==================== core_phase_sequencer
$ cat src/rtl/core_phase_sequencer_pkg.sv
// Shared definitions for the core phase sequencer: state encoding and
// default parameter values used by the top and the wait timer.
package core_phase_sequencer_pkg;

  typedef enum logic [2:0] {
    ST_BOOT   = 3'd0,
    ST_FETCH  = 3'd1,
    ST_DECODE = 3'd2,
    ST_EXEC   = 3'd3,
    ST_MEMACC = 3'd4,
    ST_WB     = 3'd5,
    ST_HALT   = 3'd6,
    ST_ERR    = 3'd7
  } state_e;

  localparam int unsigned TIMEOUT_CYC_DEF = 256;
  localparam int unsigned TMO_W_DEF       = 9;
  localparam int unsigned CNT_W_DEF       = 32;

endpackage

$ cat src/rtl/core_wait_timer.sv
// Wait-cycle counter for one outstanding memory handshake. Counts cycles
// while i_en is high, clears on i_clr, and flags the cycle on which the
// last permitted wait cycle is still waiting. TIMEOUT_CYC = 0 disables expiry.
module core_wait_timer
  import core_phase_sequencer_pkg::*;
#(
  parameter int unsigned TIMEOUT_CYC = TIMEOUT_CYC_DEF,
  parameter int unsigned TMO_W       = TMO_W_DEF
) (
  input  logic clk,
  input  logic rst_n,
  input  logic i_clr,
  input  logic i_en,
  output logic o_expire
);

  localparam bit               TMO_ON = (TIMEOUT_CYC != 0);
  localparam logic [TMO_W-1:0] LAST   = TMO_ON ? TMO_W'(TIMEOUT_CYC - 1) : '0;

  logic [TMO_W-1:0] r_count;

  // Wait-cycle counter: cleared between handshakes, counts while waiting.
  always_ff @(posedge clk or negedge rst_n) begin
    // NOTE: sequential state uses non-blocking assignments so every flop
    // samples pre-edge values regardless of statement order.
    if (!rst_n) begin
      r_count <= '0;
    end else if (i_clr) begin
      r_count <= '0;
    end else if (i_en) begin
      r_count <= r_count + TMO_W'(1);
    end
  end

  assign o_expire = TMO_ON && i_en && (r_count == LAST);

endmodule

$ cat src/rtl/core_phase_sequencer.sv
// Phase controller for the multi-cycle RV core: sequences
// FETCH/DECODE/EXECUTE/MEMACC/WRITEBACK with req/ack memory handshakes,
// a shared handshake timeout, halt at instruction boundaries and a
// retired-instruction counter.
// Build option: define CORE_PHASE_SKIP_MEM_EN to let non-memory ops go
// straight from EXECUTE to WRITEBACK (4-cycle ops); undefined keeps the
// fixed 5-phase timing of the legacy core.
module core_phase_sequencer
  import core_phase_sequencer_pkg::*;
#(
  parameter int unsigned TIMEOUT_CYC = TIMEOUT_CYC_DEF,
  parameter int unsigned TMO_W       = TMO_W_DEF,
  parameter int unsigned CNT_W       = CNT_W_DEF
) (
  input  logic             clk,
  input  logic             rst_n,
  output logic             imem_req,
  input  logic             imem_ack,
  output logic             dmem_req,
  input  logic             dmem_ack,
  input  logic             mem_op_de,
  input  logic             halt_req,
  output logic             halted,
  output logic             bus_err,
  output logic             phase_fetch,
  output logic             phase_decode,
  output logic             phase_execute,
  output logic             phase_memoryaccess,
  output logic             phase_writeback,
  output logic             stall_fetch,
  output logic             stall_decode,
  output logic             stall_execute,
  output logic             stall_memoryaccess,
  output logic             stall_writeback,
  output logic [CNT_W-1:0] instret
);

  state_e           r_state;
  state_e           w_next;
  logic             w_wait_en;
  logic             w_expire;
  logic [CNT_W-1:0] r_instret;

  // Only one handshake is ever outstanding, so FETCH and MEMACC share one timer;
  // any cycle that is not a waiting cycle ends (or is outside) a handshake.
  assign w_wait_en = (imem_req & ~imem_ack) | (dmem_req & ~dmem_ack);

  core_wait_timer #(
    .TIMEOUT_CYC (TIMEOUT_CYC),
    .TMO_W       (TMO_W)
  ) u_wait_timer (
    .clk      (clk),
    .rst_n    (rst_n),
    .i_clr    (~w_wait_en),
    .i_en     (w_wait_en),
    .o_expire (w_expire)
  );

  // State register; async reset drops every request immediately.
  always_ff @(posedge clk or negedge rst_n) begin
    if (!rst_n) r_state <= ST_BOOT;
    else        r_state <= w_next;
  end

  // Next-state and one-hot phase/request decode.
  always_comb begin
    // NOTE: every output of this block gets a default first, so no path
    // through the case leaves a variable unassigned and no latch is inferred.
    w_next             = r_state;
    phase_fetch        = 1'b0;
    phase_decode       = 1'b0;
    phase_execute      = 1'b0;
    phase_memoryaccess = 1'b0;
    phase_writeback    = 1'b0;
    imem_req           = 1'b0;
    dmem_req           = 1'b0;
    halted             = 1'b0;
    bus_err            = 1'b0;
    case (r_state)
      ST_BOOT: w_next = ST_FETCH;
      ST_FETCH: begin
        phase_fetch = 1'b1;
        imem_req    = 1'b1;
        if (imem_ack)      w_next = ST_DECODE;
        else if (w_expire) w_next = ST_ERR;
      end
      ST_DECODE: begin
        phase_decode = 1'b1;
        w_next       = ST_EXEC;
      end
      ST_EXEC: begin
        phase_execute = 1'b1;
`ifdef CORE_PHASE_SKIP_MEM_EN
        w_next = mem_op_de ? ST_MEMACC : ST_WB;
`else
        w_next = ST_MEMACC;
`endif
      end
      ST_MEMACC: begin
        phase_memoryaccess = 1'b1;
        dmem_req           = mem_op_de;
        // Ack wins over the timeout threshold in the same cycle.
        if (!mem_op_de || dmem_ack) w_next = ST_WB;
        else if (w_expire)          w_next = ST_ERR;
      end
      ST_WB: begin
        phase_writeback = 1'b1;
        w_next          = halt_req ? ST_HALT : ST_FETCH;
      end
      ST_HALT: begin
        halted = 1'b1;
        if (!halt_req) w_next = ST_FETCH;
      end
      ST_ERR: begin
        bus_err = 1'b1;
      end
      default: w_next = ST_ERR;
    endcase
  end

  // Retired-instruction counter: one per WRITEBACK, wraps silently.
  always_ff @(posedge clk or negedge rst_n) begin
    if (!rst_n)                r_instret <= '0;
    else if (r_state == ST_WB) r_instret <= r_instret + CNT_W'(1);
  end

  assign instret            = r_instret;
  assign stall_fetch        = phase_fetch & ~imem_ack;
  assign stall_memoryaccess = phase_memoryaccess & mem_op_de & ~dmem_ack;
  assign stall_decode       = 1'b0;
  assign stall_execute      = 1'b0;
  assign stall_writeback    = 1'b0;

endmodule

$ cat config.mk
export PLATFORM = sky130hd
export DESIGN_NAME = core_phase_sequencer
export DESIGN_NICKNAME = d
export VERILOG_FILES = /design/src/rtl/core_phase_sequencer_pkg.sv /design/src/rtl/core_wait_timer.sv /design/src/rtl/core_phase_sequencer.sv
export SDC_FILE = /design/constraint.sdc
export NUM_CORES = 1
export LEC_CHECK = 0
export ABC_CLOCK_PERIOD_IN_PS = 5300
export CORE_ASPECT_RATIO = 0.8
export CORE_MARGIN = 2
export CORE_UTILIZATION = 44
export CTS_CLUSTER_DIAMETER = 50
export DETAILED_ROUTE_END_ITERATION = 6
export PLACE_DENSITY = 0.72
export SLEW_MARGIN = 0
export SYNTH_ARGS = -nofsm -noshare
export SYNTH_HDL_FRONTEND = slang
export SYNTH_SLANG_ARGS = --single-unit
$ cat constraint.sdc
create_clock -name clk -period 5.3 [get_ports clk]
set_clock_uncertainty 0.15 [all_clocks]
set_input_delay 1.325 -clock clk [delete_from_list [all_inputs] [get_ports clk]]
set_output_delay 1.325 -clock clk [all_outputs]
set_load 0.005 [all_outputs]
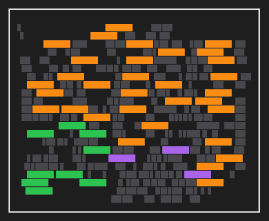
Fig. 1. Where the registers sit (core_phase_sequencer).
Drawn at 3 px/um. Other cells in grey.
- green: `u_wait_timer.r_count` (flops 9; where lower left)
- purple: `r_state` (flops 3)
- orange: `instret` (flops 32)

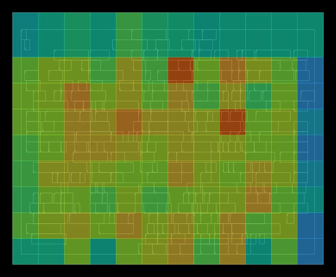
Fig. 2. Routing congestion (core_phase_sequencer).
average wire per standard cell: 13.6 um
global routing met2 resource utilization: 25.3%

==> flow_summary_export.csv <==
group,metric,value,unit
grt,global_route_wire_length_before_repair,7.13,mm
setup_path,timing.critical_path.required,3830,ps
finish,comb_share,36.5,%
setup_path,cp-end-kind,"output pin",
clock_tree,tritoncts,"built",
status,status,"finished clean",
grt,grt.busiest_layer,"met2",
logic_synthesis,synth_flop_count,44,
drt,detail_route.iter0.violations,76,
logic_synthesis,synth_async_sr_flop_share,100,%
drt,route.detailed.drc,0,
logic_synthesis,unique_cell_types,34,
logic_synthesis,synth_chip_area,2190,um^2
floorplan,io-pin-count,52,
power,post_layout_power,0.892,mW
clock_tree,cts.htree.levels,2,

==================== sd_rsp_rx_ctrl
Fig. 3: sd_rsp_rx_ctrl, pin placement
Drawn at 4 px/um. Pins as bars across the die edge, other pins in grey.
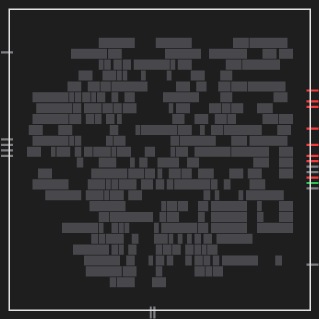
Fig. 4: sd_rsp_rx_ctrl, where the registers sit
Drawn at 4 px/um. Other sequential cells in the stronger grey, the rest of the logic in the fainter grey.
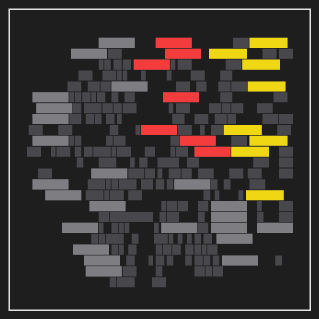
File: config.mk
export PLATFORM = sky130hd
export DESIGN_NAME = sd_rsp_rx_ctrl
export DESIGN_NICKNAME = d
export VERILOG_FILES = /design/src/rtl/sd_pkg.sv /design/src/rtl/sd_crc7.sv /design/src/rtl/sipo_reg.sv /design/src/rtl/sd_rsp_rx_ctrl.sv
export SDC_FILE = /design/constraint.sdc
export NUM_CORES = 1
export LEC_CHECK = 0
export CORE_MARGIN = 4
export CORE_UTILIZATION = 45
export CTS_BUF_LIST = sky130_fd_sc_hd__clkbuf_4
export DETAILED_ROUTE_END_ITERATION = 12
export PLACE_DENSITY = 0.65
export SKIP_CTS_REPAIR_TIMING = 1
export SYNTH_ARGS = -nofsm -noshare
export SYNTH_HDL_FRONTEND = slang
export SYNTH_SLANG_ARGS = --single-unit
File: constraint.sdc
create_clock -name clk -period 3.4 [get_ports clk]
set_input_delay 0.68 -clock clk [delete_from_list [all_inputs] [get_ports clk]]
set_output_delay 0.68 -clock clk [all_outputs]
set_load 0.005 [all_outputs]
File: src/rtl/sd_pkg.sv
// Shared SD definitions: response FSM states and CRC7 helper.
// crc7_next is also used by the command transmitter.
package sd_pkg;

  typedef enum logic [1:0] {
    IDLE,
    WAIT_START,
    RECEIVE,
    CHECK
  } rsp_state_t;

  localparam logic [6:0] CRC7_POLY = 7'h09;

  function automatic logic [6:0] crc7_next(
    input logic [6:0] crc,
    input logic       b
  );
    logic fb;
    fb = crc[6] ^ b;
    return {crc[5:0], 1'b0} ^ (fb ? CRC7_POLY : 7'h00);
  endfunction

endpackage

File: src/rtl/sd_crc7.sv
// Serial CRC7 (x^7+x^3+1), zero init, with synchronous clear.
import sd_pkg::*;

module sd_crc7 (
  input  logic       clk,
  input  logic       n_rst,
  input  logic       clr,
  input  logic       en,
  input  logic       din,
  output logic [6:0] crc
);

  always_ff @(posedge clk or negedge n_rst) begin
    if (!n_rst) begin
      crc <= '0;
    end else if (clr) begin
      crc <= '0;
    end else if (en) begin
      crc <= crc7_next(crc, din);
    end
  end

endmodule

File: src/rtl/sipo_reg.sv
// Parameterised serial-to-parallel register, MSB-first, resets to ones.
module sipo_reg #(
  parameter int W = 8
) (
  input  logic         clk,
  input  logic         n_rst,
  input  logic         shift_en,
  input  logic         din,
  output logic [W-1:0] q
);

  always_ff @(posedge clk or negedge n_rst) begin
    if (!n_rst) begin
      q <= '1;
    end else if (shift_en) begin
      q <= {q[W-2:0], din};
    end
  end

endmodule

File: src/rtl/sd_rsp_rx_ctrl.sv
// SD CMD-line response receiver sequencer: start detect, bit/byte
// framing, CRC7 and end-bit check, timeout.
import sd_pkg::*;

module sd_rsp_rx_ctrl #(
  parameter int RSP_BITS    = 48,
  parameter int TIMEOUT_CYC = 64
) (
  input  logic       clk,
  input  logic       n_rst,
  input  logic       sample_en,
  input  logic       cmd_in,
  input  logic       arm,
  input  logic       crc_check_en,
  output logic       busy,
  output logic [7:0] rx_byte,
  output logic       byte_valid,
  output logic       rsp_done,
  output logic       crc_err,
  output logic       end_err,
  output logic       timeout
);

  localparam int CRC_LO = (RSP_BITS == 136) ? 8 : 0;
  localparam int CRC_HI = RSP_BITS - 9;
  localparam int WCW    = $clog2(TIMEOUT_CYC + 1);

  rsp_state_t     state;
  logic [7:0]     bit_cnt;
  logic [WCW-1:0] wait_cnt;
  logic           chk_en;
  logic [6:0]     crc;
  logic           shift;
  logic           crc_en;
  logic           crc_clr;
  int             idx;

  always_comb begin
    shift = 1'b0;
    if (sample_en) begin
      shift = (state == RECEIVE) ||
              (state == WAIT_START && !cmd_in);
    end
    idx     = int'(bit_cnt);
    crc_en  = shift && (idx >= CRC_LO) && (idx <= CRC_HI);
    crc_clr = arm && (state == IDLE);
  end

  assign busy = (state != IDLE);

  sipo_reg #(.W(8)) u_shift (
    .clk      (clk),
    .n_rst    (n_rst),
    .shift_en (shift),
    .din      (cmd_in),
    .q        (rx_byte)
  );

  sd_crc7 u_crc (
    .clk   (clk),
    .n_rst (n_rst),
    .clr   (crc_clr),
    .en    (crc_en),
    .din   (cmd_in),
    .crc   (crc)
  );

  always_ff @(posedge clk or negedge n_rst) begin
    if (!n_rst) begin
      state      <= IDLE;
      bit_cnt    <= '0;
      wait_cnt   <= '0;
      chk_en     <= 1'b0;
      byte_valid <= 1'b0;
      rsp_done   <= 1'b0;
      crc_err    <= 1'b0;
      end_err    <= 1'b0;
      timeout    <= 1'b0;
    end else begin
      byte_valid <= 1'b0;
      rsp_done   <= 1'b0;
      unique case (state)
        IDLE: begin
          if (arm) begin
            state    <= WAIT_START;
            crc_err  <= 1'b0;
            end_err  <= 1'b0;
            timeout  <= 1'b0;
            wait_cnt <= '0;
            bit_cnt  <= '0;
            chk_en   <= crc_check_en;
          end
        end
        WAIT_START: begin
          if (sample_en) begin
            if (!cmd_in) begin
              bit_cnt <= 8'd1;
              state   <= RECEIVE;
            end else if (wait_cnt == WCW'(TIMEOUT_CYC - 1)) begin
              timeout  <= 1'b1;
              rsp_done <= 1'b1;
              state    <= IDLE;
            end else begin
              wait_cnt <= wait_cnt + 1'b1;
            end
          end
        end
        RECEIVE: begin
          if (sample_en) begin
            bit_cnt <= bit_cnt + 8'd1;
            if (bit_cnt[2:0] == 3'd7) begin
              byte_valid <= 1'b1;
            end
            if (bit_cnt == 8'(RSP_BITS - 1)) begin
              state <= CHECK;
            end
          end
        end
        CHECK: begin
          // last shifted byte is {received crc7, end bit}
          crc_err  <= chk_en && (rx_byte[7:1] != crc);
          end_err  <= !rx_byte[0];
          rsp_done <= 1'b1;
          state    <= IDLE;
        end
        default: state <= IDLE;
      endcase
    end
  end

endmodule
==> flow_summary_export.csv <==
group,metric,value,unit
power,power_frac_clock,16.7,%
status,status,"finished clean",
sta,min_period_over_period,71.6,%
clock_tree,cts_num_sinks,38,
finish,num_antenna_cells,0,
sta,final-setup-viol-count,0,
logic_synthesis,yosys.area_share.aoi,15.0,%
setup_path,timing.critical_path.required,2720,ps
power,power_leader,"combinational cells",
finish,comb_share,43.2,%
power,sequentialPower,0.729,mW
logic_synthesis,synth.cell_area,2010,um^2
grt,grt_start_max_net_pins,39,
power,post_layout_power,1.81,mW
finish,register_share_of_the_cell_area,41.6,%
power,pwr-share-comb,43.1,%
finish,final_nets,225,
About Fig. 3:
- green: `crc_err` (pins 1; direction output; edge right)
- red: `rx_byte` (pins 8; direction output; edge right)
- all pins by edge: 13 right, 5 left, 2 bottom

About Fig. 4:
- red: `u_crc.crc` (flops 7)
- yellow: `u_shift.q` (flops 8)


==================== ras_ckpt_ctrl
Fig. 5: ras_ckpt_ctrl, routing congestion
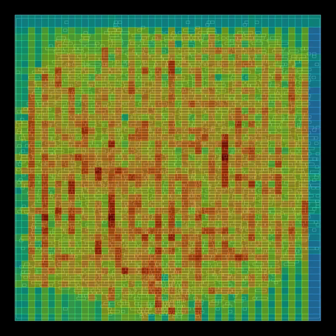
Fig. 6: ras_ckpt_ctrl, nets reached from selected ports
Drawn at 1 px/um.
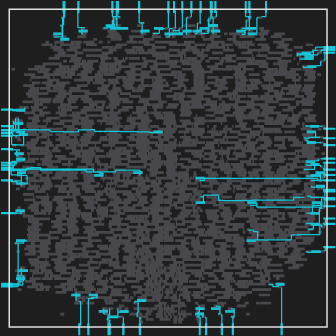
<file path="src/rtl/ras_ckpt_ctrl_pkg.sv">
// Shared sizes, FSM encoding and small helpers for the RAS checkpoint controller.
// The return stack and checkpoint queue modules import this package.
package ras_ckpt_ctrl_pkg;

  localparam int RAS_DEPTH  = 16;
  localparam int RAS_PTRW   = 4;
  localparam int CKPT_DEPTH = 16;
  localparam int CKPT_TAGW  = 4;
  localparam int CKPT_DATAW = 64;

  typedef enum logic {
    CK_IDLE   = 1'b0,
    CK_REPAIR = 1'b1
  } ckpt_state_e;

  // Queue is full when the index bits match and the wrap bits differ.
  function automatic logic ckpt_is_full(input logic [CKPT_TAGW:0] head,
                                        input logic [CKPT_TAGW:0] tail);
    return (head[CKPT_TAGW-1:0] == tail[CKPT_TAGW-1:0]) &&
           (head[CKPT_TAGW] != tail[CKPT_TAGW]);
  endfunction

endpackage

</file>
<file path="src/rtl/ras_ckpt_mem.sv">
// Checkpoint storage: one synchronous write port and one asynchronous read port.
// The stored data is not reset; head/tail validity decides which entries are live.
module ras_ckpt_mem #(
  parameter int DEPTH = 16,
  parameter int AW    = 4,
  parameter int W     = 68
) (
  input  logic          clock,
  input  logic          we_i,
  input  logic [AW-1:0] waddr_i,
  input  logic [W-1:0]  wdata_i,
  input  logic [AW-1:0] raddr_i,
  output logic [W-1:0]  rdata_o
);

  logic [W-1:0] mem_q [DEPTH];

  always_ff @(posedge clock) begin
    if (we_i) begin
      mem_q[waddr_i] <= wdata_i;
    end
  end

  assign rdata_o = mem_q[raddr_i];

endmodule

</file>
<file path="src/rtl/ras_ckpt_ctrl.sv">
// Return-address-stack checkpoint controller: saves {ptr, TOS} per predicted branch,
// frees entries at retire, and replays the saved state into the RAS on a mispredict.
module ras_ckpt_ctrl
  import ras_ckpt_ctrl_pkg::*;
#(
  parameter int DEPTH = CKPT_DEPTH,
  parameter int TAGW  = CKPT_TAGW,
  parameter int PTRW  = RAS_PTRW,
  parameter int DATAW = CKPT_DATAW
) (
  input  logic              clock,
  input  logic              reset_n,
  input  logic              alloc_vld_i,
  input  logic [PTRW-1:0]   alloc_ptr_i,
  input  logic [DATAW-1:0]  alloc_tos_i,
  output logic [TAGW-1:0]   alloc_tag_o,
  output logic              alloc_ack_o,
  output logic              full_o,
  input  logic              retire_vld_i,
  input  logic              mispredict_i,
  input  logic [TAGW-1:0]   mispredict_tag_i,
  output logic              repair_vld_o,
  output logic [PTRW-1:0]   repair_ptr_o,
  output logic              repair_we_o,
  output logic [DATAW-1:0]  repair_data_o,
  output logic              busy_o,
  output logic [TAGW:0]     count_o,
  output logic              err_o
);

  localparam int EW = PTRW + DATAW;

  logic [TAGW:0]      head_q, head_d;
  logic [TAGW:0]      tail_q, tail_d;
  logic               err_q, err_d;
  logic               repair_vld_q;
  logic [PTRW-1:0]    repair_ptr_q;
  logic [DATAW-1:0]   repair_data_q;
  ckpt_state_e        state_q;

  logic               empty;
  logic               full;
  logic [TAGW:0]      count;
  logic [TAGW-1:0]    mp_offset;
  logic               mp_valid;
  logic               ack;
  logic               retire_ok;
  logic [EW-1:0]      rd_entry;

  ras_ckpt_mem #(
    .DEPTH (DEPTH),
    .AW    (TAGW),
    .W     (EW)
  ) u_mem (
    .clock   (clock),
    .we_i    (ack),
    .waddr_i (tail_q[TAGW-1:0]),
    .wdata_i ({alloc_ptr_i, alloc_tos_i}),
    .raddr_i (mispredict_tag_i),
    .rdata_o (rd_entry)
  );

  assign empty = (head_q == tail_q);
  assign full  = ckpt_is_full(head_q, tail_q);
  assign count = tail_q - head_q;

  // A tag is live when its distance from head is below the live count.
  assign mp_offset = mispredict_tag_i - head_q[TAGW-1:0];
  assign mp_valid  = mispredict_i && !empty && ({1'b0, mp_offset} < count);

  assign ack = reset_n && alloc_vld_i && !full && (state_q == CK_IDLE) && !mispredict_i;

  // Retiring the very branch being squashed would double-free it.
  assign retire_ok = retire_vld_i && !empty && !(mp_valid && (mp_offset == '0));

  always_comb begin
    head_d = head_q + (TAGW+1)'(retire_ok);
    tail_d = tail_q + (TAGW+1)'(ack);
    if (mp_valid) begin
      tail_d = head_q + {1'b0, mp_offset};
    end
    err_d = err_q || (mispredict_i && !mp_valid);
  end

  always_ff @(posedge clock or negedge reset_n) begin
    if (!reset_n) begin
      head_q        <= '0;
      tail_q        <= '0;
      err_q         <= 1'b0;
      state_q       <= CK_IDLE;
      repair_vld_q  <= 1'b0;
      repair_ptr_q  <= '0;
      repair_data_q <= '0;
    end else begin
      head_q       <= head_d;
      tail_q       <= tail_d;
      err_q        <= err_d;
      repair_vld_q <= mp_valid;
      if (mp_valid) begin
        state_q       <= CK_REPAIR;
        repair_ptr_q  <= rd_entry[EW-1:DATAW];
        repair_data_q <= rd_entry[DATAW-1:0];
      end else begin
        state_q <= CK_IDLE;
      end
    end
  end

  assign alloc_tag_o   = tail_q[TAGW-1:0];
  assign alloc_ack_o   = ack;
  assign full_o        = full;
  assign count_o       = count;
  assign repair_vld_o  = repair_vld_q;
  assign repair_we_o   = repair_vld_q;
  assign repair_ptr_o  = repair_ptr_q;
  assign repair_data_o = repair_data_q;
  assign busy_o        = (state_q == CK_REPAIR);
  assign err_o         = err_q;

endmodule

</file>
<file path="config.mk">
export PLATFORM = sky130hd
export DESIGN_NAME = ras_ckpt_ctrl
export DESIGN_NICKNAME = d
export VERILOG_FILES = /design/src/rtl/ras_ckpt_ctrl_pkg.sv /design/src/rtl/ras_ckpt_mem.sv /design/src/rtl/ras_ckpt_ctrl.sv
export SDC_FILE = /design/constraint.sdc
export NUM_CORES = 1
export LEC_CHECK = 0
export CAP_MARGIN = 20
export CORE_UTILIZATION = 45
export DETAILED_ROUTE_END_ITERATION = 7
export GPL_TIMING_DRIVEN = 0
export SYNTH_ARGS = -nofsm -noshare
export SYNTH_HDL_FRONTEND = slang
export SYNTH_SLANG_ARGS = --single-unit
</file>
<file path="constraint.sdc">
create_clock -name clock -period 14.23 [get_ports clock]
set_clock_uncertainty 0.05 [all_clocks]
set_input_delay 4.269 -clock clock [delete_from_list [all_inputs] [get_ports clock]]
set_output_delay 4.269 -clock clock [all_outputs]
set_load 0.05 [all_outputs]
</file>
==> flow_summary_export.csv <==
group,metric,value,unit
status,status,"finished clean",
drt,detail_route.vias_per_cell,5.70,
finish,fin_area,53300,um^2
finish,finish.cell_count_without_fillers,3669,
drt,routed-wl-met3,6.09,mm
power,p_per_area,179,nW/um^2
clock_tree,cts_buffers,117,
setup_path,cp_cell_sequence,"buf_6 -> buf_16 -> or4bb_1 -> nor2_1 -> clkdlybuf4s50_1",
finish,layout.non_clock_buffers,343,
finish,final_nets,2382,
clock_tree,number_of_resized_instances_in_the_post_cts_repair_step,0,
floorplan,total_die_size,100000,um^2
clock_tree,cts.root.buffer_cell,"sky130_fd_sc_hd__clkbuf_16",
grt,antenna_found_initial,10,
place,numPortBuffers,158,
logic_synthesis,nets_in_the_synthesized_netlist,2028,
setup_path,critical-path-top-delay-family,"buffers and inverters",
grt,global_route_wire_length_before_repair,152,mm
logic_synthesis,synth.cell_area,44400,um^2
power,sequentialPower,4.05,mW
sta,min_period_over_period,76.9,%
setup_path,cp.arrival,6630,ps
logic_synthesis,unique_cell_types,37,
floorplan,io-pin-count,160,
About Fig. 5:
GR Util met1: 28.5%
met3 usage in global routing: 3.70%
average wire per standard cell: 28.4 um
layer carrying the most global-route usage: met2

About Fig. 6:
- cyan: `repair_data_o` (direction output; edge 20 right, 18 top, 15 left, 11 bottom; end cells 64; wire 2680 um)


==================== alu_issue_decoder
Fig. 7: alu_issue_decoder, pin placement
Drawn at 3 px/um. Pins as bars across the die edge, other pins in grey.
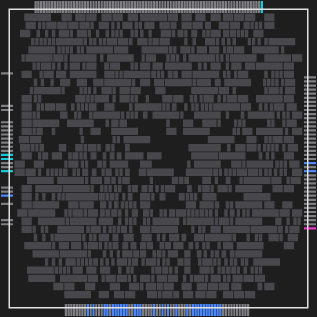
Fig. 8: alu_issue_decoder, routing congestion
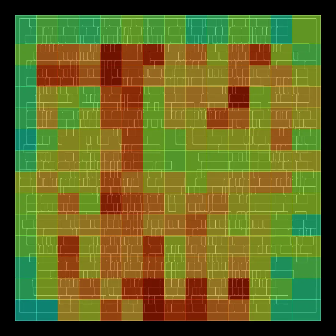
File: config.mk
export PLATFORM = sky130hd
export DESIGN_NAME = alu_issue_decoder
export DESIGN_NICKNAME = d
export VERILOG_FILES = /design/src/rtl/rv32i_pkg.sv /design/src/rtl/alu_ctrl_decode.sv /design/src/rtl/alu_issue_decoder.sv
export SDC_FILE = /design/constraint.sdc
export NUM_CORES = 1
export LEC_CHECK = 0
export ABC_AREA = 1
export CORE_MARGIN = 1
export CORE_UTILIZATION = 44
export DETAILED_ROUTE_END_ITERATION = 12
export PLACE_DENSITY = 0.87
export SLEW_MARGIN = 5
export SYNTH_ARGS = -nofsm -noshare
export SYNTH_HDL_FRONTEND = slang
export SYNTH_SLANG_ARGS = --single-unit
File: constraint.sdc
create_clock -name clk -period 4.1 [get_ports clk]
set_clock_uncertainty 0.05 [all_clocks]
set_input_delay 0.615 -clock clk [delete_from_list [all_inputs] [get_ports clk]]
set_output_delay 0.615 -clock clk [all_outputs]
set_load 0.02 [all_outputs]
File: src/rtl/rv32i_pkg.sv
//------------------------------------------------------------------------------
// Module   : rv32i_pkg
// Brief    : RV32I opcode, funct and ALU control constants shared by the issue stage.
// Revision : 1.0
//------------------------------------------------------------------------------
`default_nettype none

package rv32i_pkg;
    localparam logic [6:0] OPC_OP     = 7'b0110011;
    localparam logic [6:0] OPC_OP_IMM = 7'b0010011;
    localparam logic [6:0] OPC_LUI    = 7'b0110111;
    localparam logic [6:0] OPC_AUIPC  = 7'b0010111;

    localparam logic [3:0] ALU_CTRL_ADD  = 4'b0000;
    localparam logic [3:0] ALU_CTRL_SUB  = 4'b1000;
    localparam logic [3:0] ALU_CTRL_SLL  = 4'b0001;
    localparam logic [3:0] ALU_CTRL_SLT  = 4'b0010;
    localparam logic [3:0] ALU_CTRL_SLTU = 4'b0011;
    localparam logic [3:0] ALU_CTRL_XOR  = 4'b0100;
    localparam logic [3:0] ALU_CTRL_SRL  = 4'b0101;
    localparam logic [3:0] ALU_CTRL_SRA  = 4'b1101;
    localparam logic [3:0] ALU_CTRL_OR   = 4'b0110;
    localparam logic [3:0] ALU_CTRL_AND  = 4'b0111;

    localparam logic [6:0] F7_BASE = 7'b0000000;
    localparam logic [6:0] F7_ALT  = 7'b0100000;

    localparam logic [2:0] F3_ADD_SUB = 3'b000;
    localparam logic [2:0] F3_SLL     = 3'b001;
    localparam logic [2:0] F3_SRL_SRA = 3'b101;
endpackage

`default_nettype wire

File: src/rtl/alu_ctrl_decode.sv
//------------------------------------------------------------------------------
// Module   : alu_ctrl_decode
// Brief    : Combinational decode of ALU-class RV32I instructions into ALU code and operands.
// Revision : 1.0
//------------------------------------------------------------------------------
`default_nettype none

module alu_ctrl_decode
    import rv32i_pkg::*;
#(
    parameter int XLEN = 32
) (
    input  logic [31:0]     instr,
    input  logic [XLEN-1:0] pc,
    input  logic [XLEN-1:0] rs1_data,
    input  logic [XLEN-1:0] rs2_data,
    output logic [3:0]      alu_ctrl,
    output logic [XLEN-1:0] operand1,
    output logic [XLEN-1:0] operand2,
    output logic [4:0]      rd,
    output logic            wb_en,
    output logic            illegal
);
    logic [6:0]      w_opcode;
    logic [2:0]      w_funct3;
    logic [6:0]      w_funct7;
    logic [XLEN-1:0] w_imm_i;
    logic [XLEN-1:0] w_imm_u;
    logic [XLEN-1:0] w_shamt;

    assign w_opcode = instr[6:0];
    assign w_funct3 = instr[14:12];
    assign w_funct7 = instr[31:25];
    assign w_imm_i  = {{(XLEN-12){instr[31]}}, instr[31:20]};
    assign w_imm_u  = {{(XLEN-32){instr[31]}}, instr[31:12], 12'b0};
    assign w_shamt  = {{(XLEN-5){1'b0}}, instr[24:20]};
    assign rd       = instr[11:7];

    always_comb begin
        alu_ctrl = ALU_CTRL_ADD;
        operand1 = '0;
        operand2 = '0;
        illegal  = 1'b1;
        unique case (w_opcode)
            OPC_OP: begin
                if (w_funct7 == F7_BASE ||
                    (w_funct7 == F7_ALT && (w_funct3 == F3_ADD_SUB || w_funct3 == F3_SRL_SRA))) begin
                    illegal  = 1'b0;
                    alu_ctrl = {instr[30], w_funct3};
                    operand1 = rs1_data;
                    operand2 = rs2_data;
                end
            end
            OPC_OP_IMM: begin
                // Only shifts take instr[30] into the code; ADDI must never decode as SUB.
                if (w_funct3 == F3_SLL) begin
                    if (w_funct7 == F7_BASE) begin
                        illegal  = 1'b0;
                        alu_ctrl = {instr[30], w_funct3};
                        operand1 = rs1_data;
                        operand2 = w_shamt;
                    end
                end else if (w_funct3 == F3_SRL_SRA) begin
                    if (w_funct7 == F7_BASE || w_funct7 == F7_ALT) begin
                        illegal  = 1'b0;
                        alu_ctrl = {instr[30], w_funct3};
                        operand1 = rs1_data;
                        operand2 = w_shamt;
                    end
                end else begin
                    illegal  = 1'b0;
                    alu_ctrl = {1'b0, w_funct3};
                    operand1 = rs1_data;
                    operand2 = w_imm_i;
                end
            end
            OPC_LUI: begin
                illegal  = 1'b0;
                operand2 = w_imm_u;
            end
            OPC_AUIPC: begin
                illegal  = 1'b0;
                operand1 = pc;
                operand2 = w_imm_u;
            end
            default: ;
        endcase
    end

    assign wb_en = !illegal && (rd != 5'd0);
endmodule

`default_nettype wire

File: src/rtl/alu_issue_decoder.sv
//------------------------------------------------------------------------------
// Module   : alu_issue_decoder
// Brief    : RV32I ALU issue stage with registered valid/ready output slot and flush.
//            Optional issue/stall counters enabled by macro ALU_ISSUE_PERF_CNT_EN.
// Revision : 1.0
//------------------------------------------------------------------------------
`default_nettype none

module alu_issue_decoder
    import rv32i_pkg::*;
#(
    parameter int XLEN  = 32,
    parameter int CNT_W = 16
) (
    input  logic            clk,
    input  logic            rst,
    input  logic            in_valid,
    output logic            in_ready,
    input  logic [31:0]     instr,
    input  logic [XLEN-1:0] pc,
    input  logic [XLEN-1:0] rs1_data,
    input  logic [XLEN-1:0] rs2_data,
    input  logic            flush,
    output logic            out_valid,
    input  logic            out_ready,
    output logic [3:0]      alu_ctrl,
    output logic [XLEN-1:0] operand1,
    output logic [XLEN-1:0] operand2,
    output logic [4:0]      rd,
    output logic            wb_en,
    output logic            illegal
`ifdef ALU_ISSUE_PERF_CNT_EN
    ,
    output logic [CNT_W-1:0] issue_cnt,
    output logic [CNT_W-1:0] stall_cnt
`endif
);
    logic [3:0]      w_alu_ctrl;
    logic [XLEN-1:0] w_operand1;
    logic [XLEN-1:0] w_operand2;
    logic [4:0]      w_rd;
    logic            w_wb_en;
    logic            w_illegal;
    logic            w_load;

    logic            r_valid;
    logic [3:0]      r_alu_ctrl;
    logic [XLEN-1:0] r_operand1;
    logic [XLEN-1:0] r_operand2;
    logic [4:0]      r_rd;
    logic            r_wb_en;
    logic            r_illegal;

    alu_ctrl_decode #(
        .XLEN (XLEN)
    ) u_decode (
        .instr    (instr),
        .pc       (pc),
        .rs1_data (rs1_data),
        .rs2_data (rs2_data),
        .alu_ctrl (w_alu_ctrl),
        .operand1 (w_operand1),
        .operand2 (w_operand2),
        .rd       (w_rd),
        .wb_en    (w_wb_en),
        .illegal  (w_illegal)
    );

    assign in_ready = !r_valid || out_ready;
    assign w_load   = in_valid && in_ready && !flush;

    always_ff @(posedge clk or posedge rst) begin
        if (rst) begin
            r_valid <= 1'b0;
        end else if (flush) begin
            r_valid <= 1'b0;
        end else if (w_load) begin
            r_valid <= 1'b1;
        end else if (out_ready) begin
            r_valid <= 1'b0;
        end
    end

    // Payload only moves on a load, so a stalled entry stays bit-stable.
    always_ff @(posedge clk or posedge rst) begin
        if (rst) begin
            r_alu_ctrl <= ALU_CTRL_ADD;
            r_operand1 <= '0;
            r_operand2 <= '0;
            r_rd       <= '0;
            r_wb_en    <= 1'b0;
            r_illegal  <= 1'b0;
        end else if (w_load) begin
            r_alu_ctrl <= w_alu_ctrl;
            r_operand1 <= w_operand1;
            r_operand2 <= w_operand2;
            r_rd       <= w_rd;
            r_wb_en    <= w_wb_en;
            r_illegal  <= w_illegal;
        end
    end

    assign out_valid = r_valid;
    assign alu_ctrl  = r_alu_ctrl;
    assign operand1  = r_operand1;
    assign operand2  = r_operand2;
    assign rd        = r_rd;
    assign wb_en     = r_wb_en;
    assign illegal   = r_illegal;

`ifdef ALU_ISSUE_PERF_CNT_EN
    logic [CNT_W-1:0] r_issue_cnt;
    logic [CNT_W-1:0] r_stall_cnt;

    always_ff @(posedge clk or posedge rst) begin
        if (rst) begin
            r_issue_cnt <= '0;
            r_stall_cnt <= '0;
        end else begin
            if (r_valid && out_ready && !flush && (r_issue_cnt != {CNT_W{1'b1}})) begin
                r_issue_cnt <= r_issue_cnt + 1'b1;
            end
            if (r_valid && !out_ready && (r_stall_cnt != {CNT_W{1'b1}})) begin
                r_stall_cnt <= r_stall_cnt + 1'b1;
            end
        end
    end

    assign issue_cnt = r_issue_cnt;
    assign stall_cnt = r_stall_cnt;
`endif
endmodule

`default_nettype wire

==> flow_summary_export.csv <==
group,metric,value,unit
power,power.ir.vdd_worst,0.000159,V
logic_synthesis,unique_cell_types,24,
status,status,"finished clean",
setup_path,origin_of_the_worst_setup_path,"instr[31]",
clock_tree,cts_post_setup_buffers_inserted,0,
clock_tree,cts_buffer_depth,2,
finish,signal_buffer_area_fraction,33.1,%
logic_synthesis,yosys-dominant-comb-family,"simple AND/OR/NAND/NOR gates",
floorplan,starting_utilization_of_the_core_area,45.2,%
grt,global_route_wire_length_before_repair,20.9,mm
sta,hold_viol_final,0,
setup_path,cp_cell_sequence,"clkdlybuf4s50_1 -> inv_2 -> nand2_1 -> nor2_1 -> nand2_1 -> nand2_1 -> nand3_4 -> nand2_4 -> nand2_1 -> nand2_1 -> nand2_1 -> nand2_1",
sta,min_period_over_period,64.6,%
setup_path,worstSetupEndpoint,"operand1[16]$_DFFE_PP0P_",
setup_path,path_max_fanout,35,
logic_synthesis,nets_in_the_synthesized_netlist,731,
sta,whs,434,ps
Notes on Fig. 7 above:
- cyan: `alu_ctrl` (pins 4; direction output; edge 3 left, 1 top)
- blue: `rs2_data` (pins 32; direction input; edge 29 bottom, 2 right, 1 left)
- magenta: `flush` (pins 1; direction input; edge right)
- all pins by edge: 83 top, 67 bottom, 38 right, 22 left

Notes on Fig. 8 above:
final cell utilization of the core: 70.8%
GR Util met1: 34.5%


==================== mmio_mailbox
Fig. 9: mmio_mailbox, signal wires by layer
Drawn at 1.5 px/um.
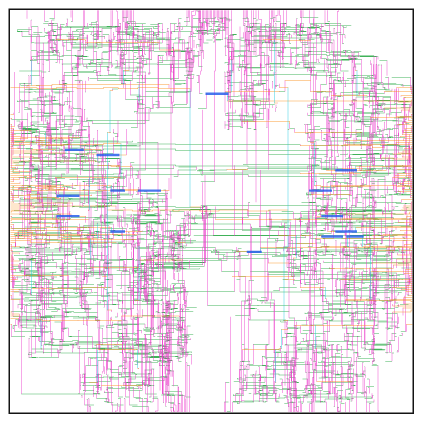
Fig. 10: mmio_mailbox, where the registers sit
Drawn at 1 px/um. Other sequential cells in the stronger grey, the rest of the logic in the fainter grey.
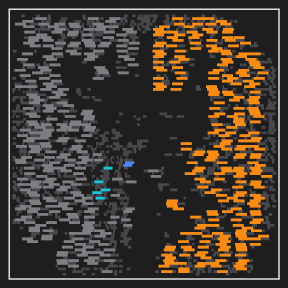
--- config.mk ---
export PLATFORM = sky130hd
export DESIGN_NAME = mmio_mailbox
export DESIGN_NICKNAME = d
export VERILOG_FILES = /design/src/rtl/mmio_mailbox.sv
export SDC_FILE = /design/constraint.sdc
export NUM_CORES = 1
export LEC_CHECK = 0
export CORE_MARGIN = 2
export CORE_UTILIZATION = 30
export CTS_BUF_LIST = sky130_fd_sc_hd__clkbuf_4 sky130_fd_sc_hd__clkbuf_8
export DETAILED_ROUTE_END_ITERATION = 6
export GPL_ROUTABILITY_DRIVEN = 0
export PLACE_DENSITY_LB_ADDON = 0.25
export SKIP_LAST_GASP = 1
export SYNTH_ARGS = -nofsm -noshare
export SYNTH_HDL_FRONTEND = slang
export SYNTH_SLANG_ARGS = --single-unit
--- constraint.sdc ---
create_clock -name Clock -period 3.7 [get_ports Clock]
set_input_delay 0.37 -clock Clock [delete_from_list [all_inputs] [get_ports Clock]]
set_output_delay 0.37 -clock Clock [all_outputs]
set_load 0.01 [all_outputs]
--- src/rtl/mmio_mailbox.sv ---
// Memory-mapped mailbox: a CPU-to-host TX FIFO and a host-to-CPU RX FIFO behind a
// four-register window on the data-memory bus.
module mmio_mailbox #(
  parameter logic [63:0] BASE  = 64'hFFFF_0000,
  parameter int unsigned DEPTH = 4,
  parameter int unsigned CW    = 5
) (
  input  logic        Clock,
  input  logic        Reset_L,
  input  logic [63:0] Address,
  input  logic [63:0] WriteData,
  input  logic        MemoryRead,
  input  logic        MemoryWrite,
  output logic [63:0] ReadData,
  output logic        Sel,
  output logic [63:0] TxData,
  output logic        TxValid,
  input  logic        TxReady,
  input  logic [63:0] RxData,
  input  logic        RxValid,
  output logic        RxReady
);

  localparam int unsigned PW = $clog2(DEPTH);

  localparam logic [1:0] RegTxData = 2'd0;
  localparam logic [1:0] RegRxData = 2'd1;
  localparam logic [1:0] RegStatus = 2'd2;
  localparam logic [1:0] RegCtrl   = 2'd3;

  // ---------------------------------------------------------------------------
  // Address decode
  // ---------------------------------------------------------------------------
  logic [1:0] reg_idx;
  logic       bus_wr;
  logic       bus_rd;
  logic       unused_addr;

  assign Sel         = (Address[63:5] == BASE[63:5]);
  assign reg_idx     = Address[4:3];
  assign bus_wr      = Sel && MemoryWrite;
  // A combined read/write applies only the write side.
  assign bus_rd      = Sel && MemoryRead && !MemoryWrite;
  assign unused_addr = ^Address[2:0];

  logic tx_push_req;
  logic ctrl_wr;
  logic rx_pop_req;
  logic tx_flush;
  logic rx_flush;
  logic sticky_clr;

  assign tx_push_req = bus_wr && (reg_idx == RegTxData);
  assign ctrl_wr     = bus_wr && (reg_idx == RegCtrl);
  assign rx_pop_req  = bus_rd && (reg_idx == RegRxData);
  assign tx_flush    = ctrl_wr && WriteData[0];
  assign rx_flush    = ctrl_wr && WriteData[1];
  assign sticky_clr  = ctrl_wr && WriteData[2];

  // ---------------------------------------------------------------------------
  // TX FIFO (CPU pushes, host pops)
  // ---------------------------------------------------------------------------
  logic [63:0]   tx_mem [DEPTH];
  logic [PW-1:0] tx_wptr_q, tx_wptr_d;
  logic [PW-1:0] tx_rptr_q, tx_rptr_d;
  logic [CW-1:0] tx_cnt_q, tx_cnt_d;
  logic          tx_full, tx_empty;
  logic          tx_push, tx_pop;
  logic          tx_ovf_q, tx_ovf_d;

  assign tx_full  = (tx_cnt_q == CW'(DEPTH));
  assign tx_empty = (tx_cnt_q == '0);
  assign tx_push  = tx_push_req && !tx_full;
  assign tx_pop   = TxValid && TxReady;

  assign TxValid = !tx_empty;
  assign TxData  = tx_empty ? 64'h0 : tx_mem[tx_rptr_q];

  always_comb begin
    tx_wptr_d = tx_wptr_q;
    tx_rptr_d = tx_rptr_q;
    tx_cnt_d  = tx_cnt_q;
    if (tx_flush) begin
      tx_wptr_d = '0;
      tx_rptr_d = '0;
      tx_cnt_d  = '0;
    end else begin
      if (tx_push) tx_wptr_d = tx_wptr_q + PW'(1);
      if (tx_pop)  tx_rptr_d = tx_rptr_q + PW'(1);
      tx_cnt_d = tx_cnt_q + CW'(tx_push) - CW'(tx_pop);
    end
  end

  // A push into a full FIFO is lost even if the host pops on the same edge.
  always_comb begin
    tx_ovf_d = tx_ovf_q;
    if (sticky_clr)                 tx_ovf_d = 1'b0;
    else if (tx_push_req && tx_full) tx_ovf_d = 1'b1;
  end

  always_ff @(posedge Clock) begin
    if (tx_push) tx_mem[tx_wptr_q] <= WriteData;
  end

  always_ff @(posedge Clock or negedge Reset_L) begin
    if (!Reset_L) begin
      tx_wptr_q <= '0;
      tx_rptr_q <= '0;
      tx_cnt_q  <= '0;
      tx_ovf_q  <= 1'b0;
    end else begin
      tx_wptr_q <= tx_wptr_d;
      tx_rptr_q <= tx_rptr_d;
      tx_cnt_q  <= tx_cnt_d;
      tx_ovf_q  <= tx_ovf_d;
    end
  end

  // ---------------------------------------------------------------------------
  // RX FIFO (host pushes, CPU pops)
  // ---------------------------------------------------------------------------
  logic [63:0]   rx_mem [DEPTH];
  logic [PW-1:0] rx_wptr_q, rx_wptr_d;
  logic [PW-1:0] rx_rptr_q, rx_rptr_d;
  logic [CW-1:0] rx_cnt_q, rx_cnt_d;
  logic          rx_full, rx_empty;
  logic          rx_push, rx_pop;
  logic          rx_unf_q, rx_unf_d;
  logic [63:0]   rx_head;

  assign rx_full  = (rx_cnt_q == CW'(DEPTH));
  assign rx_empty = (rx_cnt_q == '0);
  assign RxReady  = !rx_full;
  assign rx_push  = RxValid && RxReady;
  assign rx_pop   = rx_pop_req && !rx_empty;
  assign rx_head  = rx_empty ? 64'h0 : rx_mem[rx_rptr_q];

  always_comb begin
    rx_wptr_d = rx_wptr_q;
    rx_rptr_d = rx_rptr_q;
    rx_cnt_d  = rx_cnt_q;
    if (rx_flush) begin
      rx_wptr_d = '0;
      rx_rptr_d = '0;
      rx_cnt_d  = '0;
    end else begin
      if (rx_push) rx_wptr_d = rx_wptr_q + PW'(1);
      if (rx_pop)  rx_rptr_d = rx_rptr_q + PW'(1);
      rx_cnt_d = rx_cnt_q + CW'(rx_push) - CW'(rx_pop);
    end
  end

  always_comb begin
    rx_unf_d = rx_unf_q;
    if (sticky_clr)                   rx_unf_d = 1'b0;
    else if (rx_pop_req && rx_empty)  rx_unf_d = 1'b1;
  end

  // Writing during a flush is harmless: the pointers are reset on the same edge.
  always_ff @(posedge Clock) begin
    if (rx_push) rx_mem[rx_wptr_q] <= RxData;
  end

  always_ff @(posedge Clock or negedge Reset_L) begin
    if (!Reset_L) begin
      rx_wptr_q <= '0;
      rx_rptr_q <= '0;
      rx_cnt_q  <= '0;
      rx_unf_q  <= 1'b0;
    end else begin
      rx_wptr_q <= rx_wptr_d;
      rx_rptr_q <= rx_rptr_d;
      rx_cnt_q  <= rx_cnt_d;
      rx_unf_q  <= rx_unf_d;
    end
  end

  // ---------------------------------------------------------------------------
  // Read mux
  // ---------------------------------------------------------------------------
  logic [63:0] status;

  always_comb begin
    status        = 64'h0;
    status[0]     = tx_full;
    status[1]     = tx_empty;
    status[2]     = rx_full;
    status[3]     = rx_empty;
    status[4]     = tx_ovf_q;
    status[5]     = rx_unf_q;
    status[15:8]  = 8'(tx_cnt_q);
    status[23:16] = 8'(rx_cnt_q);
  end

  always_comb begin
    ReadData = 64'h0;
    if (Sel && MemoryRead) begin
      unique case (reg_idx)
        RegRxData: ReadData = rx_head;
        RegStatus: ReadData = status;
        default:   ReadData = 64'h0;
      endcase
    end
  end

endmodule
==> flow_summary_export.csv <==
group,metric,value,unit
power,cellInternalPower,12.3,mW
finish,n_clock_buffer,120,
sta,min_period_over_period,98.7,%
logic_synthesis,synth.cell_area,21000,um^2
logic_synthesis,post-synth-top-area-fraction,73.3,%
logic_synthesis,yosysTopAreaCell,"sky130_fd_sc_hd__edfxtp_1",
finish,final_nets,1675,
drt,drt_first_pass_iters,4,
clock_tree,cts.htree.levels,3,
clock_tree,cts.reportedPaths.clkPinSlew,60,ps
finish,ff_count,532,
place,detailedPlace.worstSlack,-741,ps
power,power.share.switching,26.3,%
logic_synthesis,yosysWarningCount,0,
logic_synthesis,ys_seq_share,75.7,%
logic_synthesis,number_of_instances_in_the_synthesized_netlist,1011,
logic_synthesis,edf_count,512,
status,status,"finished clean",
flow_run,drv_cap,0,
clock_tree,tritoncts,"built",
power,sequentialPower,7.66,mW
floorplan,total_core_area,68900,um^2
clock_tree,ctsHoldBuffers,0,
logic_synthesis,yosys-dominant-comb-family,"multiplexers",
clock_tree,insertion_delay,670,ps
floorplan,total_die_size,72000,um^2
setup_path,origin_of_the_worst_setup_path,"Address[51]",
setup_path,path_max_fanout,8,
grt,antenna_found_initial,21,
Notes on Fig. 9 above:
- cyan: metal 4 (wire length 887 um)
- orange: metal 3 (wire length 4900 um)
- blue: metal 5 (wire length 180 um)
- green: metal 1 (wire length 22.2 mm)
- magenta: metal 2 (wire length 24.6 mm)

Notes on Fig. 10 above:
- blue: `tx_wptr_q` (flops 2)
- cyan: `tx_cnt_q` (flops 5)
- orange: `tx_mem` (flops 256)
- not coloured: 269


==================== seq_detect_param
[config.mk]
export PLATFORM = sky130hd
export DESIGN_NAME = seq_detect_param
export DESIGN_NICKNAME = d
export VERILOG_FILES = /design/src/rtl/seq_detect_param.sv
export SDC_FILE = /design/constraint.sdc
export NUM_CORES = 1
export LEC_CHECK = 0
export ABC_AREA = 1
export CAP_MARGIN = 20
export CORE_ASPECT_RATIO = 0.6
export CORE_UTILIZATION = 45
export CTS_CLUSTER_SIZE = 20
export DETAILED_ROUTE_END_ITERATION = 10
export PLACE_DENSITY = 0.7
export SLEW_MARGIN = 20
export SYNTH_ARGS = -nofsm -noshare
export SYNTH_HDL_FRONTEND = slang
export SYNTH_SLANG_ARGS = --single-unit
[constraint.sdc]
create_clock -name clk -period 2.1 [get_ports clk]
set_input_delay 0.21 -clock clk [delete_from_list [all_inputs] [get_ports clk]]
set_output_delay 0.21 -clock clk [all_outputs]
set_load 0.01 [all_outputs]
[src/rtl/seq_detect_param.sv]
// seq_detect_param
//   Parameterised serial sequence detector. Compares the most recent `len`
//   valid bits of a 1-bit stream against a run-time loadable pattern and
//   emits a registered one-cycle match pulse per hit. The detector supports
//   overlapping and non-overlapping detection. A saturating counter tallies
//   the hits.
//
// Ports
//   clk          rising-edge clock
//   reset        synchronous, active-high reset
//   din          serial data bit
//   din_valid    din is sampled only when high
//   cfg_we       one-cycle strobe loading cfg_pattern / cfg_len / cfg_overlap
//   cfg_pattern  new pattern; bit[len-1] is the first bit received, bit[0] the last
//   cfg_len      new pattern length (clamped to 1..MAX_LEN)
//   cfg_overlap  1 = overlapping, 0 = non-overlapping detection
//   cnt_clr      clears match_count (wins over a simultaneous hit)
//   match        registered one-cycle pulse per detected pattern
//   match_count  saturating number of matches
//   cur_len      active (clamped) pattern length
module seq_detect_param #(
    parameter int unsigned          MAX_LEN         = 8,
    parameter int unsigned          LEN_W           = $clog2(MAX_LEN + 1),
    parameter int unsigned          CNT_W           = 8,
    parameter logic [MAX_LEN-1:0]   DEFAULT_PATTERN = MAX_LEN'(8'b0000_0110),
    parameter int unsigned          DEFAULT_LEN     = 4,
    parameter bit                   DEFAULT_OVERLAP = 1'b1
) (
    input  logic               clk,
    input  logic               reset,
    input  logic               din,
    input  logic               din_valid,
    input  logic               cfg_we,
    input  logic [MAX_LEN-1:0] cfg_pattern,
    input  logic [LEN_W-1:0]   cfg_len,
    input  logic               cfg_overlap,
    input  logic               cnt_clr,
    output logic               match,
    output logic [CNT_W-1:0]   match_count,
    output logic [LEN_W-1:0]   cur_len
);

    logic [MAX_LEN-1:0] pattern_q, pattern_d;
    logic [LEN_W-1:0]   len_q,     len_d;
    logic               overlap_q, overlap_d;
    logic [MAX_LEN-1:0] hist_q,    hist_d;
    logic [LEN_W-1:0]   fill_q,    fill_d;
    logic               match_q,   match_d;
    logic [CNT_W-1:0]   cnt_q,     cnt_d;

    logic [MAX_LEN-1:0] hist_next;
    logic [MAX_LEN-1:0] len_mask;
    logic               window_full;
    logic               pattern_eq;
    logic               hit;
    logic [LEN_W-1:0]   len_clamped;

    always_comb begin
        hist_next = {hist_q[MAX_LEN-2:0], din};

        // Only the low len bits of history/pattern take part in the compare.
        len_mask = '0;
        for (int unsigned i = 0; i < MAX_LEN; i++) begin
            len_mask[i] = (i < 32'(len_q));
        end

        // One extra bit so fill+1 cannot wrap when MAX_LEN+1 is a power of two.
        window_full = (({1'b0, fill_q} + (LEN_W + 1)'(1)) >= {1'b0, len_q});
        pattern_eq  = (((hist_next ^ pattern_q) & len_mask) == '0);
        hit         = din_valid & ~cfg_we & window_full & pattern_eq;

        if (cfg_len == '0) begin
            len_clamped = LEN_W'(1);
        end else if (cfg_len > LEN_W'(MAX_LEN)) begin
            len_clamped = LEN_W'(MAX_LEN);
        end else begin
            len_clamped = cfg_len;
        end
    end

    always_comb begin
        pattern_d = pattern_q;
        len_d     = len_q;
        overlap_d = overlap_q;
        hist_d    = hist_q;
        fill_d    = fill_q;
        match_d   = 1'b0;
        cnt_d     = cnt_q;

        if (cfg_we) begin
            // A valid bit arriving with the config strobe is discarded.
            pattern_d = cfg_pattern;
            len_d     = len_clamped;
            overlap_d = cfg_overlap;
            hist_d    = '0;
            fill_d    = '0;
        end else if (din_valid) begin
            hist_d  = hist_next;
            match_d = hit;
            if (hit && !overlap_q) begin
                fill_d = '0;
            end else if (fill_q < len_q) begin
                fill_d = fill_q + 1'b1;
            end
        end

        if (cnt_clr) begin
            cnt_d = '0;
        end else if (hit && (cnt_q != '1)) begin
            cnt_d = cnt_q + 1'b1;
        end
    end

    always_ff @(posedge clk) begin
        if (reset) begin
            pattern_q <= DEFAULT_PATTERN;
            len_q     <= LEN_W'(DEFAULT_LEN);
            overlap_q <= DEFAULT_OVERLAP;
            hist_q    <= '0;
            fill_q    <= '0;
            match_q   <= 1'b0;
            cnt_q     <= '0;
        end else begin
            pattern_q <= pattern_d;
            len_q     <= len_d;
            overlap_q <= overlap_d;
            hist_q    <= hist_d;
            fill_q    <= fill_d;
            match_q   <= match_d;
            cnt_q     <= cnt_d;
        end
    end

    assign match       = match_q;
    assign match_count = cnt_q;
    assign cur_len     = len_q;

endmodule

==> flow_summary_export.csv <==
group,metric,value,unit
status,status,"finished clean",
power,combinational_logic_power,0.186,mW
logic_synthesis,nets_in_the_synthesized_netlist,270,
finish,register_share_of_the_cell_area,28.9,%
drt,detail_route.iter0.violations,120,
grt,global_route.usage.met1,33.7,%
logic_synthesis,yosysTopAreaCell,"sky130_fd_sc_hd__dfxtp_1",
finish,register_cell_area_after_layout,663,um^2
grt,antenna_found_initial,0,
place,place.gp.congestion,0.858,
place,postPlaceCellArea,2140,um^2
setup_path,worst-r2r-setup-slack,130,ps
power,power.share.switching,23.8,%
place,hpwl_detailed,3.03,mm
setup_path,cp_cell_sequence,"ha_1 -> xor2_2 -> ha_1 -> nand2_1 -> a21oi_1 -> nor2_2 -> nor2_4 -> nand2_2 -> clkinv_4 -> nand2_8 -> clkinv_4 -> nand2_1 -> a21oi_1",
finish,post-route-util,62.3,%
sta,timing_max_transition_violations_final,0,
logic_synthesis,yosys.area_share.aoi,14.9,%
power,clk-power,0.616,mW
logic_synthesis,synthFlopType,"sky130_fd_sc_hd__dfxtp_1",
finish,finish.cell_count_without_fillers,330,
place,placed_cells,322,
logic_synthesis,mux_share,0,%
sta,final.setup_skew,4.31,ps
setup_path,cpPeakStageDelay,350,ps
sta,final-setup-viol-count,0,
logic_synthesis,netlist_top_cells_count,"sky130_fd_sc_hd__nand2_1, sky130_fd_sc_hd__dfxtp_1, sky130_fd_sc_hd__a21oi_1",
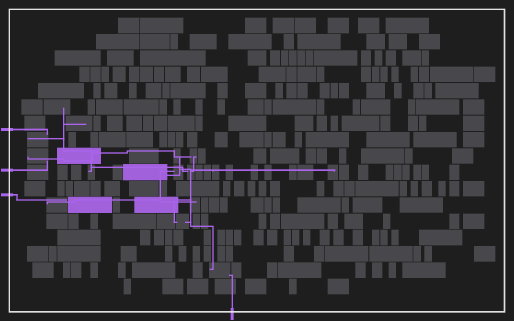
Fig. 11. Nets reached from selected ports (seq_detect_param).
Drawn at 6 px/um.
- purple: `cur_len` (direction output; edge 3 left, 1 bottom; end cells 4; wire 200 um)

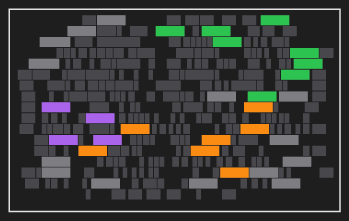
Fig. 12. Where the registers sit (seq_detect_param).
Drawn at 4 px/um. Other sequential cells in the stronger grey, the rest of the logic in the fainter grey.
- purple: `cur_len` (flops 4; where middle left)
- orange: `hist_q` (flops 7)
- green: `match_count` (flops 8; where upper right)


==================== mem_copy_dma
Fig. 13: mem_copy_dma, pin placement
Drawn at 3 px/um. Pins as bars across the die edge, other pins in grey.
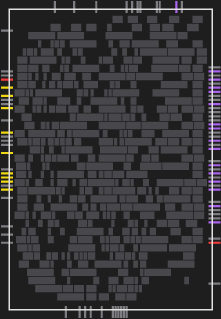
==> src/rtl/mem_copy_dma.sv <==
// mem_copy_dma: bus-initiator word copier (read, read-hold, write per word).
// Ports: clk, reset (async low), start/abort, src_addr/dst_addr/len in;
//   busy, done, count, mem_cmd, mem_addr, write_data out; read_data in.
module mem_copy_dma (
   input  logic        clk,
   input  logic        reset,
   input  logic        start,
   input  logic        abort,
   input  logic [8:0]  src_addr,
   input  logic [8:0]  dst_addr,
   input  logic [8:0]  len,
   output logic        busy,
   output logic        done,
   output logic [8:0]  count,
   output logic [1:0]  mem_cmd,
   output logic [8:0]  mem_addr,
   output logic [15:0] write_data,
   input  logic [15:0] read_data
);

   localparam logic [1:0] MREAD  = 2'd1;
   localparam logic [1:0] MWRITE = 2'd2;
   localparam logic [1:0] MNONE  = 2'd3;

   typedef enum logic [2:0] {
      S_IDLE,
      S_RD_ADDR,
      S_RD_DATA,
      S_WR,
      S_FIN
   } state_t;

   state_t      state_q, state_d;
   logic [8:0]  src_q, src_d;
   logic [8:0]  dst_q, dst_d;
   logic [8:0]  rem_q, rem_d;
   logic [8:0]  count_q, count_d;
   logic [15:0] data_q, data_d;

   always_ff @(posedge clk or negedge reset) begin
      if (!reset) begin
         state_q <= S_IDLE;
         src_q   <= '0;
         dst_q   <= '0;
         rem_q   <= '0;
         count_q <= '0;
         data_q  <= '0;
      end else begin
         state_q <= state_d;
         src_q   <= src_d;
         dst_q   <= dst_d;
         rem_q   <= rem_d;
         count_q <= count_d;
         data_q  <= data_d;
      end
   end

   always_comb begin
      state_d  = state_q;
      src_d    = src_q;
      dst_d    = dst_q;
      rem_d    = rem_q;
      count_d  = count_q;
      data_d   = data_q;
      busy     = 1'b0;
      done     = 1'b0;
      mem_cmd  = MNONE;
      mem_addr = src_q;
      unique case (state_q)
         S_IDLE: begin
            // abort outranks a simultaneous start
            if (start && !abort) begin
               src_d   = src_addr;
               dst_d   = dst_addr;
               rem_d   = len;
               count_d = '0;
               state_d = (len == '0) ? S_FIN : S_RD_ADDR;
            end
         end
         S_RD_ADDR: begin
            busy    = 1'b1;
            mem_cmd = MREAD;
            state_d = abort ? S_IDLE : S_RD_DATA;
         end
         S_RD_DATA: begin
            // MREAD held so the memory keeps driving read_data
            busy    = 1'b1;
            mem_cmd = MREAD;
            data_d  = read_data;
            state_d = abort ? S_IDLE : S_WR;
         end
         S_WR: begin
            // the write lands at this edge even on abort, so it is counted
            busy     = 1'b1;
            mem_cmd  = MWRITE;
            mem_addr = dst_q;
            src_d    = src_q + 9'd1;
            dst_d    = dst_q + 9'd1;
            count_d  = count_q + 9'd1;
            rem_d    = rem_q - 9'd1;
            if (abort)
               state_d = S_IDLE;
            else
               state_d = (rem_q == 9'd1) ? S_FIN : S_RD_ADDR;
         end
         S_FIN: begin
            done    = 1'b1;
            state_d = S_IDLE;
         end
         default: state_d = S_IDLE;
      endcase
   end

   assign count      = count_q;
   assign write_data = data_q;

endmodule

==> config.mk <==
export PLATFORM = sky130hd
export DESIGN_NAME = mem_copy_dma
export DESIGN_NICKNAME = d
export VERILOG_FILES = /design/src/rtl/mem_copy_dma.sv
export SDC_FILE = /design/constraint.sdc
export NUM_CORES = 1
export LEC_CHECK = 0
export CAP_MARGIN = 25
export CORE_ASPECT_RATIO = 1.5
export CORE_UTILIZATION = 45
export CTS_CLUSTER_SIZE = 14
export DETAILED_ROUTE_END_ITERATION = 8
export PLACE_DENSITY_LB_ADDON = 0.15
export SLEW_MARGIN = 20
export SYNTH_ARGS = -nofsm -noshare
export SYNTH_HDL_FRONTEND = slang
export SYNTH_SLANG_ARGS = --single-unit
==> constraint.sdc <==
create_clock -name clk -period 2.6 [get_ports clk]
set_clock_uncertainty 0.15 [all_clocks]
set_input_delay 0.52 -clock clk [delete_from_list [all_inputs] [get_ports clk]]
set_output_delay 0.52 -clock clk [all_outputs]
set_load 0.005 [all_outputs]
==> flow_summary_export.csv <==
group,metric,value,unit
status,status,"finished clean",
power,clk-power,0.500,mW
setup_path,start_kind,"flop",
grt,global_route_wire_length_before_repair,12.0,mm
flow_run,drv_cap,0,
power,post_layout_power,3.67,mW
flow_run,warning_count,27,
finish,fin_area,4050,um^2
setup_path,rr_startpoint,"state_q[1]$_DFFE_PN0P_",
clock_tree,number_of_resized_instances_in_the_post_cts_repair_step,3,
power,power.share.switching,35.8,%
floorplan,io-pin-count,85,
logic_synthesis,synth_chip_area,2860,um^2
logic_synthesis,netlist_top_cells_count,"sky130_fd_sc_hd__dfrtp_1, sky130_fd_sc_hd__nand2_1, sky130_fd_sc_hd__o21ai_1",
finish,inv_count,8,
drt,detail_route.iter0.violations,121,
Notes on Fig. 13 above:
- purple: `read_data` (pins 16; direction input; edge 15 right, 1 top)
- red: `mem_cmd` (pins 2; direction output; edge 1 left, 1 right)
- yellow: `mem_addr` (pins 9; direction output; edge left)
- all pins by edge: 38 right, 25 left, 11 top, 11 bottom


==================== keypad_scanner
Fig. 14: keypad_scanner, signal wires by layer
Drawn at 4 px/um.
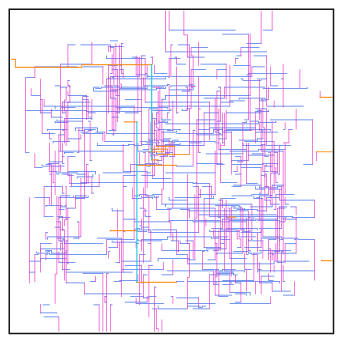
Fig. 15: keypad_scanner, where the registers sit
Drawn at 3 px/um. Other sequential cells in the stronger grey, the rest of the logic in the fainter grey.
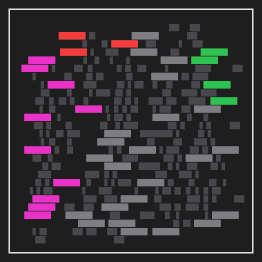
$ cat config.mk
export PLATFORM = sky130hd
export DESIGN_NAME = keypad_scanner
export DESIGN_NICKNAME = d
export VERILOG_FILES = /design/src/rtl/keypad_scanner.sv
export SDC_FILE = /design/constraint.sdc
export NUM_CORES = 1
export LEC_CHECK = 0
export CAP_MARGIN = 20
export CELL_PAD_IN_SITES_DETAIL_PLACEMENT = 1
export CELL_PAD_IN_SITES_GLOBAL_PLACEMENT = 1
export CORE_MARGIN = 2
export CORE_UTILIZATION = 35
export DETAILED_ROUTE_END_ITERATION = 6
export PLACE_DENSITY_LB_ADDON = 0.1
export SYNTH_ARGS = -nofsm -noshare
export SYNTH_HDL_FRONTEND = slang
export SYNTH_SLANG_ARGS = --single-unit
$ cat constraint.sdc
create_clock -name clk -period 3.3 [get_ports clk]
set_input_delay 0.66 -clock clk [delete_from_list [all_inputs] [get_ports clk]]
set_output_delay 0.66 -clock clk [all_outputs]
set_load 0.005 [all_outputs]
$ cat src/rtl/keypad_scanner.sv
// keypad_scanner
// Matrix-keypad scanner for the dosing unit operator keypad.
// Drives one column at a time for DWELL clocks and samples the synchronised
// rows at the end of each dwell. The lowest active code seen in a full frame
// is debounced over DEBOUNCE frames. Each accepted press is reported once
// through a valid/ack handshake.
//
// Ports:
//   clk       system clock
//   rst       asynchronous active-high reset
//   filas     raw row lines, active-high, asynchronous to clk
//   columnas  one-hot column drive
//   key_code  accepted key code, row*NCOLS+col
//   key_valid key_code valid, held until key_ack
//   key_ack   consumer accepts key_code while key_valid=1
//   key_down  high while a debounced key is held
//
// Optional macro KEYPAD_REPEAT_EN: while a key is held, key_valid re-asserts
// every REPEAT_FRAMES frames if the previous report has been acknowledged.
//
// FSM states:
//   state       | meaning
//   IDLE        | no key held; waiting for a key frame (blocked while key_valid)
//   DEB_PRESS   | candidate key seen, counting identical frames
//   HELD        | key accepted and held down
//   DEB_RELEASE | empty frames seen, counting toward release
module keypad_scanner #(
    parameter int NCOLS         = 4,
    parameter int NROWS         = 4,
    parameter int DWELL         = 1000,
    parameter int DEBOUNCE      = 4,
    parameter int REPEAT_FRAMES = 250
) (
    input  logic                             clk,
    input  logic                             rst,
    input  logic [NROWS-1:0]                 filas,
    output logic [NCOLS-1:0]                 columnas,
    output logic [$clog2(NROWS*NCOLS)-1:0]   key_code,
    output logic                             key_valid,
    input  logic                             key_ack,
    output logic                             key_down
);
    localparam int CW  = $clog2(NROWS*NCOLS);
    localparam int CIW = $clog2(NCOLS);
    localparam int DW  = $clog2(DWELL);
    localparam int BW  = $clog2(DEBOUNCE+1);

    if (NCOLS < 2 || NROWS < 1 || DWELL < 3 || DEBOUNCE < 1 || REPEAT_FRAMES < 1) begin : g_bad_params
        $error("keypad_scanner: illegal parameter value");
    end

    typedef enum logic [1:0] {IDLE, DEB_PRESS, HELD, DEB_RELEASE} state_t;

    logic [NROWS-1:0] sync1, sync2;
    logic [DW-1:0]    dwell_cnt;
    logic [CIW-1:0]   col_idx;
    logic             acc_hit;
    logic [CW-1:0]    acc_code;
    logic             sample_en, frame_end;
    logic             samp_hit, res_hit;
    logic [CW-1:0]    samp_code, res_code;

    state_t           state, state_nxt;
    logic [CW-1:0]    cand, cand_nxt;
    logic [BW-1:0]    cnt, cnt_nxt;
    logic [CW-1:0]    key_code_nxt;
    logic             key_valid_nxt, key_down_nxt;
    logic             accept;

    assign sample_en = (dwell_cnt == DW'(DWELL-1));
    assign frame_end = sample_en && (col_idx == CIW'(NCOLS-1));
    assign columnas  = NCOLS'(1) << col_idx;

    // Lowest active row of the current column gives the lowest code for it.
    always_comb begin
        samp_hit  = 1'b0;
        samp_code = '0;
        for (int r = NROWS-1; r >= 0; r--) begin
            if (sync2[r]) begin
                samp_hit  = 1'b1;
                samp_code = CW'(r*NCOLS + int'(col_idx));
            end
        end
    end

    // Running minimum over the frame, including the sample taken this cycle.
    always_comb begin
        res_hit  = acc_hit | samp_hit;
        res_code = samp_code;
        if (acc_hit && (!samp_hit || acc_code < samp_code)) begin
            res_code = acc_code;
        end
    end

    always_ff @(posedge clk or posedge rst) begin
        if (rst) begin
            sync1     <= '0;
            sync2     <= '0;
            dwell_cnt <= '0;
            col_idx   <= '0;
            acc_hit   <= 1'b0;
            acc_code  <= '0;
        end else begin
            sync1 <= filas;
            sync2 <= sync1;
            if (sample_en) begin
                dwell_cnt <= '0;
                if (col_idx == CIW'(NCOLS-1)) begin
                    col_idx <= '0;
                end else begin
                    col_idx <= col_idx + 1'b1;
                end
                if (frame_end) begin
                    acc_hit  <= 1'b0;
                    acc_code <= '0;
                end else begin
                    acc_hit  <= res_hit;
                    acc_code <= res_code;
                end
            end else begin
                dwell_cnt <= dwell_cnt + 1'b1;
            end
        end
    end

`ifdef KEYPAD_REPEAT_EN
    localparam int RW = $clog2(REPEAT_FRAMES+1);
    logic [RW-1:0] rep_cnt, rep_nxt;
`endif

    always_comb begin
        state_nxt     = state;
        cand_nxt      = cand;
        cnt_nxt       = cnt;
        key_code_nxt  = key_code;
        key_valid_nxt = key_valid;
        key_down_nxt  = key_down;
        accept        = 1'b0;

        if (key_valid && key_ack) begin
            key_valid_nxt = 1'b0;
        end

        if (frame_end) begin
            case (state)
                IDLE: begin
                    // An unacknowledged key blocks new presses from even starting.
                    if (res_hit && !key_valid) begin
                        cand_nxt = res_code;
                        cnt_nxt  = BW'(1);
                        if (DEBOUNCE == 1) begin
                            accept = 1'b1;
                        end else begin
                            state_nxt = DEB_PRESS;
                        end
                    end
                end
                DEB_PRESS: begin
                    if (!res_hit) begin
                        state_nxt = IDLE;
                    end else if (res_code == cand) begin
                        if (cnt == BW'(DEBOUNCE-1)) begin
                            accept = 1'b1;
                        end else begin
                            cnt_nxt = cnt + 1'b1;
                        end
                    end else begin
                        cand_nxt = res_code;
                        cnt_nxt  = BW'(1);
                    end
                end
                HELD: begin
                    if (!res_hit) begin
                        cnt_nxt = BW'(1);
                        if (DEBOUNCE == 1) begin
                            state_nxt    = IDLE;
                            key_down_nxt = 1'b0;
                        end else begin
                            state_nxt = DEB_RELEASE;
                        end
                    end
                end
                DEB_RELEASE: begin
                    if (res_hit) begin
                        state_nxt = HELD;
                    end else if (cnt == BW'(DEBOUNCE-1)) begin
                        state_nxt    = IDLE;
                        key_down_nxt = 1'b0;
                    end else begin
                        cnt_nxt = cnt + 1'b1;
                    end
                end
                default: state_nxt = IDLE;
            endcase
        end

        if (accept) begin
            if (key_valid) begin
                state_nxt = IDLE;
            end else begin
                key_code_nxt  = cand_nxt;
                key_valid_nxt = 1'b1;
                key_down_nxt  = 1'b1;
                state_nxt     = HELD;
            end
        end

`ifdef KEYPAD_REPEAT_EN
        rep_nxt = rep_cnt;
        if (frame_end && state == HELD && state_nxt == HELD) begin
            if (rep_cnt == '0) begin
                rep_nxt = RW'(REPEAT_FRAMES-1);
                if (!key_valid) begin
                    key_valid_nxt = 1'b1;
                end
            end else begin
                rep_nxt = rep_cnt - 1'b1;
            end
        end
        if (state != HELD && state_nxt == HELD) begin
            rep_nxt = RW'(REPEAT_FRAMES-1);
        end
`endif
    end

    always_ff @(posedge clk or posedge rst) begin
        if (rst) begin
            state     <= IDLE;
            cand      <= '0;
            cnt       <= '0;
            key_code  <= '0;
            key_valid <= 1'b0;
            key_down  <= 1'b0;
`ifdef KEYPAD_REPEAT_EN
            rep_cnt   <= '0;
`endif
        end else begin
            state     <= state_nxt;
            cand      <= cand_nxt;
            cnt       <= cnt_nxt;
            key_code  <= key_code_nxt;
            key_valid <= key_valid_nxt;
            key_down  <= key_down_nxt;
`ifdef KEYPAD_REPEAT_EN
            rep_cnt   <= rep_nxt;
`endif
        end
    end

endmodule
==> flow_summary_export.csv <==
group,metric,value,unit
finish,largest_cell_class,"multi-input combinational cells",
finish,post-route-util,43.4,%
grt,global_route_wire_length_before_repair,7.95,mm
finish,regMostFlops,"dwell_cnt",
drt,route.layer.met1.wl,2.16,mm
logic_synthesis,fa_ha_area_share,5.47,%
setup_path,cpPeakStageDelay,540,ps
finish,n_fill_cell,649,
status,status,"finished clean",
finish,comb_share,41.3,%
setup_path,rr_startpoint,"sync2[0]$_DFF_PP0_",
logic_synthesis,post-synth-top-area-fraction,48.7,%
power,power_leader,"registers",
logic_synthesis,synth.cell_area,2060,um^2
finish,layout_top_cells_excl_fill_tap,"sky130_fd_sc_hd__dfrtp_1, sky130_fd_sc_hd__clkdlybuf4s50_1, sky130_fd_sc_hd__nand2_1",
setup_path,crit_type,"flop to flop",
finish,inv_count,10,
setup_path,cp.arrival,3290,ps
sta,hold_viol_final,0,
clock_tree,cts.root.buffer_cell,"sky130_fd_sc_hd__clkbuf_8",
floorplan,io-pin-count,17,
power,cellInternalPower,0.734,mW
clock_tree,tritoncts,"built",
sta,final.setup_skew,7.27,ps
finish,drive_above_1_share,14.5,%
grt,grt_start_max_net_pins,41,
sta,setup-tns-final,0,ps
power,power_frac_clock,43.1,%
finish,fin_area,2440,um^2
setup_path,worstSetupEndpoint,"key_code[2]$_DFFE_PP0P_",
## Picture notes: Fig. 14
- orange: metal 3 (wire length 100 um)
- cyan: metal 4 (wire length 63.9 um)
- magenta: metal 2 (wire length 2260 um)
- blue: metal 1 (wire length 2160 um)

## Picture notes: Fig. 15
- red: `cnt` (flops 3)
- magenta: `dwell_cnt` (flops 10)
- green: `key_code` (flops 4; where upper right)


==================== div32_restoring
Fig. 16: div32_restoring, pin placement
Drawn at 1.5 px/um. Pins as bars across the die edge, other pins in grey.
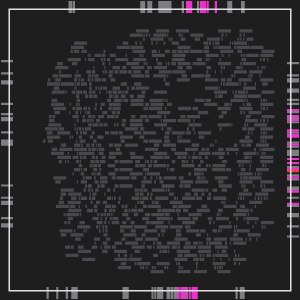
Fig. 17: div32_restoring, M2 wires
Drawn at 1.5 px/um.
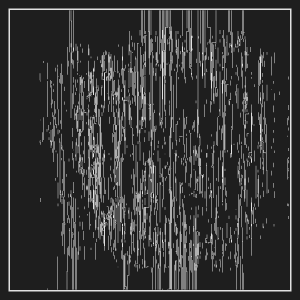
==> src/rtl/div32_restoring_pkg.sv <==
// Shared ALU definitions for the sequential restoring divider.
// State encoding, default operand width and divide-by-zero fill value.
package div32_restoring_pkg;

    localparam int DIV_WIDTH = 32;

    // Quotient bit pattern reported on divide by zero (all ones)
    localparam logic DIV0_FILL = 1'b1;

    typedef enum logic [1:0] {
        S_IDLE = 2'd0,
        S_RUN  = 2'd1,
        S_FIN  = 2'd2
    } div_state_t;

endpackage

==> src/rtl/div32_step.sv <==
// One restoring shift-subtract iteration, purely combinational.
// Holds the WIDTH+1-bit subtractor so the FSM stays register-only.
module div32_step #(
    parameter int WIDTH = 32
) (
    input  logic [WIDTH-1:0] i_rem,
    input  logic [WIDTH-1:0] i_quo,
    input  logic [WIDTH-1:0] i_b,
    output logic [WIDTH-1:0] o_rem,
    output logic [WIDTH-1:0] o_quo
);

    logic [WIDTH:0] w_trial;

    assign w_trial = {i_rem, i_quo[WIDTH-1]} - {1'b0, i_b};

    always_comb begin
        if (!w_trial[WIDTH]) begin
            o_rem = w_trial[WIDTH-1:0];
            o_quo = {i_quo[WIDTH-2:0], 1'b1};
        end else begin
            o_rem = {i_rem[WIDTH-2:0], i_quo[WIDTH-1]};
            o_quo = {i_quo[WIDTH-2:0], 1'b0};
        end
    end

endmodule

==> src/rtl/div32_restoring.sv <==
// Sequential unsigned divider, one quotient bit per clock.
// start/busy/done handshake for the ALU control FSM.
import div32_restoring_pkg::*;

module div32_restoring #(
    parameter int WIDTH = DIV_WIDTH
) (
    input  logic             clk,
    input  logic             rst_n,
    input  logic             start,
    input  logic [WIDTH-1:0] A,
    input  logic [WIDTH-1:0] B,
    output logic             busy,
    output logic             done,
    output logic [WIDTH-1:0] Q,
    output logic [WIDTH-1:0] R,
    output logic             div0
);

    localparam int CW = $clog2(WIDTH);

    div_state_t       r_state, w_state_n;
    logic [WIDTH-1:0] r_a, w_a_n;
    logic [WIDTH-1:0] r_b, w_b_n;
    logic [WIDTH-1:0] r_rem, w_rem_n;
    logic [WIDTH-1:0] r_quo, w_quo_n;
    logic [CW-1:0]    r_cnt, w_cnt_n;
    logic             r_zero, w_zero_n;
    logic             r_busy, w_busy_n;
    logic             r_done, w_done_n;
    logic [WIDTH-1:0] r_q, w_q_n;
    logic [WIDTH-1:0] r_r, w_r_n;
    logic             r_div0, w_div0_n;
    logic [WIDTH-1:0] w_step_rem;
    logic [WIDTH-1:0] w_step_quo;

    div32_step #(.WIDTH(WIDTH)) u_step (
        .i_rem (r_rem),
        .i_quo (r_quo),
        .i_b   (r_b),
        .o_rem (w_step_rem),
        .o_quo (w_step_quo)
    );

    always_comb begin
        w_state_n = r_state;
        w_a_n     = r_a;
        w_b_n     = r_b;
        w_rem_n   = r_rem;
        w_quo_n   = r_quo;
        w_cnt_n   = r_cnt;
        w_zero_n  = r_zero;
        w_busy_n  = r_busy;
        w_done_n  = 1'b0;
        w_q_n     = r_q;
        w_r_n     = r_r;
        w_div0_n  = r_div0;
        case (r_state)
            S_IDLE: begin
                w_busy_n = 1'b0;
                if (start) begin
                    w_a_n     = A;
                    w_b_n     = B;
                    w_rem_n   = '0;
                    w_quo_n   = A;
                    w_cnt_n   = '0;
                    w_busy_n  = 1'b1;
                    w_zero_n  = (B == '0);
                    w_state_n = (B == '0) ? S_FIN : S_RUN;
                end
            end
            S_RUN: begin
                w_rem_n = w_step_rem;
                w_quo_n = w_step_quo;
                w_cnt_n = r_cnt + CW'(1);
                if (r_cnt == CW'(WIDTH - 1)) begin
                    w_state_n = S_FIN;
                end
            end
            S_FIN: begin
                // busy stays high through the done cycle and drops in IDLE
                w_done_n  = 1'b1;
                w_state_n = S_IDLE;
                if (r_zero) begin
                    w_q_n    = {WIDTH{DIV0_FILL}};
                    w_r_n    = r_a;
                    w_div0_n = 1'b1;
                end else begin
                    w_q_n    = r_quo;
                    w_r_n    = r_rem;
                    w_div0_n = 1'b0;
                end
            end
            default: begin
                w_state_n = S_IDLE;
                w_busy_n  = 1'b0;
            end
        endcase
    end

    always_ff @(posedge clk or negedge rst_n) begin
        if (!rst_n) begin
            r_state <= S_IDLE;
            r_a     <= '0;
            r_b     <= '0;
            r_rem   <= '0;
            r_quo   <= '0;
            r_cnt   <= '0;
            r_zero  <= 1'b0;
            r_busy  <= 1'b0;
            r_done  <= 1'b0;
            r_q     <= '0;
            r_r     <= '0;
            r_div0  <= 1'b0;
        end else begin
            r_state <= w_state_n;
            r_a     <= w_a_n;
            r_b     <= w_b_n;
            r_rem   <= w_rem_n;
            r_quo   <= w_quo_n;
            r_cnt   <= w_cnt_n;
            r_zero  <= w_zero_n;
            r_busy  <= w_busy_n;
            r_done  <= w_done_n;
            r_q     <= w_q_n;
            r_r     <= w_r_n;
            r_div0  <= w_div0_n;
        end
    end

    assign busy = r_busy;
    assign done = r_done;
    assign Q    = r_q;
    assign R    = r_r;
    assign div0 = r_div0;

endmodule

==> config.mk <==
export PLATFORM = sky130hd
export DESIGN_NAME = div32_restoring
export DESIGN_NICKNAME = d
export VERILOG_FILES = /design/src/rtl/div32_restoring_pkg.sv /design/src/rtl/div32_step.sv /design/src/rtl/div32_restoring.sv
export SDC_FILE = /design/constraint.sdc
export NUM_CORES = 1
export LEC_CHECK = 0
export CORE_MARGIN = 10
export CORE_UTILIZATION = 39
export CTS_CLUSTER_SIZE = 28
export DETAILED_ROUTE_END_ITERATION = 10
export DONT_BUFFER_PORTS = 1
export GPL_ROUTABILITY_DRIVEN = 0
export PLACE_DENSITY_LB_ADDON = 0.2
export SLEW_MARGIN = 20
export SYNTH_ARGS = -nofsm -noshare
export SYNTH_HDL_FRONTEND = slang
export SYNTH_HIERARCHICAL = 1
export SYNTH_SLANG_ARGS = --single-unit
==> constraint.sdc <==
create_clock -name clk -period 3.5 [get_ports clk]
set_input_delay 0.7 -clock clk [delete_from_list [all_inputs] [get_ports clk]]
set_output_delay 0.7 -clock clk [all_outputs]
set_load 0.02 [all_outputs]
==> flow_summary_export.csv <==
group,metric,value,unit
place,hpwl_detailed,19.0,mm
logic_synthesis,yosysTopAreaCell,"sky130_fd_sc_hd__dfrtp_1",
sta,final.setup.worst_slack,188,ps
grt,grt_start_max_net_pins,204,
drt,detail_route.vias_per_cell,5.21,
setup_path,rr_startpoint,"r_quo[31]$_DFFE_PN0P_",
sta,post-route-min-period,3310,ps
finish,n_clock_buffer,32,
floorplan,io-pin-count,134,
drt,totalWireLength,26.8,mm
power,sequentialPower,4.79,mW
sta,whs,-103,ps
sta,min_period_over_period,94.6,%
setup_path,origin_of_the_worst_setup_path,"r_quo[31]$_DFFE_PN0P_",
finish,layout_top_cells_excl_fill_tap,"sky130_fd_sc_hd__dfrtp_1, sky130_fd_sc_hd__nor2_1, sky130_fd_sc_hd__a21oi_1",
logic_synthesis,synth_async_sr_flop_share,100,%
sta,hold_viol_final,203,
place,detailedPlace.worstSlack,33.8,ps
finish,final_nets,1074,
status,violations,"negative hold slack",
setup_path,worstSetupEndpoint,"r_rem[27]$_DFFE_PN0P_",
clock_tree,number_of_resized_instances_in_the_post_cts_repair_step,0,
power,p_per_area,1020,nW/um^2
grt,global_route.usage.met1,19.9,%
grt,grt_util_met2,23.5,%
logic_synthesis,syn_area_per_cell,10.7,um^2
place,placed_cells,1315,
status,status,"complete, but fails checks",
logic_synthesis,fa_ha_area_share,4.46,%
About Fig. 16:
- magenta: `A` (pins 32; direction input; edge 13 right, 10 top, 9 bottom)
- red: `busy` (pins 1; direction output; edge right)

About Fig. 17:
- main direction: vertical
- longest straight run: 79.9 um
- nets with wire on the layer: 872
- wire length on this layer: 12100 um
- share of all routed wire: 45%


==================== event_tile_router
Fig. 18: event_tile_router, where the registers sit
Drawn at 1 px/um. Other sequential cells in the stronger grey, the rest of the logic in the fainter grey.
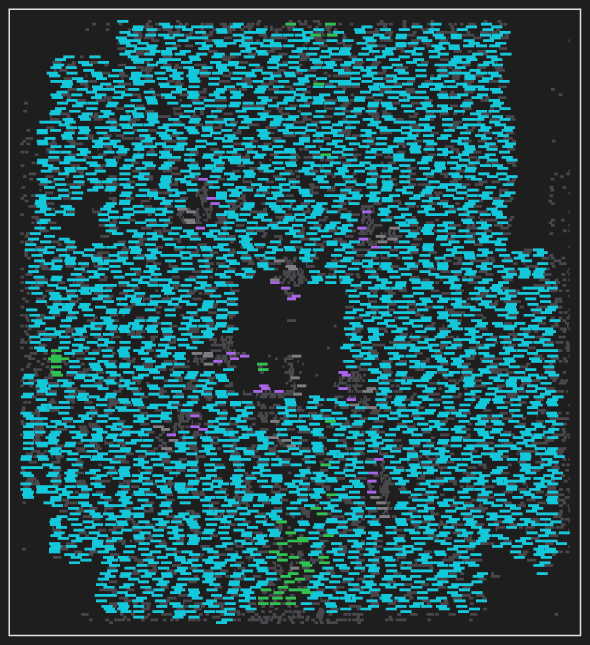
Fig. 19: event_tile_router, pin placement
Drawn at 0.5 px/um. Pins as bars across the die edge, other pins in grey.
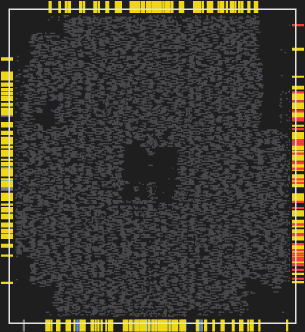
Fig. 20: event_tile_router, signal wires by layer
Drawn at 1 px/um.
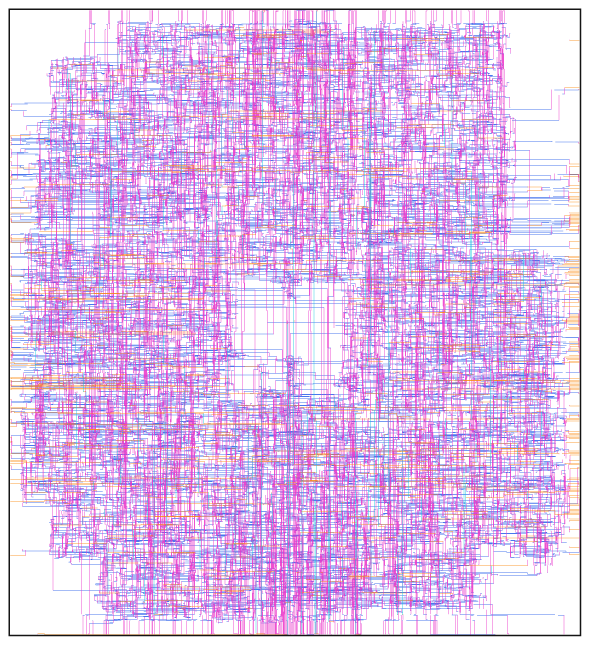
--- src/rtl/event_pkg.sv ---
// Shared event type and sizing helpers for the DVS tile router.
package event_pkg;

  localparam int XY_BITS = 10;
  localparam int T_BITS  = 32;

  localparam int DEFAULT_SENSOR_WIDTH  = 640;
  localparam int DEFAULT_SENSOR_HEIGHT = 480;

  typedef struct packed {
    logic [XY_BITS-1:0] x;
    logic [XY_BITS-1:0] y;
    logic               p;
    logic [T_BITS-1:0]  t;
  } event_t;

  // A single-tile grid still needs a one-bit index.
  function automatic int tileIdxBits(input int numTiles);
    return (numTiles > 1) ? $clog2(numTiles) : 1;
  endfunction

endpackage

--- src/rtl/tile_fifo.sv ---
// Per-tile event FIFO: registered storage, no fall-through, extra-MSB pointers.
module tile_fifo
  import event_pkg::*;
#(
  parameter int FIFO_DEPTH = 8
) (
  input  logic   clk,
  input  logic   rst,
  input  logic   push_i,
  input  event_t pushData_i,
  output logic   full_o,
  input  logic   pop_i,
  output event_t head_o,
  output logic   valid_o
);

  localparam int AW = $clog2(FIFO_DEPTH);

  event_t        mem_q [FIFO_DEPTH];
  logic [AW:0]   wrPtr_q, wrPtr_d;
  logic [AW:0]   rdPtr_q, rdPtr_d;
  logic          empty;
  logic          doPush;
  logic          doPop;

  // Full is judged before any same-cycle pop, so a push to a full FIFO never slips in.
  assign empty  = (wrPtr_q == rdPtr_q);
  assign full_o = (wrPtr_q[AW] != rdPtr_q[AW]) && (wrPtr_q[AW-1:0] == rdPtr_q[AW-1:0]);
  assign doPush = push_i && !full_o;
  assign doPop  = pop_i && !empty;

  always_comb begin
    wrPtr_d = wrPtr_q;
    rdPtr_d = rdPtr_q;
    if (doPush) wrPtr_d = wrPtr_q + (AW+1)'(1);
    if (doPop)  rdPtr_d = rdPtr_q + (AW+1)'(1);
  end

  always_ff @(posedge clk or posedge rst) begin
    if (rst) begin
      wrPtr_q <= '0;
      rdPtr_q <= '0;
    end else begin
      wrPtr_q <= wrPtr_d;
      rdPtr_q <= rdPtr_d;
    end
  end

  always_ff @(posedge clk) begin
    if (doPush) mem_q[wrPtr_q[AW-1:0]] <= pushData_i;
  end

  assign head_o  = mem_q[rdPtr_q[AW-1:0]];
  assign valid_o = !empty;

endmodule

--- src/rtl/event_tile_router.sv ---
// Routes DVS events into per-tile FIFOs through one registered routing stage.
// Define EVENT_ROUTER_DROP_EN to discard events for full tiles instead of stalling.
module event_tile_router
  import event_pkg::*;
#(
  parameter int  SENSOR_WIDTH  = DEFAULT_SENSOR_WIDTH,
  parameter int  SENSOR_HEIGHT = DEFAULT_SENSOR_HEIGHT,
  parameter int  X_DIVISIONS   = 4,
  parameter int  Y_DIVISIONS   = 2,
  parameter int  FIFO_DEPTH    = 8,
  localparam int NUM_TILES     = X_DIVISIONS * Y_DIVISIONS
) (
  input  logic                   clk,
  input  logic                   rst,
  input  event_t                 in_event,
  input  logic                   in_valid,
  output logic                   in_ready,
  output event_t [NUM_TILES-1:0] out_event,
  output logic   [NUM_TILES-1:0] out_valid,
  input  logic   [NUM_TILES-1:0] out_ready,
  output logic                   oob_err,
  output logic   [31:0]          drop_count
);

  localparam int TILE_W = SENSOR_WIDTH / X_DIVISIONS;
  localparam int TILE_H = SENSOR_HEIGHT / Y_DIVISIONS;
  localparam int TIDX_W = tileIdxBits(NUM_TILES);

  logic               s1Valid_q, s1Valid_d;
  event_t             s1Event_q, s1Event_d;
  logic [TIDX_W-1:0]  s1Tile_q, s1Tile_d;
  logic               oobErr_q, oobErr_d;

  logic [TIDX_W-1:0]    routeTile;
  logic                 routeOob;
  logic [NUM_TILES-1:0] fifoFull;
  logic [NUM_TILES-1:0] fifoPush;
  logic                 targetFull;
  logic                 s1Advance;
  logic                 pushEn;
  logic                 accept;

  // Comparator chain; out-of-range and remainder coordinates land in the last column/row.
  always_comb begin : route
    int tx;
    int ty;
    tx = 0;
    ty = 0;
    for (int i = 1; i < X_DIVISIONS; i++) begin
      if (int'(in_event.x) >= i * TILE_W) tx = i;
    end
    for (int j = 1; j < Y_DIVISIONS; j++) begin
      if (int'(in_event.y) >= j * TILE_H) ty = j;
    end
    routeTile = TIDX_W'(ty * X_DIVISIONS + tx);
    routeOob  = (int'(in_event.x) >= SENSOR_WIDTH) || (int'(in_event.y) >= SENSOR_HEIGHT);
  end

  assign targetFull = fifoFull[s1Tile_q];

`ifdef EVENT_ROUTER_DROP_EN
  logic [31:0] dropCount_q, dropCount_d;

  assign s1Advance = s1Valid_q;
  assign pushEn    = s1Valid_q && !targetFull;
  assign in_ready  = !rst;

  always_comb begin
    dropCount_d = dropCount_q;
    if (s1Valid_q && targetFull && (dropCount_q != 32'hFFFF_FFFF)) dropCount_d = dropCount_q + 32'd1;
  end

  always_ff @(posedge clk or posedge rst) begin
    if (rst) dropCount_q <= '0;
    else     dropCount_q <= dropCount_d;
  end

  assign drop_count = dropCount_q;
`else
  assign s1Advance  = s1Valid_q && !targetFull;
  assign pushEn     = s1Advance;
  assign in_ready   = !rst && (!s1Valid_q || s1Advance);
  assign drop_count = '0;
`endif

  assign accept = in_valid && in_ready;

  always_comb begin : s1_next
    s1Valid_d = s1Valid_q;
    s1Event_d = s1Event_q;
    s1Tile_d  = s1Tile_q;
    oobErr_d  = accept && routeOob;
    if (s1Advance) s1Valid_d = 1'b0;
    if (accept) begin
      s1Valid_d = 1'b1;
      s1Event_d = in_event;
      s1Tile_d  = routeTile;
    end
  end

  always_ff @(posedge clk or posedge rst) begin
    if (rst) begin
      s1Valid_q <= 1'b0;
      s1Event_q <= '0;
      s1Tile_q  <= '0;
      oobErr_q  <= 1'b0;
    end else begin
      s1Valid_q <= s1Valid_d;
      s1Event_q <= s1Event_d;
      s1Tile_q  <= s1Tile_d;
      oobErr_q  <= oobErr_d;
    end
  end

  assign oob_err = oobErr_q;

  for (genvar g = 0; g < NUM_TILES; g++) begin : g_tile
    assign fifoPush[g] = pushEn && (s1Tile_q == TIDX_W'(g));

    tile_fifo #(
      .FIFO_DEPTH(FIFO_DEPTH)
    ) u_fifo (
      .clk       (clk),
      .rst       (rst),
      .push_i    (fifoPush[g]),
      .pushData_i(s1Event_q),
      .full_o    (fifoFull[g]),
      .pop_i     (out_ready[g]),
      .head_o    (out_event[g]),
      .valid_o   (out_valid[g])
    );
  end

endmodule

--- config.mk ---
export PLATFORM = sky130hd
export DESIGN_NAME = event_tile_router
export DESIGN_NICKNAME = d
export VERILOG_FILES = /design/src/rtl/event_pkg.sv /design/src/rtl/tile_fifo.sv /design/src/rtl/event_tile_router.sv
export SDC_FILE = /design/constraint.sdc
export NUM_CORES = 2
export LEC_CHECK = 0
export CORE_ASPECT_RATIO = 1.1
export CORE_MARGIN = 10
export CORE_UTILIZATION = 40
export CTS_CLUSTER_SIZE = 24
export DETAILED_ROUTE_END_ITERATION = 10
export MAX_ROUTING_LAYER = met4
export PLACE_DENSITY_LB_ADDON = 0.1
export SLEW_MARGIN = 5
export SYNTH_ARGS = -nofsm -noshare
export SYNTH_HDL_FRONTEND = slang
export SYNTH_SLANG_ARGS = --single-unit
--- constraint.sdc ---
create_clock -name clk -period 8.5 [get_ports clk]
set_clock_uncertainty 0.05 [all_clocks]
set_input_delay 0.85 -clock clk [delete_from_list [all_inputs] [get_ports clk]]
set_output_delay 0.85 -clock clk [all_outputs]
set_load 0.05 [all_outputs]
==> flow_summary_export.csv <==
group,metric,value,unit
status,status,"finished clean",
clock_tree,ctsHoldBuffers,0,
drt,drt_first_pass_iters,5,
power,post_layout_power,58.1,mW
logic_synthesis,most_common_cell,"sky130_fd_sc_hd__edfxtp_1",
logic_synthesis,syn_area_per_cell,24.3,um^2
grt,first_global_vias,62900,
setup_path,origin_of_the_worst_setup_path,"g_tile[4].u_fifo.rdPtr_q[0]$_DFFE_PP0P_",
sta,final-setup-viol-count,0,
power,power.ir.vdd_worst,0.000296,V
clock_tree,cts.root.buffer_cell,"sky130_fd_sc_hd__clkbuf_16",
setup_path,path_max_fanout,41,
drt,route.layer.met1.wl,150,mm
sta,post-route-min-period,6080,ps
sta,min_period_over_period,71.5,%
setup_path,cp.depth,5,
floorplan,total_die_size,356000,um^2
drt,wl_per_cell,33.2,um
floorplan,standard_cell_row_count,222,
grt,groute.usage.overall,20.5,%
setup_path,worstSetupEndpoint,"out_event[215]",
setup_path,critical-path-slowest-cell,"sky130_fd_sc_hd__dfrtp_4",
power,power_leader,"registers",
setup_path,worst-r2r-setup-slack,3960,ps
finish,largest_cell_class,"sequential cells",
logic_synthesis,unique_cell_types,39,
finish,drive_above_1_share,32.5,%
setup_path,timing.critical_path.required,7600,ps
drt,routed-wl-met3,22.1,mm
Notes on Fig. 18 above:
- purple: `g_tile.u_fifo.wrPtr_q` (flops 32)
- green: `s1Event_q` (flops 53)
- cyan: `g_tile.u_fifo.mem_q` (flops 3392; where widely spread)

Notes on Fig. 19 above:
- yellow: `out_event` (pins 424; direction output; edge 113 right, 108 top, 103 left, 100 bottom)
- blue: `out_ready` (pins 8; direction input; edge 4 bottom, 2 left, 1 top, 1 right)
- red: `drop_count` (pins 32; direction output; edge right)
- all pins by edge: 152 bottom, 147 right, 116 top, 115 left

Notes on Fig. 20 above:
- blue: metal 1 (wire length 150 mm)
- cyan: metal 4 (wire length 9240 um)
- magenta: metal 2 (wire length 180 mm)
- orange: metal 3 (wire length 22.1 mm)


==================== psum_quant_drain
Fig. 21: psum_quant_drain, routing congestion
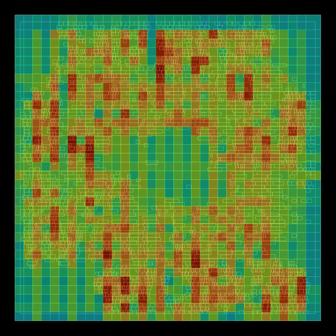
Fig. 22: psum_quant_drain, signal wires by layer
Drawn at 1.5 px/um.
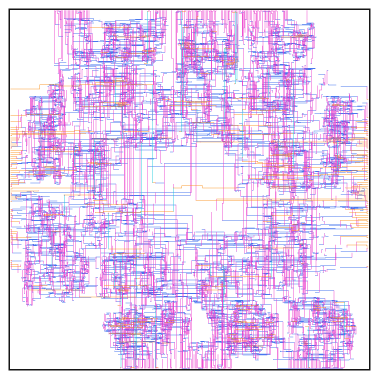
Fig. 23: psum_quant_drain, where the registers sit
Drawn at 1 px/um. Other sequential cells in the stronger grey, the rest of the logic in the fainter grey.
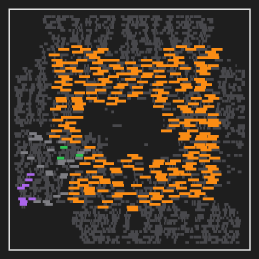
**config.mk**
```make
export PLATFORM = sky130hd
export DESIGN_NAME = psum_quant_drain
export DESIGN_NICKNAME = d
export VERILOG_FILES = /design/src/rtl/psum_pkg.sv /design/src/rtl/psum_row_fifo.sv /design/src/rtl/psum_quant_drain.sv
export SDC_FILE = /design/constraint.sdc
export NUM_CORES = 1
export LEC_CHECK = 0
export CORE_MARGIN = 4
export CORE_UTILIZATION = 35
export CTS_CLUSTER_SIZE = 30
export DETAILED_ROUTE_END_ITERATION = 6
export PLACE_DENSITY = 0.6
export SYNTH_ARGS = -nofsm -noshare
export SYNTH_HDL_FRONTEND = slang
export SYNTH_SLANG_ARGS = --single-unit
```
**constraint.sdc**
```tcl
create_clock -name clk -period 9.86 [get_ports clk]
set_clock_uncertainty 0.05 [all_clocks]
set_input_delay 1.972 -clock clk [delete_from_list [all_inputs] [get_ports clk]]
set_output_delay 1.972 -clock clk [all_outputs]
set_load 0.02 [all_outputs]
```
**src/rtl/psum_pkg.sv**
```systemverilog
// rtl/psum_pkg.sv - shared state encoding, default widths and requantizer for the psum drain path
package psum_pkg;

    localparam int DEF_COL            = 8;
    localparam int DEF_OUT_DATA_WIDTH = 32;
    localparam int DEF_IN_DATA_WIDTH  = 8;
    localparam int DEF_ADDR_WIDTH     = 7;
    localparam int FIFO_DEPTH         = 4;

    typedef enum logic [1:0] {
        ST_IDLE  = 2'd0,
        ST_ISSUE = 2'd1,
        ST_FLUSH = 2'd2,
        ST_DONE  = 2'd3
    } drain_state_t;

    // Divide by 2^shift with round-half-to-even, then clamp to the signed 8-bit range.
    function automatic logic [DEF_IN_DATA_WIDTH-1:0] quant_rhe(
        input logic [DEF_OUT_DATA_WIDTH-1:0] p,
        input int                            shift
    );
        logic signed [DEF_OUT_DATA_WIDTH-1:0] q;
        logic        [DEF_OUT_DATA_WIDTH-1:0] one;
        logic        [DEF_OUT_DATA_WIDTH-1:0] mask;
        logic g;
        logic s;
        logic l;
        one  = DEF_OUT_DATA_WIDTH'(1);
        q    = $signed(p) >>> shift;
        mask = (one << (shift - 1)) - one;
        g    = (p & (one << (shift - 1))) != '0;
        l    = (p & (one << shift)) != '0;
        s    = (p & mask) != '0;
        if (g && (s || l)) begin
            q = q + 1;
        end
        if (q > 127) begin
            return 8'h7f;
        end
        if (q < -128) begin
            return 8'h80;
        end
        return q[DEF_IN_DATA_WIDTH-1:0];
    endfunction

endpackage

```
**src/rtl/psum_row_fifo.sv**
```systemverilog
// rtl/psum_row_fifo.sv - 4-entry synchronous row FIFO (packed row plus last flag) with occupancy count
module psum_row_fifo
    import psum_pkg::*;
#(
    parameter int WIDTH = DEF_COL * DEF_IN_DATA_WIDTH + 1
) (
    input  logic             clk,
    input  logic             rstn,
    input  logic             push,
    input  logic [WIDTH-1:0] push_data,
    input  logic             pop,
    output logic [WIDTH-1:0] head_data,
    output logic [2:0]       count
);

    // Two-bit pointers wrap naturally over the fixed four entries.
    logic [WIDTH-1:0] mem [FIFO_DEPTH];
    logic [1:0]       wr_ptr;
    logic [1:0]       rd_ptr;

    always_ff @(posedge clk) begin
        if (rstn) begin
            wr_ptr <= '0;
            rd_ptr <= '0;
            count  <= '0;
            for (int i = 0; i < FIFO_DEPTH; i++) begin
                mem[i] <= '0;
            end
        end else begin
            if (push) begin
                mem[wr_ptr] <= push_data;
                wr_ptr      <= wr_ptr + 2'd1;
            end
            if (pop) begin
                rd_ptr <= rd_ptr + 2'd1;
            end
            case ({push, pop})
                2'b10:   count <= count + 3'd1;
                2'b01:   count <= count - 3'd1;
                default: count <= count;
            endcase
        end
    end

    assign head_data = mem[rd_ptr];

endmodule

```
**src/rtl/psum_quant_drain.sv**
```systemverilog
// rtl/psum_quant_drain.sv - drains the finished psum buffer, requantizes each row and streams packed rows out
module psum_quant_drain
    import psum_pkg::*;
#(
    parameter int COL            = DEF_COL,
    parameter int OUT_DATA_WIDTH = DEF_OUT_DATA_WIDTH,
    parameter int IN_DATA_WIDTH  = DEF_IN_DATA_WIDTH,
    parameter int ADDR_WIDTH     = DEF_ADDR_WIDTH,
    parameter int SHIFT          = 11,
    parameter int RD_LAT         = 1
) (
    input  logic                          clk,
    input  logic                          rstn,
    input  logic                          start,
    input  logic [ADDR_WIDTH:0]           num_rows,
    output logic                          busy,
    output logic                          done,
    output logic                          rd_en,
    output logic [ADDR_WIDTH-1:0]         rd_addr,
    input  logic [COL*OUT_DATA_WIDTH-1:0] rd_data,
    output logic                          out_valid,
    input  logic                          out_ready,
    output logic [COL*IN_DATA_WIDTH-1:0]  out_data,
    output logic                          out_last
);

    localparam int ROW_W = COL * IN_DATA_WIDTH;
    localparam logic [ADDR_WIDTH:0] CNT_ONE = {{ADDR_WIDTH{1'b0}}, 1'b1};

    drain_state_t state;
    drain_state_t state_nx;

    logic [ADDR_WIDTH:0] num_rows_q;
    logic [ADDR_WIDTH:0] rd_cnt;
    logic [ADDR_WIDTH:0] out_cnt;
    logic [ADDR_WIDTH:0] last_idx;
    logic [RD_LAT-1:0]   vld_pipe;
    logic [RD_LAT-1:0]   last_pipe;
    logic [2:0]          inflight;
    logic [2:0]          fifo_count;
    logic [3:0]          credit_used;
    logic                issue;
    logic                issue_last;
    logic                pop;
    logic [ROW_W-1:0]    q_row;
    logic [ROW_W:0]      head;

    assign last_idx   = num_rows_q - CNT_ONE;
    assign issue_last = (rd_cnt == last_idx);
    assign pop        = out_valid & out_ready;

    always_comb begin
        inflight = '0;
        for (int i = 0; i < RD_LAT; i++) begin
            inflight = inflight + {2'b00, vld_pipe[i]};
        end
    end

    // Rows in flight plus rows parked in the FIFO never exceed its depth, so pushes always fit.
    assign credit_used = {1'b0, inflight} + {1'b0, fifo_count};
    assign issue       = (state == ST_ISSUE) && (credit_used < 4'(FIFO_DEPTH));

    always_comb begin
        state_nx = state;
        case (state)
            ST_IDLE: begin
                if (start) begin
                    state_nx = (num_rows == '0) ? ST_DONE : ST_ISSUE;
                end
            end
            ST_ISSUE: begin
                if (issue && issue_last) begin
                    state_nx = ST_FLUSH;
                end
            end
            ST_FLUSH: begin
                if (pop && (out_cnt == last_idx)) begin
                    state_nx = ST_DONE;
                end
            end
            ST_DONE:  state_nx = ST_IDLE;
            default:  state_nx = ST_IDLE;
        endcase
    end

    always_ff @(posedge clk) begin
        if (rstn) begin
            state      <= ST_IDLE;
            num_rows_q <= '0;
            rd_cnt     <= '0;
            out_cnt    <= '0;
        end else begin
            state <= state_nx;
            if (state == ST_IDLE) begin
                if (start) begin
                    num_rows_q <= num_rows;
                    rd_cnt     <= '0;
                    out_cnt    <= '0;
                end
            end else begin
                if (issue) begin
                    rd_cnt <= rd_cnt + CNT_ONE;
                end
                if (pop) begin
                    out_cnt <= out_cnt + CNT_ONE;
                end
            end
        end
    end

    // The last flag rides alongside the read so it lands in the FIFO with its row.
    always_ff @(posedge clk) begin
        if (rstn) begin
            vld_pipe  <= '0;
            last_pipe <= '0;
        end else begin
            vld_pipe[0]  <= issue;
            last_pipe[0] <= issue & issue_last;
            for (int i = 1; i < RD_LAT; i++) begin
                vld_pipe[i]  <= vld_pipe[i-1];
                last_pipe[i] <= last_pipe[i-1];
            end
        end
    end

    for (genvar i = 0; i < COL; i++) begin : g_lane
        assign q_row[i*IN_DATA_WIDTH +: IN_DATA_WIDTH] =
            quant_rhe(rd_data[i*OUT_DATA_WIDTH +: OUT_DATA_WIDTH], SHIFT);
    end

    psum_row_fifo #(
        .WIDTH (ROW_W + 1)
    ) u_row_fifo (
        .clk       (clk),
        .rstn      (rstn),
        .push      (vld_pipe[RD_LAT-1]),
        .push_data ({last_pipe[RD_LAT-1], q_row}),
        .pop       (pop),
        .head_data (head),
        .count     (fifo_count)
    );

    assign busy      = (state == ST_ISSUE) || (state == ST_FLUSH);
    assign done      = (state == ST_DONE);
    assign rd_en     = issue;
    assign rd_addr   = issue ? rd_cnt[ADDR_WIDTH-1:0] : '0;
    assign out_valid = (fifo_count != 3'd0);
    assign out_data  = head[ROW_W-1:0];
    assign out_last  = head[ROW_W];

endmodule

```
==> flow_summary_export.csv <==
group,metric,value,unit
status,status,"finished clean",
sta,final.setup.worst_slack,4460,ps
setup_path,cp-end-kind,"output pin",
setup_path,regToRegEndpoint,"u_row_fifo.mem[0][25]$_SDFFCE_PN0P_",
logic_synthesis,ys_seq_share,45.7,%
power,pwr-share-comb,28.2,%
sta,fmaxAchievable,0.185,GHz
power,power_frac_clock,30.5,%
logic_synthesis,post-synth-top-area-fraction,41.7,%
power,power.share.switching,30.0,%
finish,signal_buffer_area_fraction,15.0,%
logic_synthesis,number_of_instances_in_the_synthesized_netlist,1835,
setup_path,critical-path-top-delay-family,"buffers and inverters",
setup_path,rr_startpoint,"vld_pipe$_SDFF_PP0_",
drt,route.detailed.drc,0,
finish,final_nets,2433,
power,sequentialPower,1.54,mW
About Fig. 21:
GR Util met1: 25.5%
average wire per standard cell: 20.0 um
met3 usage in global routing: 3.11%

About Fig. 22:
- cyan: metal 4 (wire length 1240 um)
- blue: metal 1 (wire length 24.4 mm)
- orange: metal 3 (wire length 3340 um)
- magenta: metal 2 (wire length 28.3 mm)

About Fig. 23:
- green: `u_row_fifo.count` (flops 3)
- purple: `num_rows_q` (flops 8; where lower left)
- orange: `u_row_fifo.mem` (flops 260)
- not coloured: 26


==================== seq_alu
[src/rtl/seq_alu_pkg.sv]
// seq_alu shared types: op codes and FSM states.
// Divider built only when SEQ_ALU_DIV_EN is defined.
package seq_alu_pkg;

  localparam logic [1:0] ENC_ADD = 2'b00;
  localparam logic [1:0] ENC_SUB = 2'b01;
  localparam logic [1:0] ENC_MUL = 2'b10;
  localparam logic [1:0] ENC_DIV = 2'b11;

  typedef enum logic [1:0] {
    OP_ADD = ENC_ADD,
    OP_SUB = ENC_SUB,
    OP_MUL = ENC_MUL,
    OP_DIV = ENC_DIV
  } op_t;

  typedef enum logic [1:0] {
    S_IDLE = 2'b00,
    S_MUL  = 2'b01,
    S_DIV  = 2'b10,
    S_DONE = 2'b11
  } state_t;

endpackage

[src/rtl/seq_alu_div.sv]
// Restoring unsigned divider: iteration registers and one step.
// Instantiated by seq_alu only when SEQ_ALU_DIV_EN is defined.
module seq_alu_div
  import seq_alu_pkg::*;
#(
  parameter int WIDTH = 4
) (
  input  logic             clk,
  input  logic             rst,
  input  logic             load,
  input  logic             step,
  input  logic [WIDTH-1:0] a,
  input  logic [WIDTH-1:0] b,
  output logic [WIDTH-1:0] rem_nxt,
  output logic [WIDTH-1:0] quo_nxt
);

  logic [WIDTH-1:0] rem;
  logic [WIDTH-1:0] quo;
  logic [WIDTH-1:0] dvs;
  logic [WIDTH:0]   shl;
  logic [WIDTH:0]   diff;
  logic             ge;

  // quo doubles as the dividend shift register
  always_comb begin
    shl     = {rem, quo[WIDTH-1]};
    diff    = shl - {1'b0, dvs};
    ge      = (shl >= {1'b0, dvs});
    rem_nxt = ge ? diff[WIDTH-1:0] : shl[WIDTH-1:0];
    quo_nxt = {quo[WIDTH-2:0], ge};
  end

  always_ff @(posedge clk) begin
    if (rst) begin
      rem <= '0;
      quo <= '0;
      dvs <= '0;
    end else if (load) begin
      rem <= '0;
      quo <= a;
      dvs <= b;
    end else if (step) begin
      rem <= rem_nxt;
      quo <= quo_nxt;
    end
  end

endmodule

[src/rtl/seq_alu.sv]
// Multi-cycle ALU: add/sub, Booth multiply, restoring divide.
// Define SEQ_ALU_DIV_EN to build the divider; otherwise op=11 errors.
module seq_alu
  import seq_alu_pkg::*;
#(
  parameter int WIDTH = 4
) (
  input  logic               clk,
  input  logic               rst,
  input  logic               start,
  input  logic [1:0]         op,
  input  logic [WIDTH-1:0]   a,
  input  logic [WIDTH-1:0]   b,
  output logic               ready,
  output logic               valid,
  output logic [2*WIDTH-1:0] result,
  output logic               err
);

  localparam int CW = $clog2(WIDTH + 1);
  localparam int RW = 2 * WIDTH;

  state_t state;
  state_t state_nxt;
  state_t req_state;
  op_t    op_i;

  logic          accept;
  logic          last;
  logic [CW-1:0] cnt;

  logic [WIDTH:0]   acc;
  logic [WIDTH-1:0] q;
  logic             q_1;
  logic [WIDTH:0]   m;
  logic [WIDTH:0]   m_neg;
  logic [WIDTH:0]   sum;
  logic [WIDTH:0]   acc_sh;
  logic [WIDTH-1:0] q_sh;
  logic [RW-1:0]    mul_res;
  logic [RW-1:0]    a_sx;
  logic [RW-1:0]    b_sx;

  assign op_i   = op_t'(op);
  assign accept = start && ready;
  assign last   = (cnt == CW'(WIDTH - 1));
  assign a_sx   = {{WIDTH{a[WIDTH-1]}}, a};
  assign b_sx   = {{WIDTH{b[WIDTH-1]}}, b};

  always_comb begin
    req_state = S_DONE;
    unique case (1'b1)
      (op_i == OP_MUL): req_state = S_MUL;
`ifdef SEQ_ALU_DIV_EN
      (op_i == OP_DIV) && (b != '0): req_state = S_DIV;
`endif
      default: req_state = S_DONE;
    endcase
  end

  always_ff @(posedge clk) begin
    if (rst) state <= S_IDLE;
    else     state <= state_nxt;
  end

  always_comb begin
    state_nxt = state;
    unique case (state)
      S_IDLE: if (start) state_nxt = req_state;
      S_MUL:  if (last)  state_nxt = S_DONE;
      S_DIV:  if (last)  state_nxt = S_DONE;
      S_DONE: state_nxt = start ? req_state : S_IDLE;
      default: state_nxt = S_IDLE;
    endcase
  end

  always_comb begin
    ready = (state == S_IDLE) || (state == S_DONE);
    valid = (state == S_DONE);
  end

  always_ff @(posedge clk) begin
    if (rst)
      cnt <= '0;
    else if (accept)
      cnt <= '0;
    else if (state == S_MUL || state == S_DIV)
      cnt <= cnt + 1'b1;
  end

  // Booth step: add per {q0,q_1}, then arithmetic shift right
  always_comb begin
    sum = acc;
    unique case ({q[0], q_1})
      2'b01:   sum = acc + m;
      2'b10:   sum = acc + m_neg;
      default: sum = acc;
    endcase
    acc_sh  = {sum[WIDTH], sum[WIDTH:1]};
    q_sh    = {sum[0], q[WIDTH-1:1]};
    mul_res = {acc_sh[WIDTH-1:0], q_sh};
  end

  always_ff @(posedge clk) begin
    if (rst) begin
      acc   <= '0;
      q     <= '0;
      q_1   <= 1'b0;
      m     <= '0;
      m_neg <= '0;
    end else if (accept) begin
      acc   <= '0;
      q     <= b;
      q_1   <= 1'b0;
      m     <= {a[WIDTH-1], a};
      m_neg <= -{a[WIDTH-1], a};
    end else if (state == S_MUL) begin
      acc   <= acc_sh;
      q     <= q_sh;
      q_1   <= q[0];
    end
  end

`ifdef SEQ_ALU_DIV_EN
  logic [WIDTH-1:0] rem_nxt;
  logic [WIDTH-1:0] quo_nxt;

  seq_alu_div #(.WIDTH(WIDTH)) u_div (
    .clk    (clk),
    .rst    (rst),
    .load   (accept && op_i == OP_DIV),
    .step   (state == S_DIV),
    .a      (a),
    .b      (b),
    .rem_nxt(rem_nxt),
    .quo_nxt(quo_nxt)
  );
`endif

  always_ff @(posedge clk) begin
    if (rst) begin
      result <= '0;
      err    <= 1'b0;
    end else if (accept) begin
      unique case (op_i)
        OP_ADD: begin
          result <= a_sx + b_sx;
          err    <= 1'b0;
        end
        OP_SUB: begin
          result <= a_sx - b_sx;
          err    <= 1'b0;
        end
        OP_MUL: ;
        OP_DIV: begin
`ifdef SEQ_ALU_DIV_EN
          if (b == '0) begin
            result <= {a, {WIDTH{1'b1}}};
            err    <= 1'b1;
          end
`else
          result <= '0;
          err    <= 1'b1;
`endif
        end
        default: ;
      endcase
    end else if (state == S_MUL && last) begin
      result <= mul_res;
      err    <= 1'b0;
`ifdef SEQ_ALU_DIV_EN
    end else if (state == S_DIV && last) begin
      result <= {rem_nxt, quo_nxt};
      err    <= 1'b0;
`endif
    end
  end

endmodule

[config.mk]
export PLATFORM = sky130hd
export DESIGN_NAME = seq_alu
export DESIGN_NICKNAME = d
export VERILOG_FILES = /design/src/rtl/seq_alu_pkg.sv /design/src/rtl/seq_alu_div.sv /design/src/rtl/seq_alu.sv
export SDC_FILE = /design/constraint.sdc
export NUM_CORES = 1
export LEC_CHECK = 0
export ABC_CLOCK_PERIOD_IN_PS = 2840
export CORE_MARGIN = 3
export CORE_UTILIZATION = 35
export DETAILED_ROUTE_END_ITERATION = 12
export PLACE_DENSITY = 0.5
export SLEW_MARGIN = 10
export SYNTH_ARGS = -nofsm -noshare
export SYNTH_HDL_FRONTEND = slang
export SYNTH_SLANG_ARGS = --single-unit
[constraint.sdc]
create_clock -name clk -period 2.84 [get_ports clk]
set_input_delay 0.568 -clock clk [delete_from_list [all_inputs] [get_ports clk]]
set_output_delay 0.568 -clock clk [all_outputs]
set_load 0.01 [all_outputs]
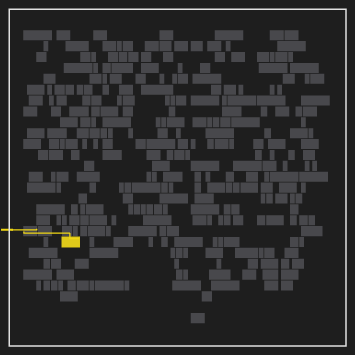
Fig. 24. Nets reached from selected ports (seq_alu).
Drawn at 4 px/um.
- yellow: `valid` (direction output; edge left; end cells 1; wire 21.9 um)

==> flow_summary_export.csv <==
group,metric,value,unit
floorplan,tap-cell-count,72,
status,status,"finished clean",
logic_synthesis,synth_stat.cells,254,
logic_synthesis,synth.area.top_cells,"sky130_fd_sc_hd__dfxtp_1, sky130_fd_sc_hd__ha_1, sky130_fd_sc_hd__nor2_1, sky130_fd_sc_hd__a21oi_1, sky130_fd_sc_hd__inv_1",
power,combinational_logic_power,0.952,mW
drt,top_signal_layer_used,"met4",
power,netSwitchingPower,0.775,mW
logic_synthesis,synthFlopType,"sky130_fd_sc_hd__dfxtp_1",
setup_path,cp_cell_sequence,"dlygate4sd2_1 -> inv_1 -> ha_1 -> mux2_4 -> fa_2 -> nand2b_4 -> a21oi_4 -> xor2_1 -> mux2i_1 -> buf_4 -> a311oi_1",
logic_synthesis,number_of_instances_in_the_synthesized_netlist,254,
finish,inv_count,25,
finish,final_nets,331,
finish,n_fill_cell,582,
setup_path,cp-end-kind,"flop",
sta,timing_max_transition_violations_final,0,

==================== scan_sequencer
Fig. 25: scan_sequencer, signal wires by layer
Drawn at 4 px/um.
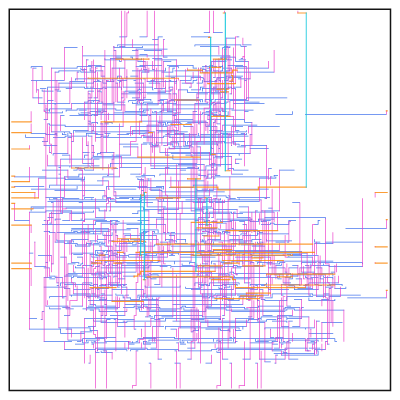
Fig. 26: scan_sequencer, pin placement
Drawn at 3 px/um. Pins as bars across the die edge, other pins in grey.
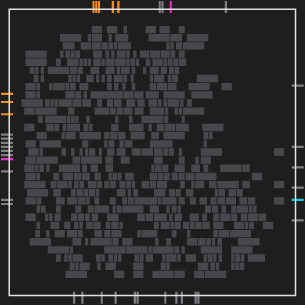
Fig. 27: scan_sequencer, where the registers sit
Drawn at 3 px/um. Other sequential cells in the stronger grey, the rest of the logic in the fainter grey.
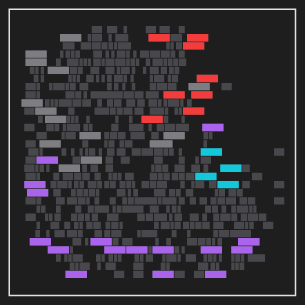
## src/rtl/scan_sequencer_pkg.sv

```systemverilog
// Shared definitions for the scan sequencer: line count and FSM encoding.
package scan_sequencer_pkg;

  localparam int LINES = 16;
  localparam int IDX_W = 4;

  typedef enum logic [1:0] {
    ST_IDLE  = 2'd0,
    ST_DRIVE = 2'd1,
    ST_DONE  = 2'd2
  } state_e;

endpackage

```

## src/rtl/scan_sequencer_next_set_bit.sv

```systemverilog
// Combinational search over a line mask: the lowest set bit strictly above
// cur_i, and the lowest set bit overall (used for the first line and for wrap).
module next_set_bit
  import scan_sequencer_pkg::*;
(
  input  logic [LINES-1:0] mask_i,
  input  logic [IDX_W-1:0] cur_i,
  output logic [IDX_W-1:0] nxt_o,
  output logic             found_above_o,
  output logic [IDX_W-1:0] first_o
);

  // Descending walk so that the last hit written is the lowest qualifying bit.
  always_comb begin
    nxt_o         = '0;
    found_above_o = 1'b0;
    first_o       = '0;
    for (int i = LINES - 1; i >= 0; i--) begin
      if (mask_i[i]) begin
        first_o = IDX_W'(i);
        if (i > int'(cur_i)) begin
          nxt_o         = IDX_W'(i);
          found_above_o = 1'b1;
        end
      end
    end
  end

endmodule

```

## src/rtl/scan_sequencer.sv

```systemverilog
// Scan sequencer: walks the set bits of a latched 16-bit mask in ascending
// order, holding each line index on i0..i3 with EN high for a programmable
// dwell. Single pass ends with a one-cycle done pulse; loop mode wraps forever.
//
// Handshake: start is a single-cycle request sampled only in IDLE; it is
// accepted on the edge where start=1 and stop=0, and busy rises on the
// following cycle (except for an empty mask, which goes straight to DONE).
// stop is level-sampled and aborts a running scan on the next edge.
module scan_sequencer
  import scan_sequencer_pkg::*;
#(
  parameter int DWELL_W = 8
) (
  input  logic               clk,
  input  logic               rst,
  input  logic               start,
  input  logic               stop,
  input  logic               loop_mode,
  input  logic [LINES-1:0]   mask,
  input  logic [DWELL_W-1:0] dwell,
  output logic               i0,
  output logic               i1,
  output logic               i2,
  output logic               i3,
  output logic               EN,
  output logic               busy,
  output logic               line_done,
  output logic               done,
  output state_e             state_dbg
);

  state_e             state_q, state_d;
  logic [IDX_W-1:0]   idx_q, idx_d;
  logic               en_q, en_d;
  logic               busy_q, busy_d;
  logic               line_done_q, line_done_d;
  logic               done_q, done_d;
  logic [DWELL_W-1:0] cnt_q, cnt_d;
  logic [LINES-1:0]   mask_q, mask_d;
  logic [DWELL_W-1:0] dwell_q, dwell_d;
  logic               loop_q, loop_d;

  logic [LINES-1:0]   search_mask;
  logic [IDX_W-1:0]   nxt_idx;
  logic               found_above;
  logic [IDX_W-1:0]   first_idx;

  // A dwell of 0 behaves like 1; the counter holds (cycles - 1).
  function automatic logic [DWELL_W-1:0] dwell_reload(input logic [DWELL_W-1:0] dw);
    return (dw == '0) ? '0 : dw - DWELL_W'(1);
  endfunction

  // In IDLE the first line must come from the live mask input, since the
  // latch is only written on the accepting edge.
  assign search_mask = (state_q == ST_IDLE) ? mask : mask_q;

  next_set_bit u_next_set_bit (
    .mask_i        (search_mask),
    .cur_i         (idx_q),
    .nxt_o         (nxt_idx),
    .found_above_o (found_above),
    .first_o       (first_idx)
  );

  // Next-state and next-output logic; every output is computed one cycle
  // ahead so all ports come straight from flops.
  always_comb begin
    state_d = state_q;
    idx_d   = idx_q;
    en_d    = en_q;
    busy_d  = busy_q;
    done_d  = 1'b0;
    cnt_d   = cnt_q;
    mask_d  = mask_q;
    dwell_d = dwell_q;
    loop_d  = loop_q;

    case (state_q)
      ST_IDLE: begin
        if (start && !stop) begin
          mask_d  = mask;
          dwell_d = dwell;
          loop_d  = loop_mode;
          if (mask != '0) begin
            state_d = ST_DRIVE;
            en_d    = 1'b1;
            busy_d  = 1'b1;
            idx_d   = first_idx;
            cnt_d   = dwell_reload(dwell);
          end else begin
            state_d = ST_DONE;
            done_d  = 1'b1;
          end
        end
      end
      ST_DRIVE: begin
        if (stop) begin
          state_d = ST_IDLE;
          en_d    = 1'b0;
          busy_d  = 1'b0;
          idx_d   = '0;
          cnt_d   = '0;
        end else if (cnt_q != '0) begin
          cnt_d = cnt_q - DWELL_W'(1);
        end else if (found_above) begin
          idx_d = nxt_idx;
          cnt_d = dwell_reload(dwell_q);
        end else if (loop_q) begin
          idx_d = first_idx;
          cnt_d = dwell_reload(dwell_q);
        end else begin
          state_d = ST_DONE;
          en_d    = 1'b0;
          busy_d  = 1'b0;
          idx_d   = '0;
          cnt_d   = '0;
          done_d  = 1'b1;
        end
      end
      ST_DONE: begin
        state_d = ST_IDLE;
      end
      default: begin
        state_d = ST_IDLE;
        en_d    = 1'b0;
        busy_d  = 1'b0;
        idx_d   = '0;
        cnt_d   = '0;
      end
    endcase

    line_done_d = (state_d == ST_DRIVE) && (cnt_d == '0);
  end

  // State, counter, latches and output registers with synchronous reset.
  always_ff @(posedge clk) begin
    if (rst) begin
      state_q     <= ST_IDLE;
      idx_q       <= '0;
      en_q        <= 1'b0;
      busy_q      <= 1'b0;
      line_done_q <= 1'b0;
      done_q      <= 1'b0;
      cnt_q       <= '0;
      mask_q      <= '0;
      dwell_q     <= '0;
      loop_q      <= 1'b0;
    end else begin
      state_q     <= state_d;
      idx_q       <= idx_d;
      en_q        <= en_d;
      busy_q      <= busy_d;
      line_done_q <= line_done_d;
      done_q      <= done_d;
      cnt_q       <= cnt_d;
      mask_q      <= mask_d;
      dwell_q     <= dwell_d;
      loop_q      <= loop_d;
    end
  end

  assign {i0, i1, i2, i3} = idx_q;
  assign EN        = en_q;
  assign busy      = busy_q;
  assign line_done = line_done_q;
  assign done      = done_q;
  assign state_dbg = state_q;

endmodule

```

## config.mk

```make
export PLATFORM = sky130hd
export DESIGN_NAME = scan_sequencer
export DESIGN_NICKNAME = d
export VERILOG_FILES = /design/src/rtl/scan_sequencer_pkg.sv /design/src/rtl/scan_sequencer_next_set_bit.sv /design/src/rtl/scan_sequencer.sv
export SDC_FILE = /design/constraint.sdc
export NUM_CORES = 1
export LEC_CHECK = 0
export ABC_CLOCK_PERIOD_IN_PS = 3250
export CORE_MARGIN = 3
export CORE_UTILIZATION = 40
export DETAILED_ROUTE_END_ITERATION = 7
export PLACE_DENSITY = 0.72
export SYNTH_ARGS = -nofsm -noshare
export SYNTH_HDL_FRONTEND = slang
export SYNTH_SLANG_ARGS = --single-unit
```

## constraint.sdc

```tcl
create_clock -name clk -period 3.25 [get_ports clk]
set_clock_uncertainty 0.1 [all_clocks]
set_input_delay 0.325 -clock clk [delete_from_list [all_inputs] [get_ports clk]]
set_output_delay 0.325 -clock clk [all_outputs]
set_load 0.01 [all_outputs]
```

==> flow_summary_export.csv <==
group,metric,value,unit
power,power.ir.vdd_worst,0.000237,V
finish,comb_share,56.3,%
setup_path,critical-path-slowest-cell,"sky130_fd_sc_hd__or4b_4",
drt,drt_first_pass_iters,5,
setup_path,timing.critical_path.required,3400,ps
logic_synthesis,post-synth-top-area-fraction,26.6,%
power,power_frac_clock,28.7,%
finish,register_cell_area_after_layout,842,um^2
logic_synthesis,ys_sh_xor,3.60,%
finish,n_fill_cell,741,
min_path,whs_endpoint,"mask_q[1]$_SDFFE_PP0P_",
power,sequentialPower,0.576,mW
status,status,"finished clean",
power,combinational_logic_power,0.464,mW
clock_tree,cts_buffers,5,
logic_synthesis,yosys.area_share.aoi,25.7,%
clock_tree,tritoncts,"built",
logic_synthesis,nets_in_the_synthesized_netlist,464,
finish,inv_count,10,
floorplan,tap-cell-count,99,
grt,global_route.usage.met1,31.1,%
## Picture notes: Fig. 25
- orange: metal 3 (wire length 586 um)
- blue: metal 1 (wire length 4480 um)
- cyan: metal 4 (wire length 179 um)
- magenta: metal 2 (wire length 3890 um)

## Picture notes: Fig. 26
- cyan: `i0` (pins 1; direction output; edge right)
- magenta: `state_dbg` (pins 2; direction output; edge 1 top, 1 left)
- orange: `dwell` (pins 8; direction input; edge 5 top, 3 left)
- all pins by edge: 13 left, 11 bottom, 9 top, 6 right

## Picture notes: Fig. 27
- red: `cnt_q` (flops 8)
- cyan: `idx_q` (flops 4; where middle right)
- purple: `mask_q` (flops 16)



==> layout pictures side by side <==
Signal wires by layer.
panel A
Drawn at 4 px/um.
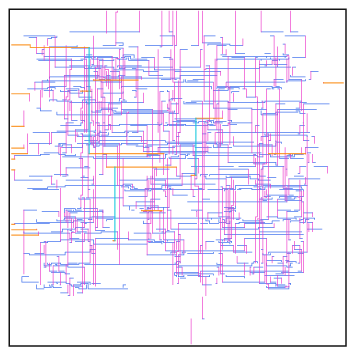
panel B
Drawn at 4 px/um.
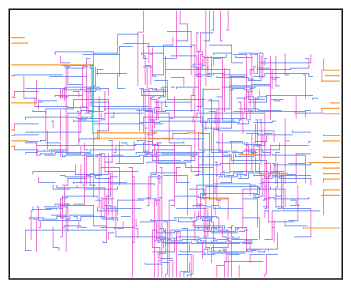
panel C
Drawn at 2 px/um.
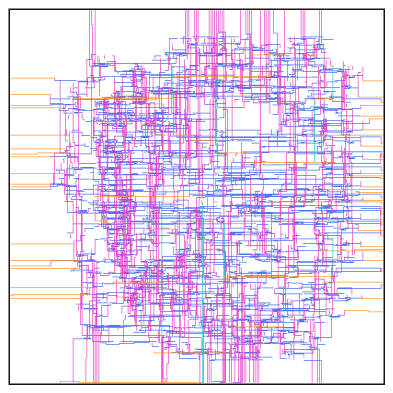
panel D
Drawn at 4 px/um.
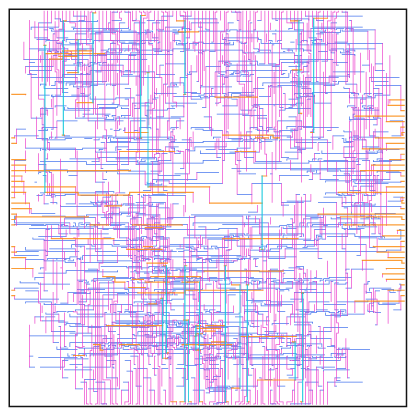
panel E
Drawn at 4 px/um.
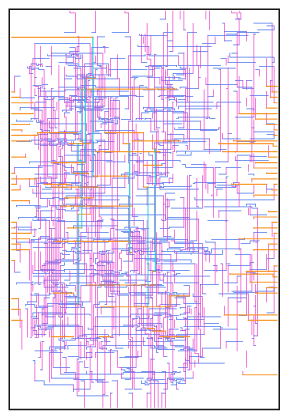
panel F
Drawn at 4 px/um.
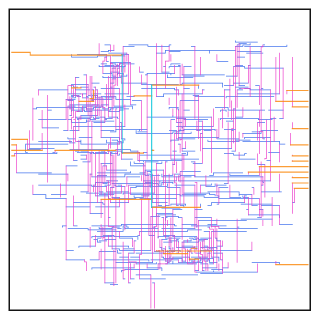
For sd_rsp_rx_ctrl, see panel F.
For seq_alu, see panel A.
For core_phase_sequencer, see panel B.
For alu_issue_decoder, see panel D.
For div32_restoring, see panel C.
For mem_copy_dma, see panel E.


==> notes/layouts.md <==
Pictures saved along the way, in no particular order.

Routing congestion.
image #1
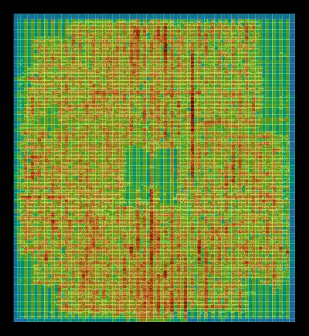
image #2
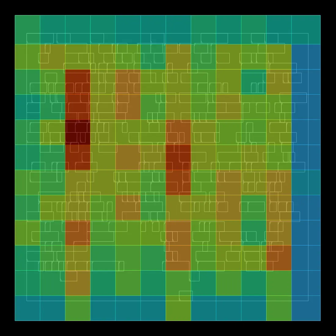
image #3
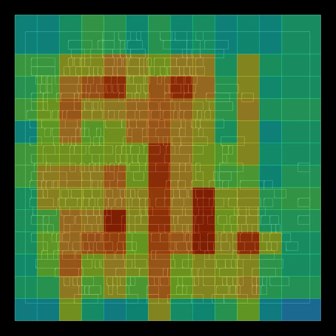
image #4
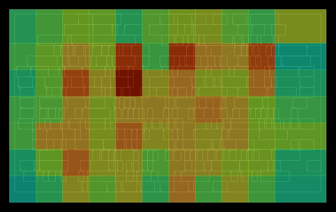
image #5
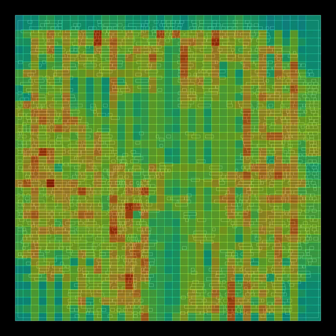
image #6
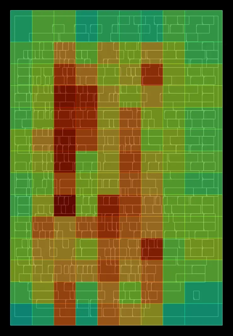
| picture | from |
|---|---|
| image #6 | mem_copy_dma |
| image #3 | scan_sequencer |
| image #2 | seq_alu |
| image #5 | mmio_mailbox |
| image #1 | event_tile_router |
| image #4 | seq_detect_param |
Of these, most wire per cell: image #1
Of these, lowest utilization: image #5

Power and IR drop assume default switching activity.
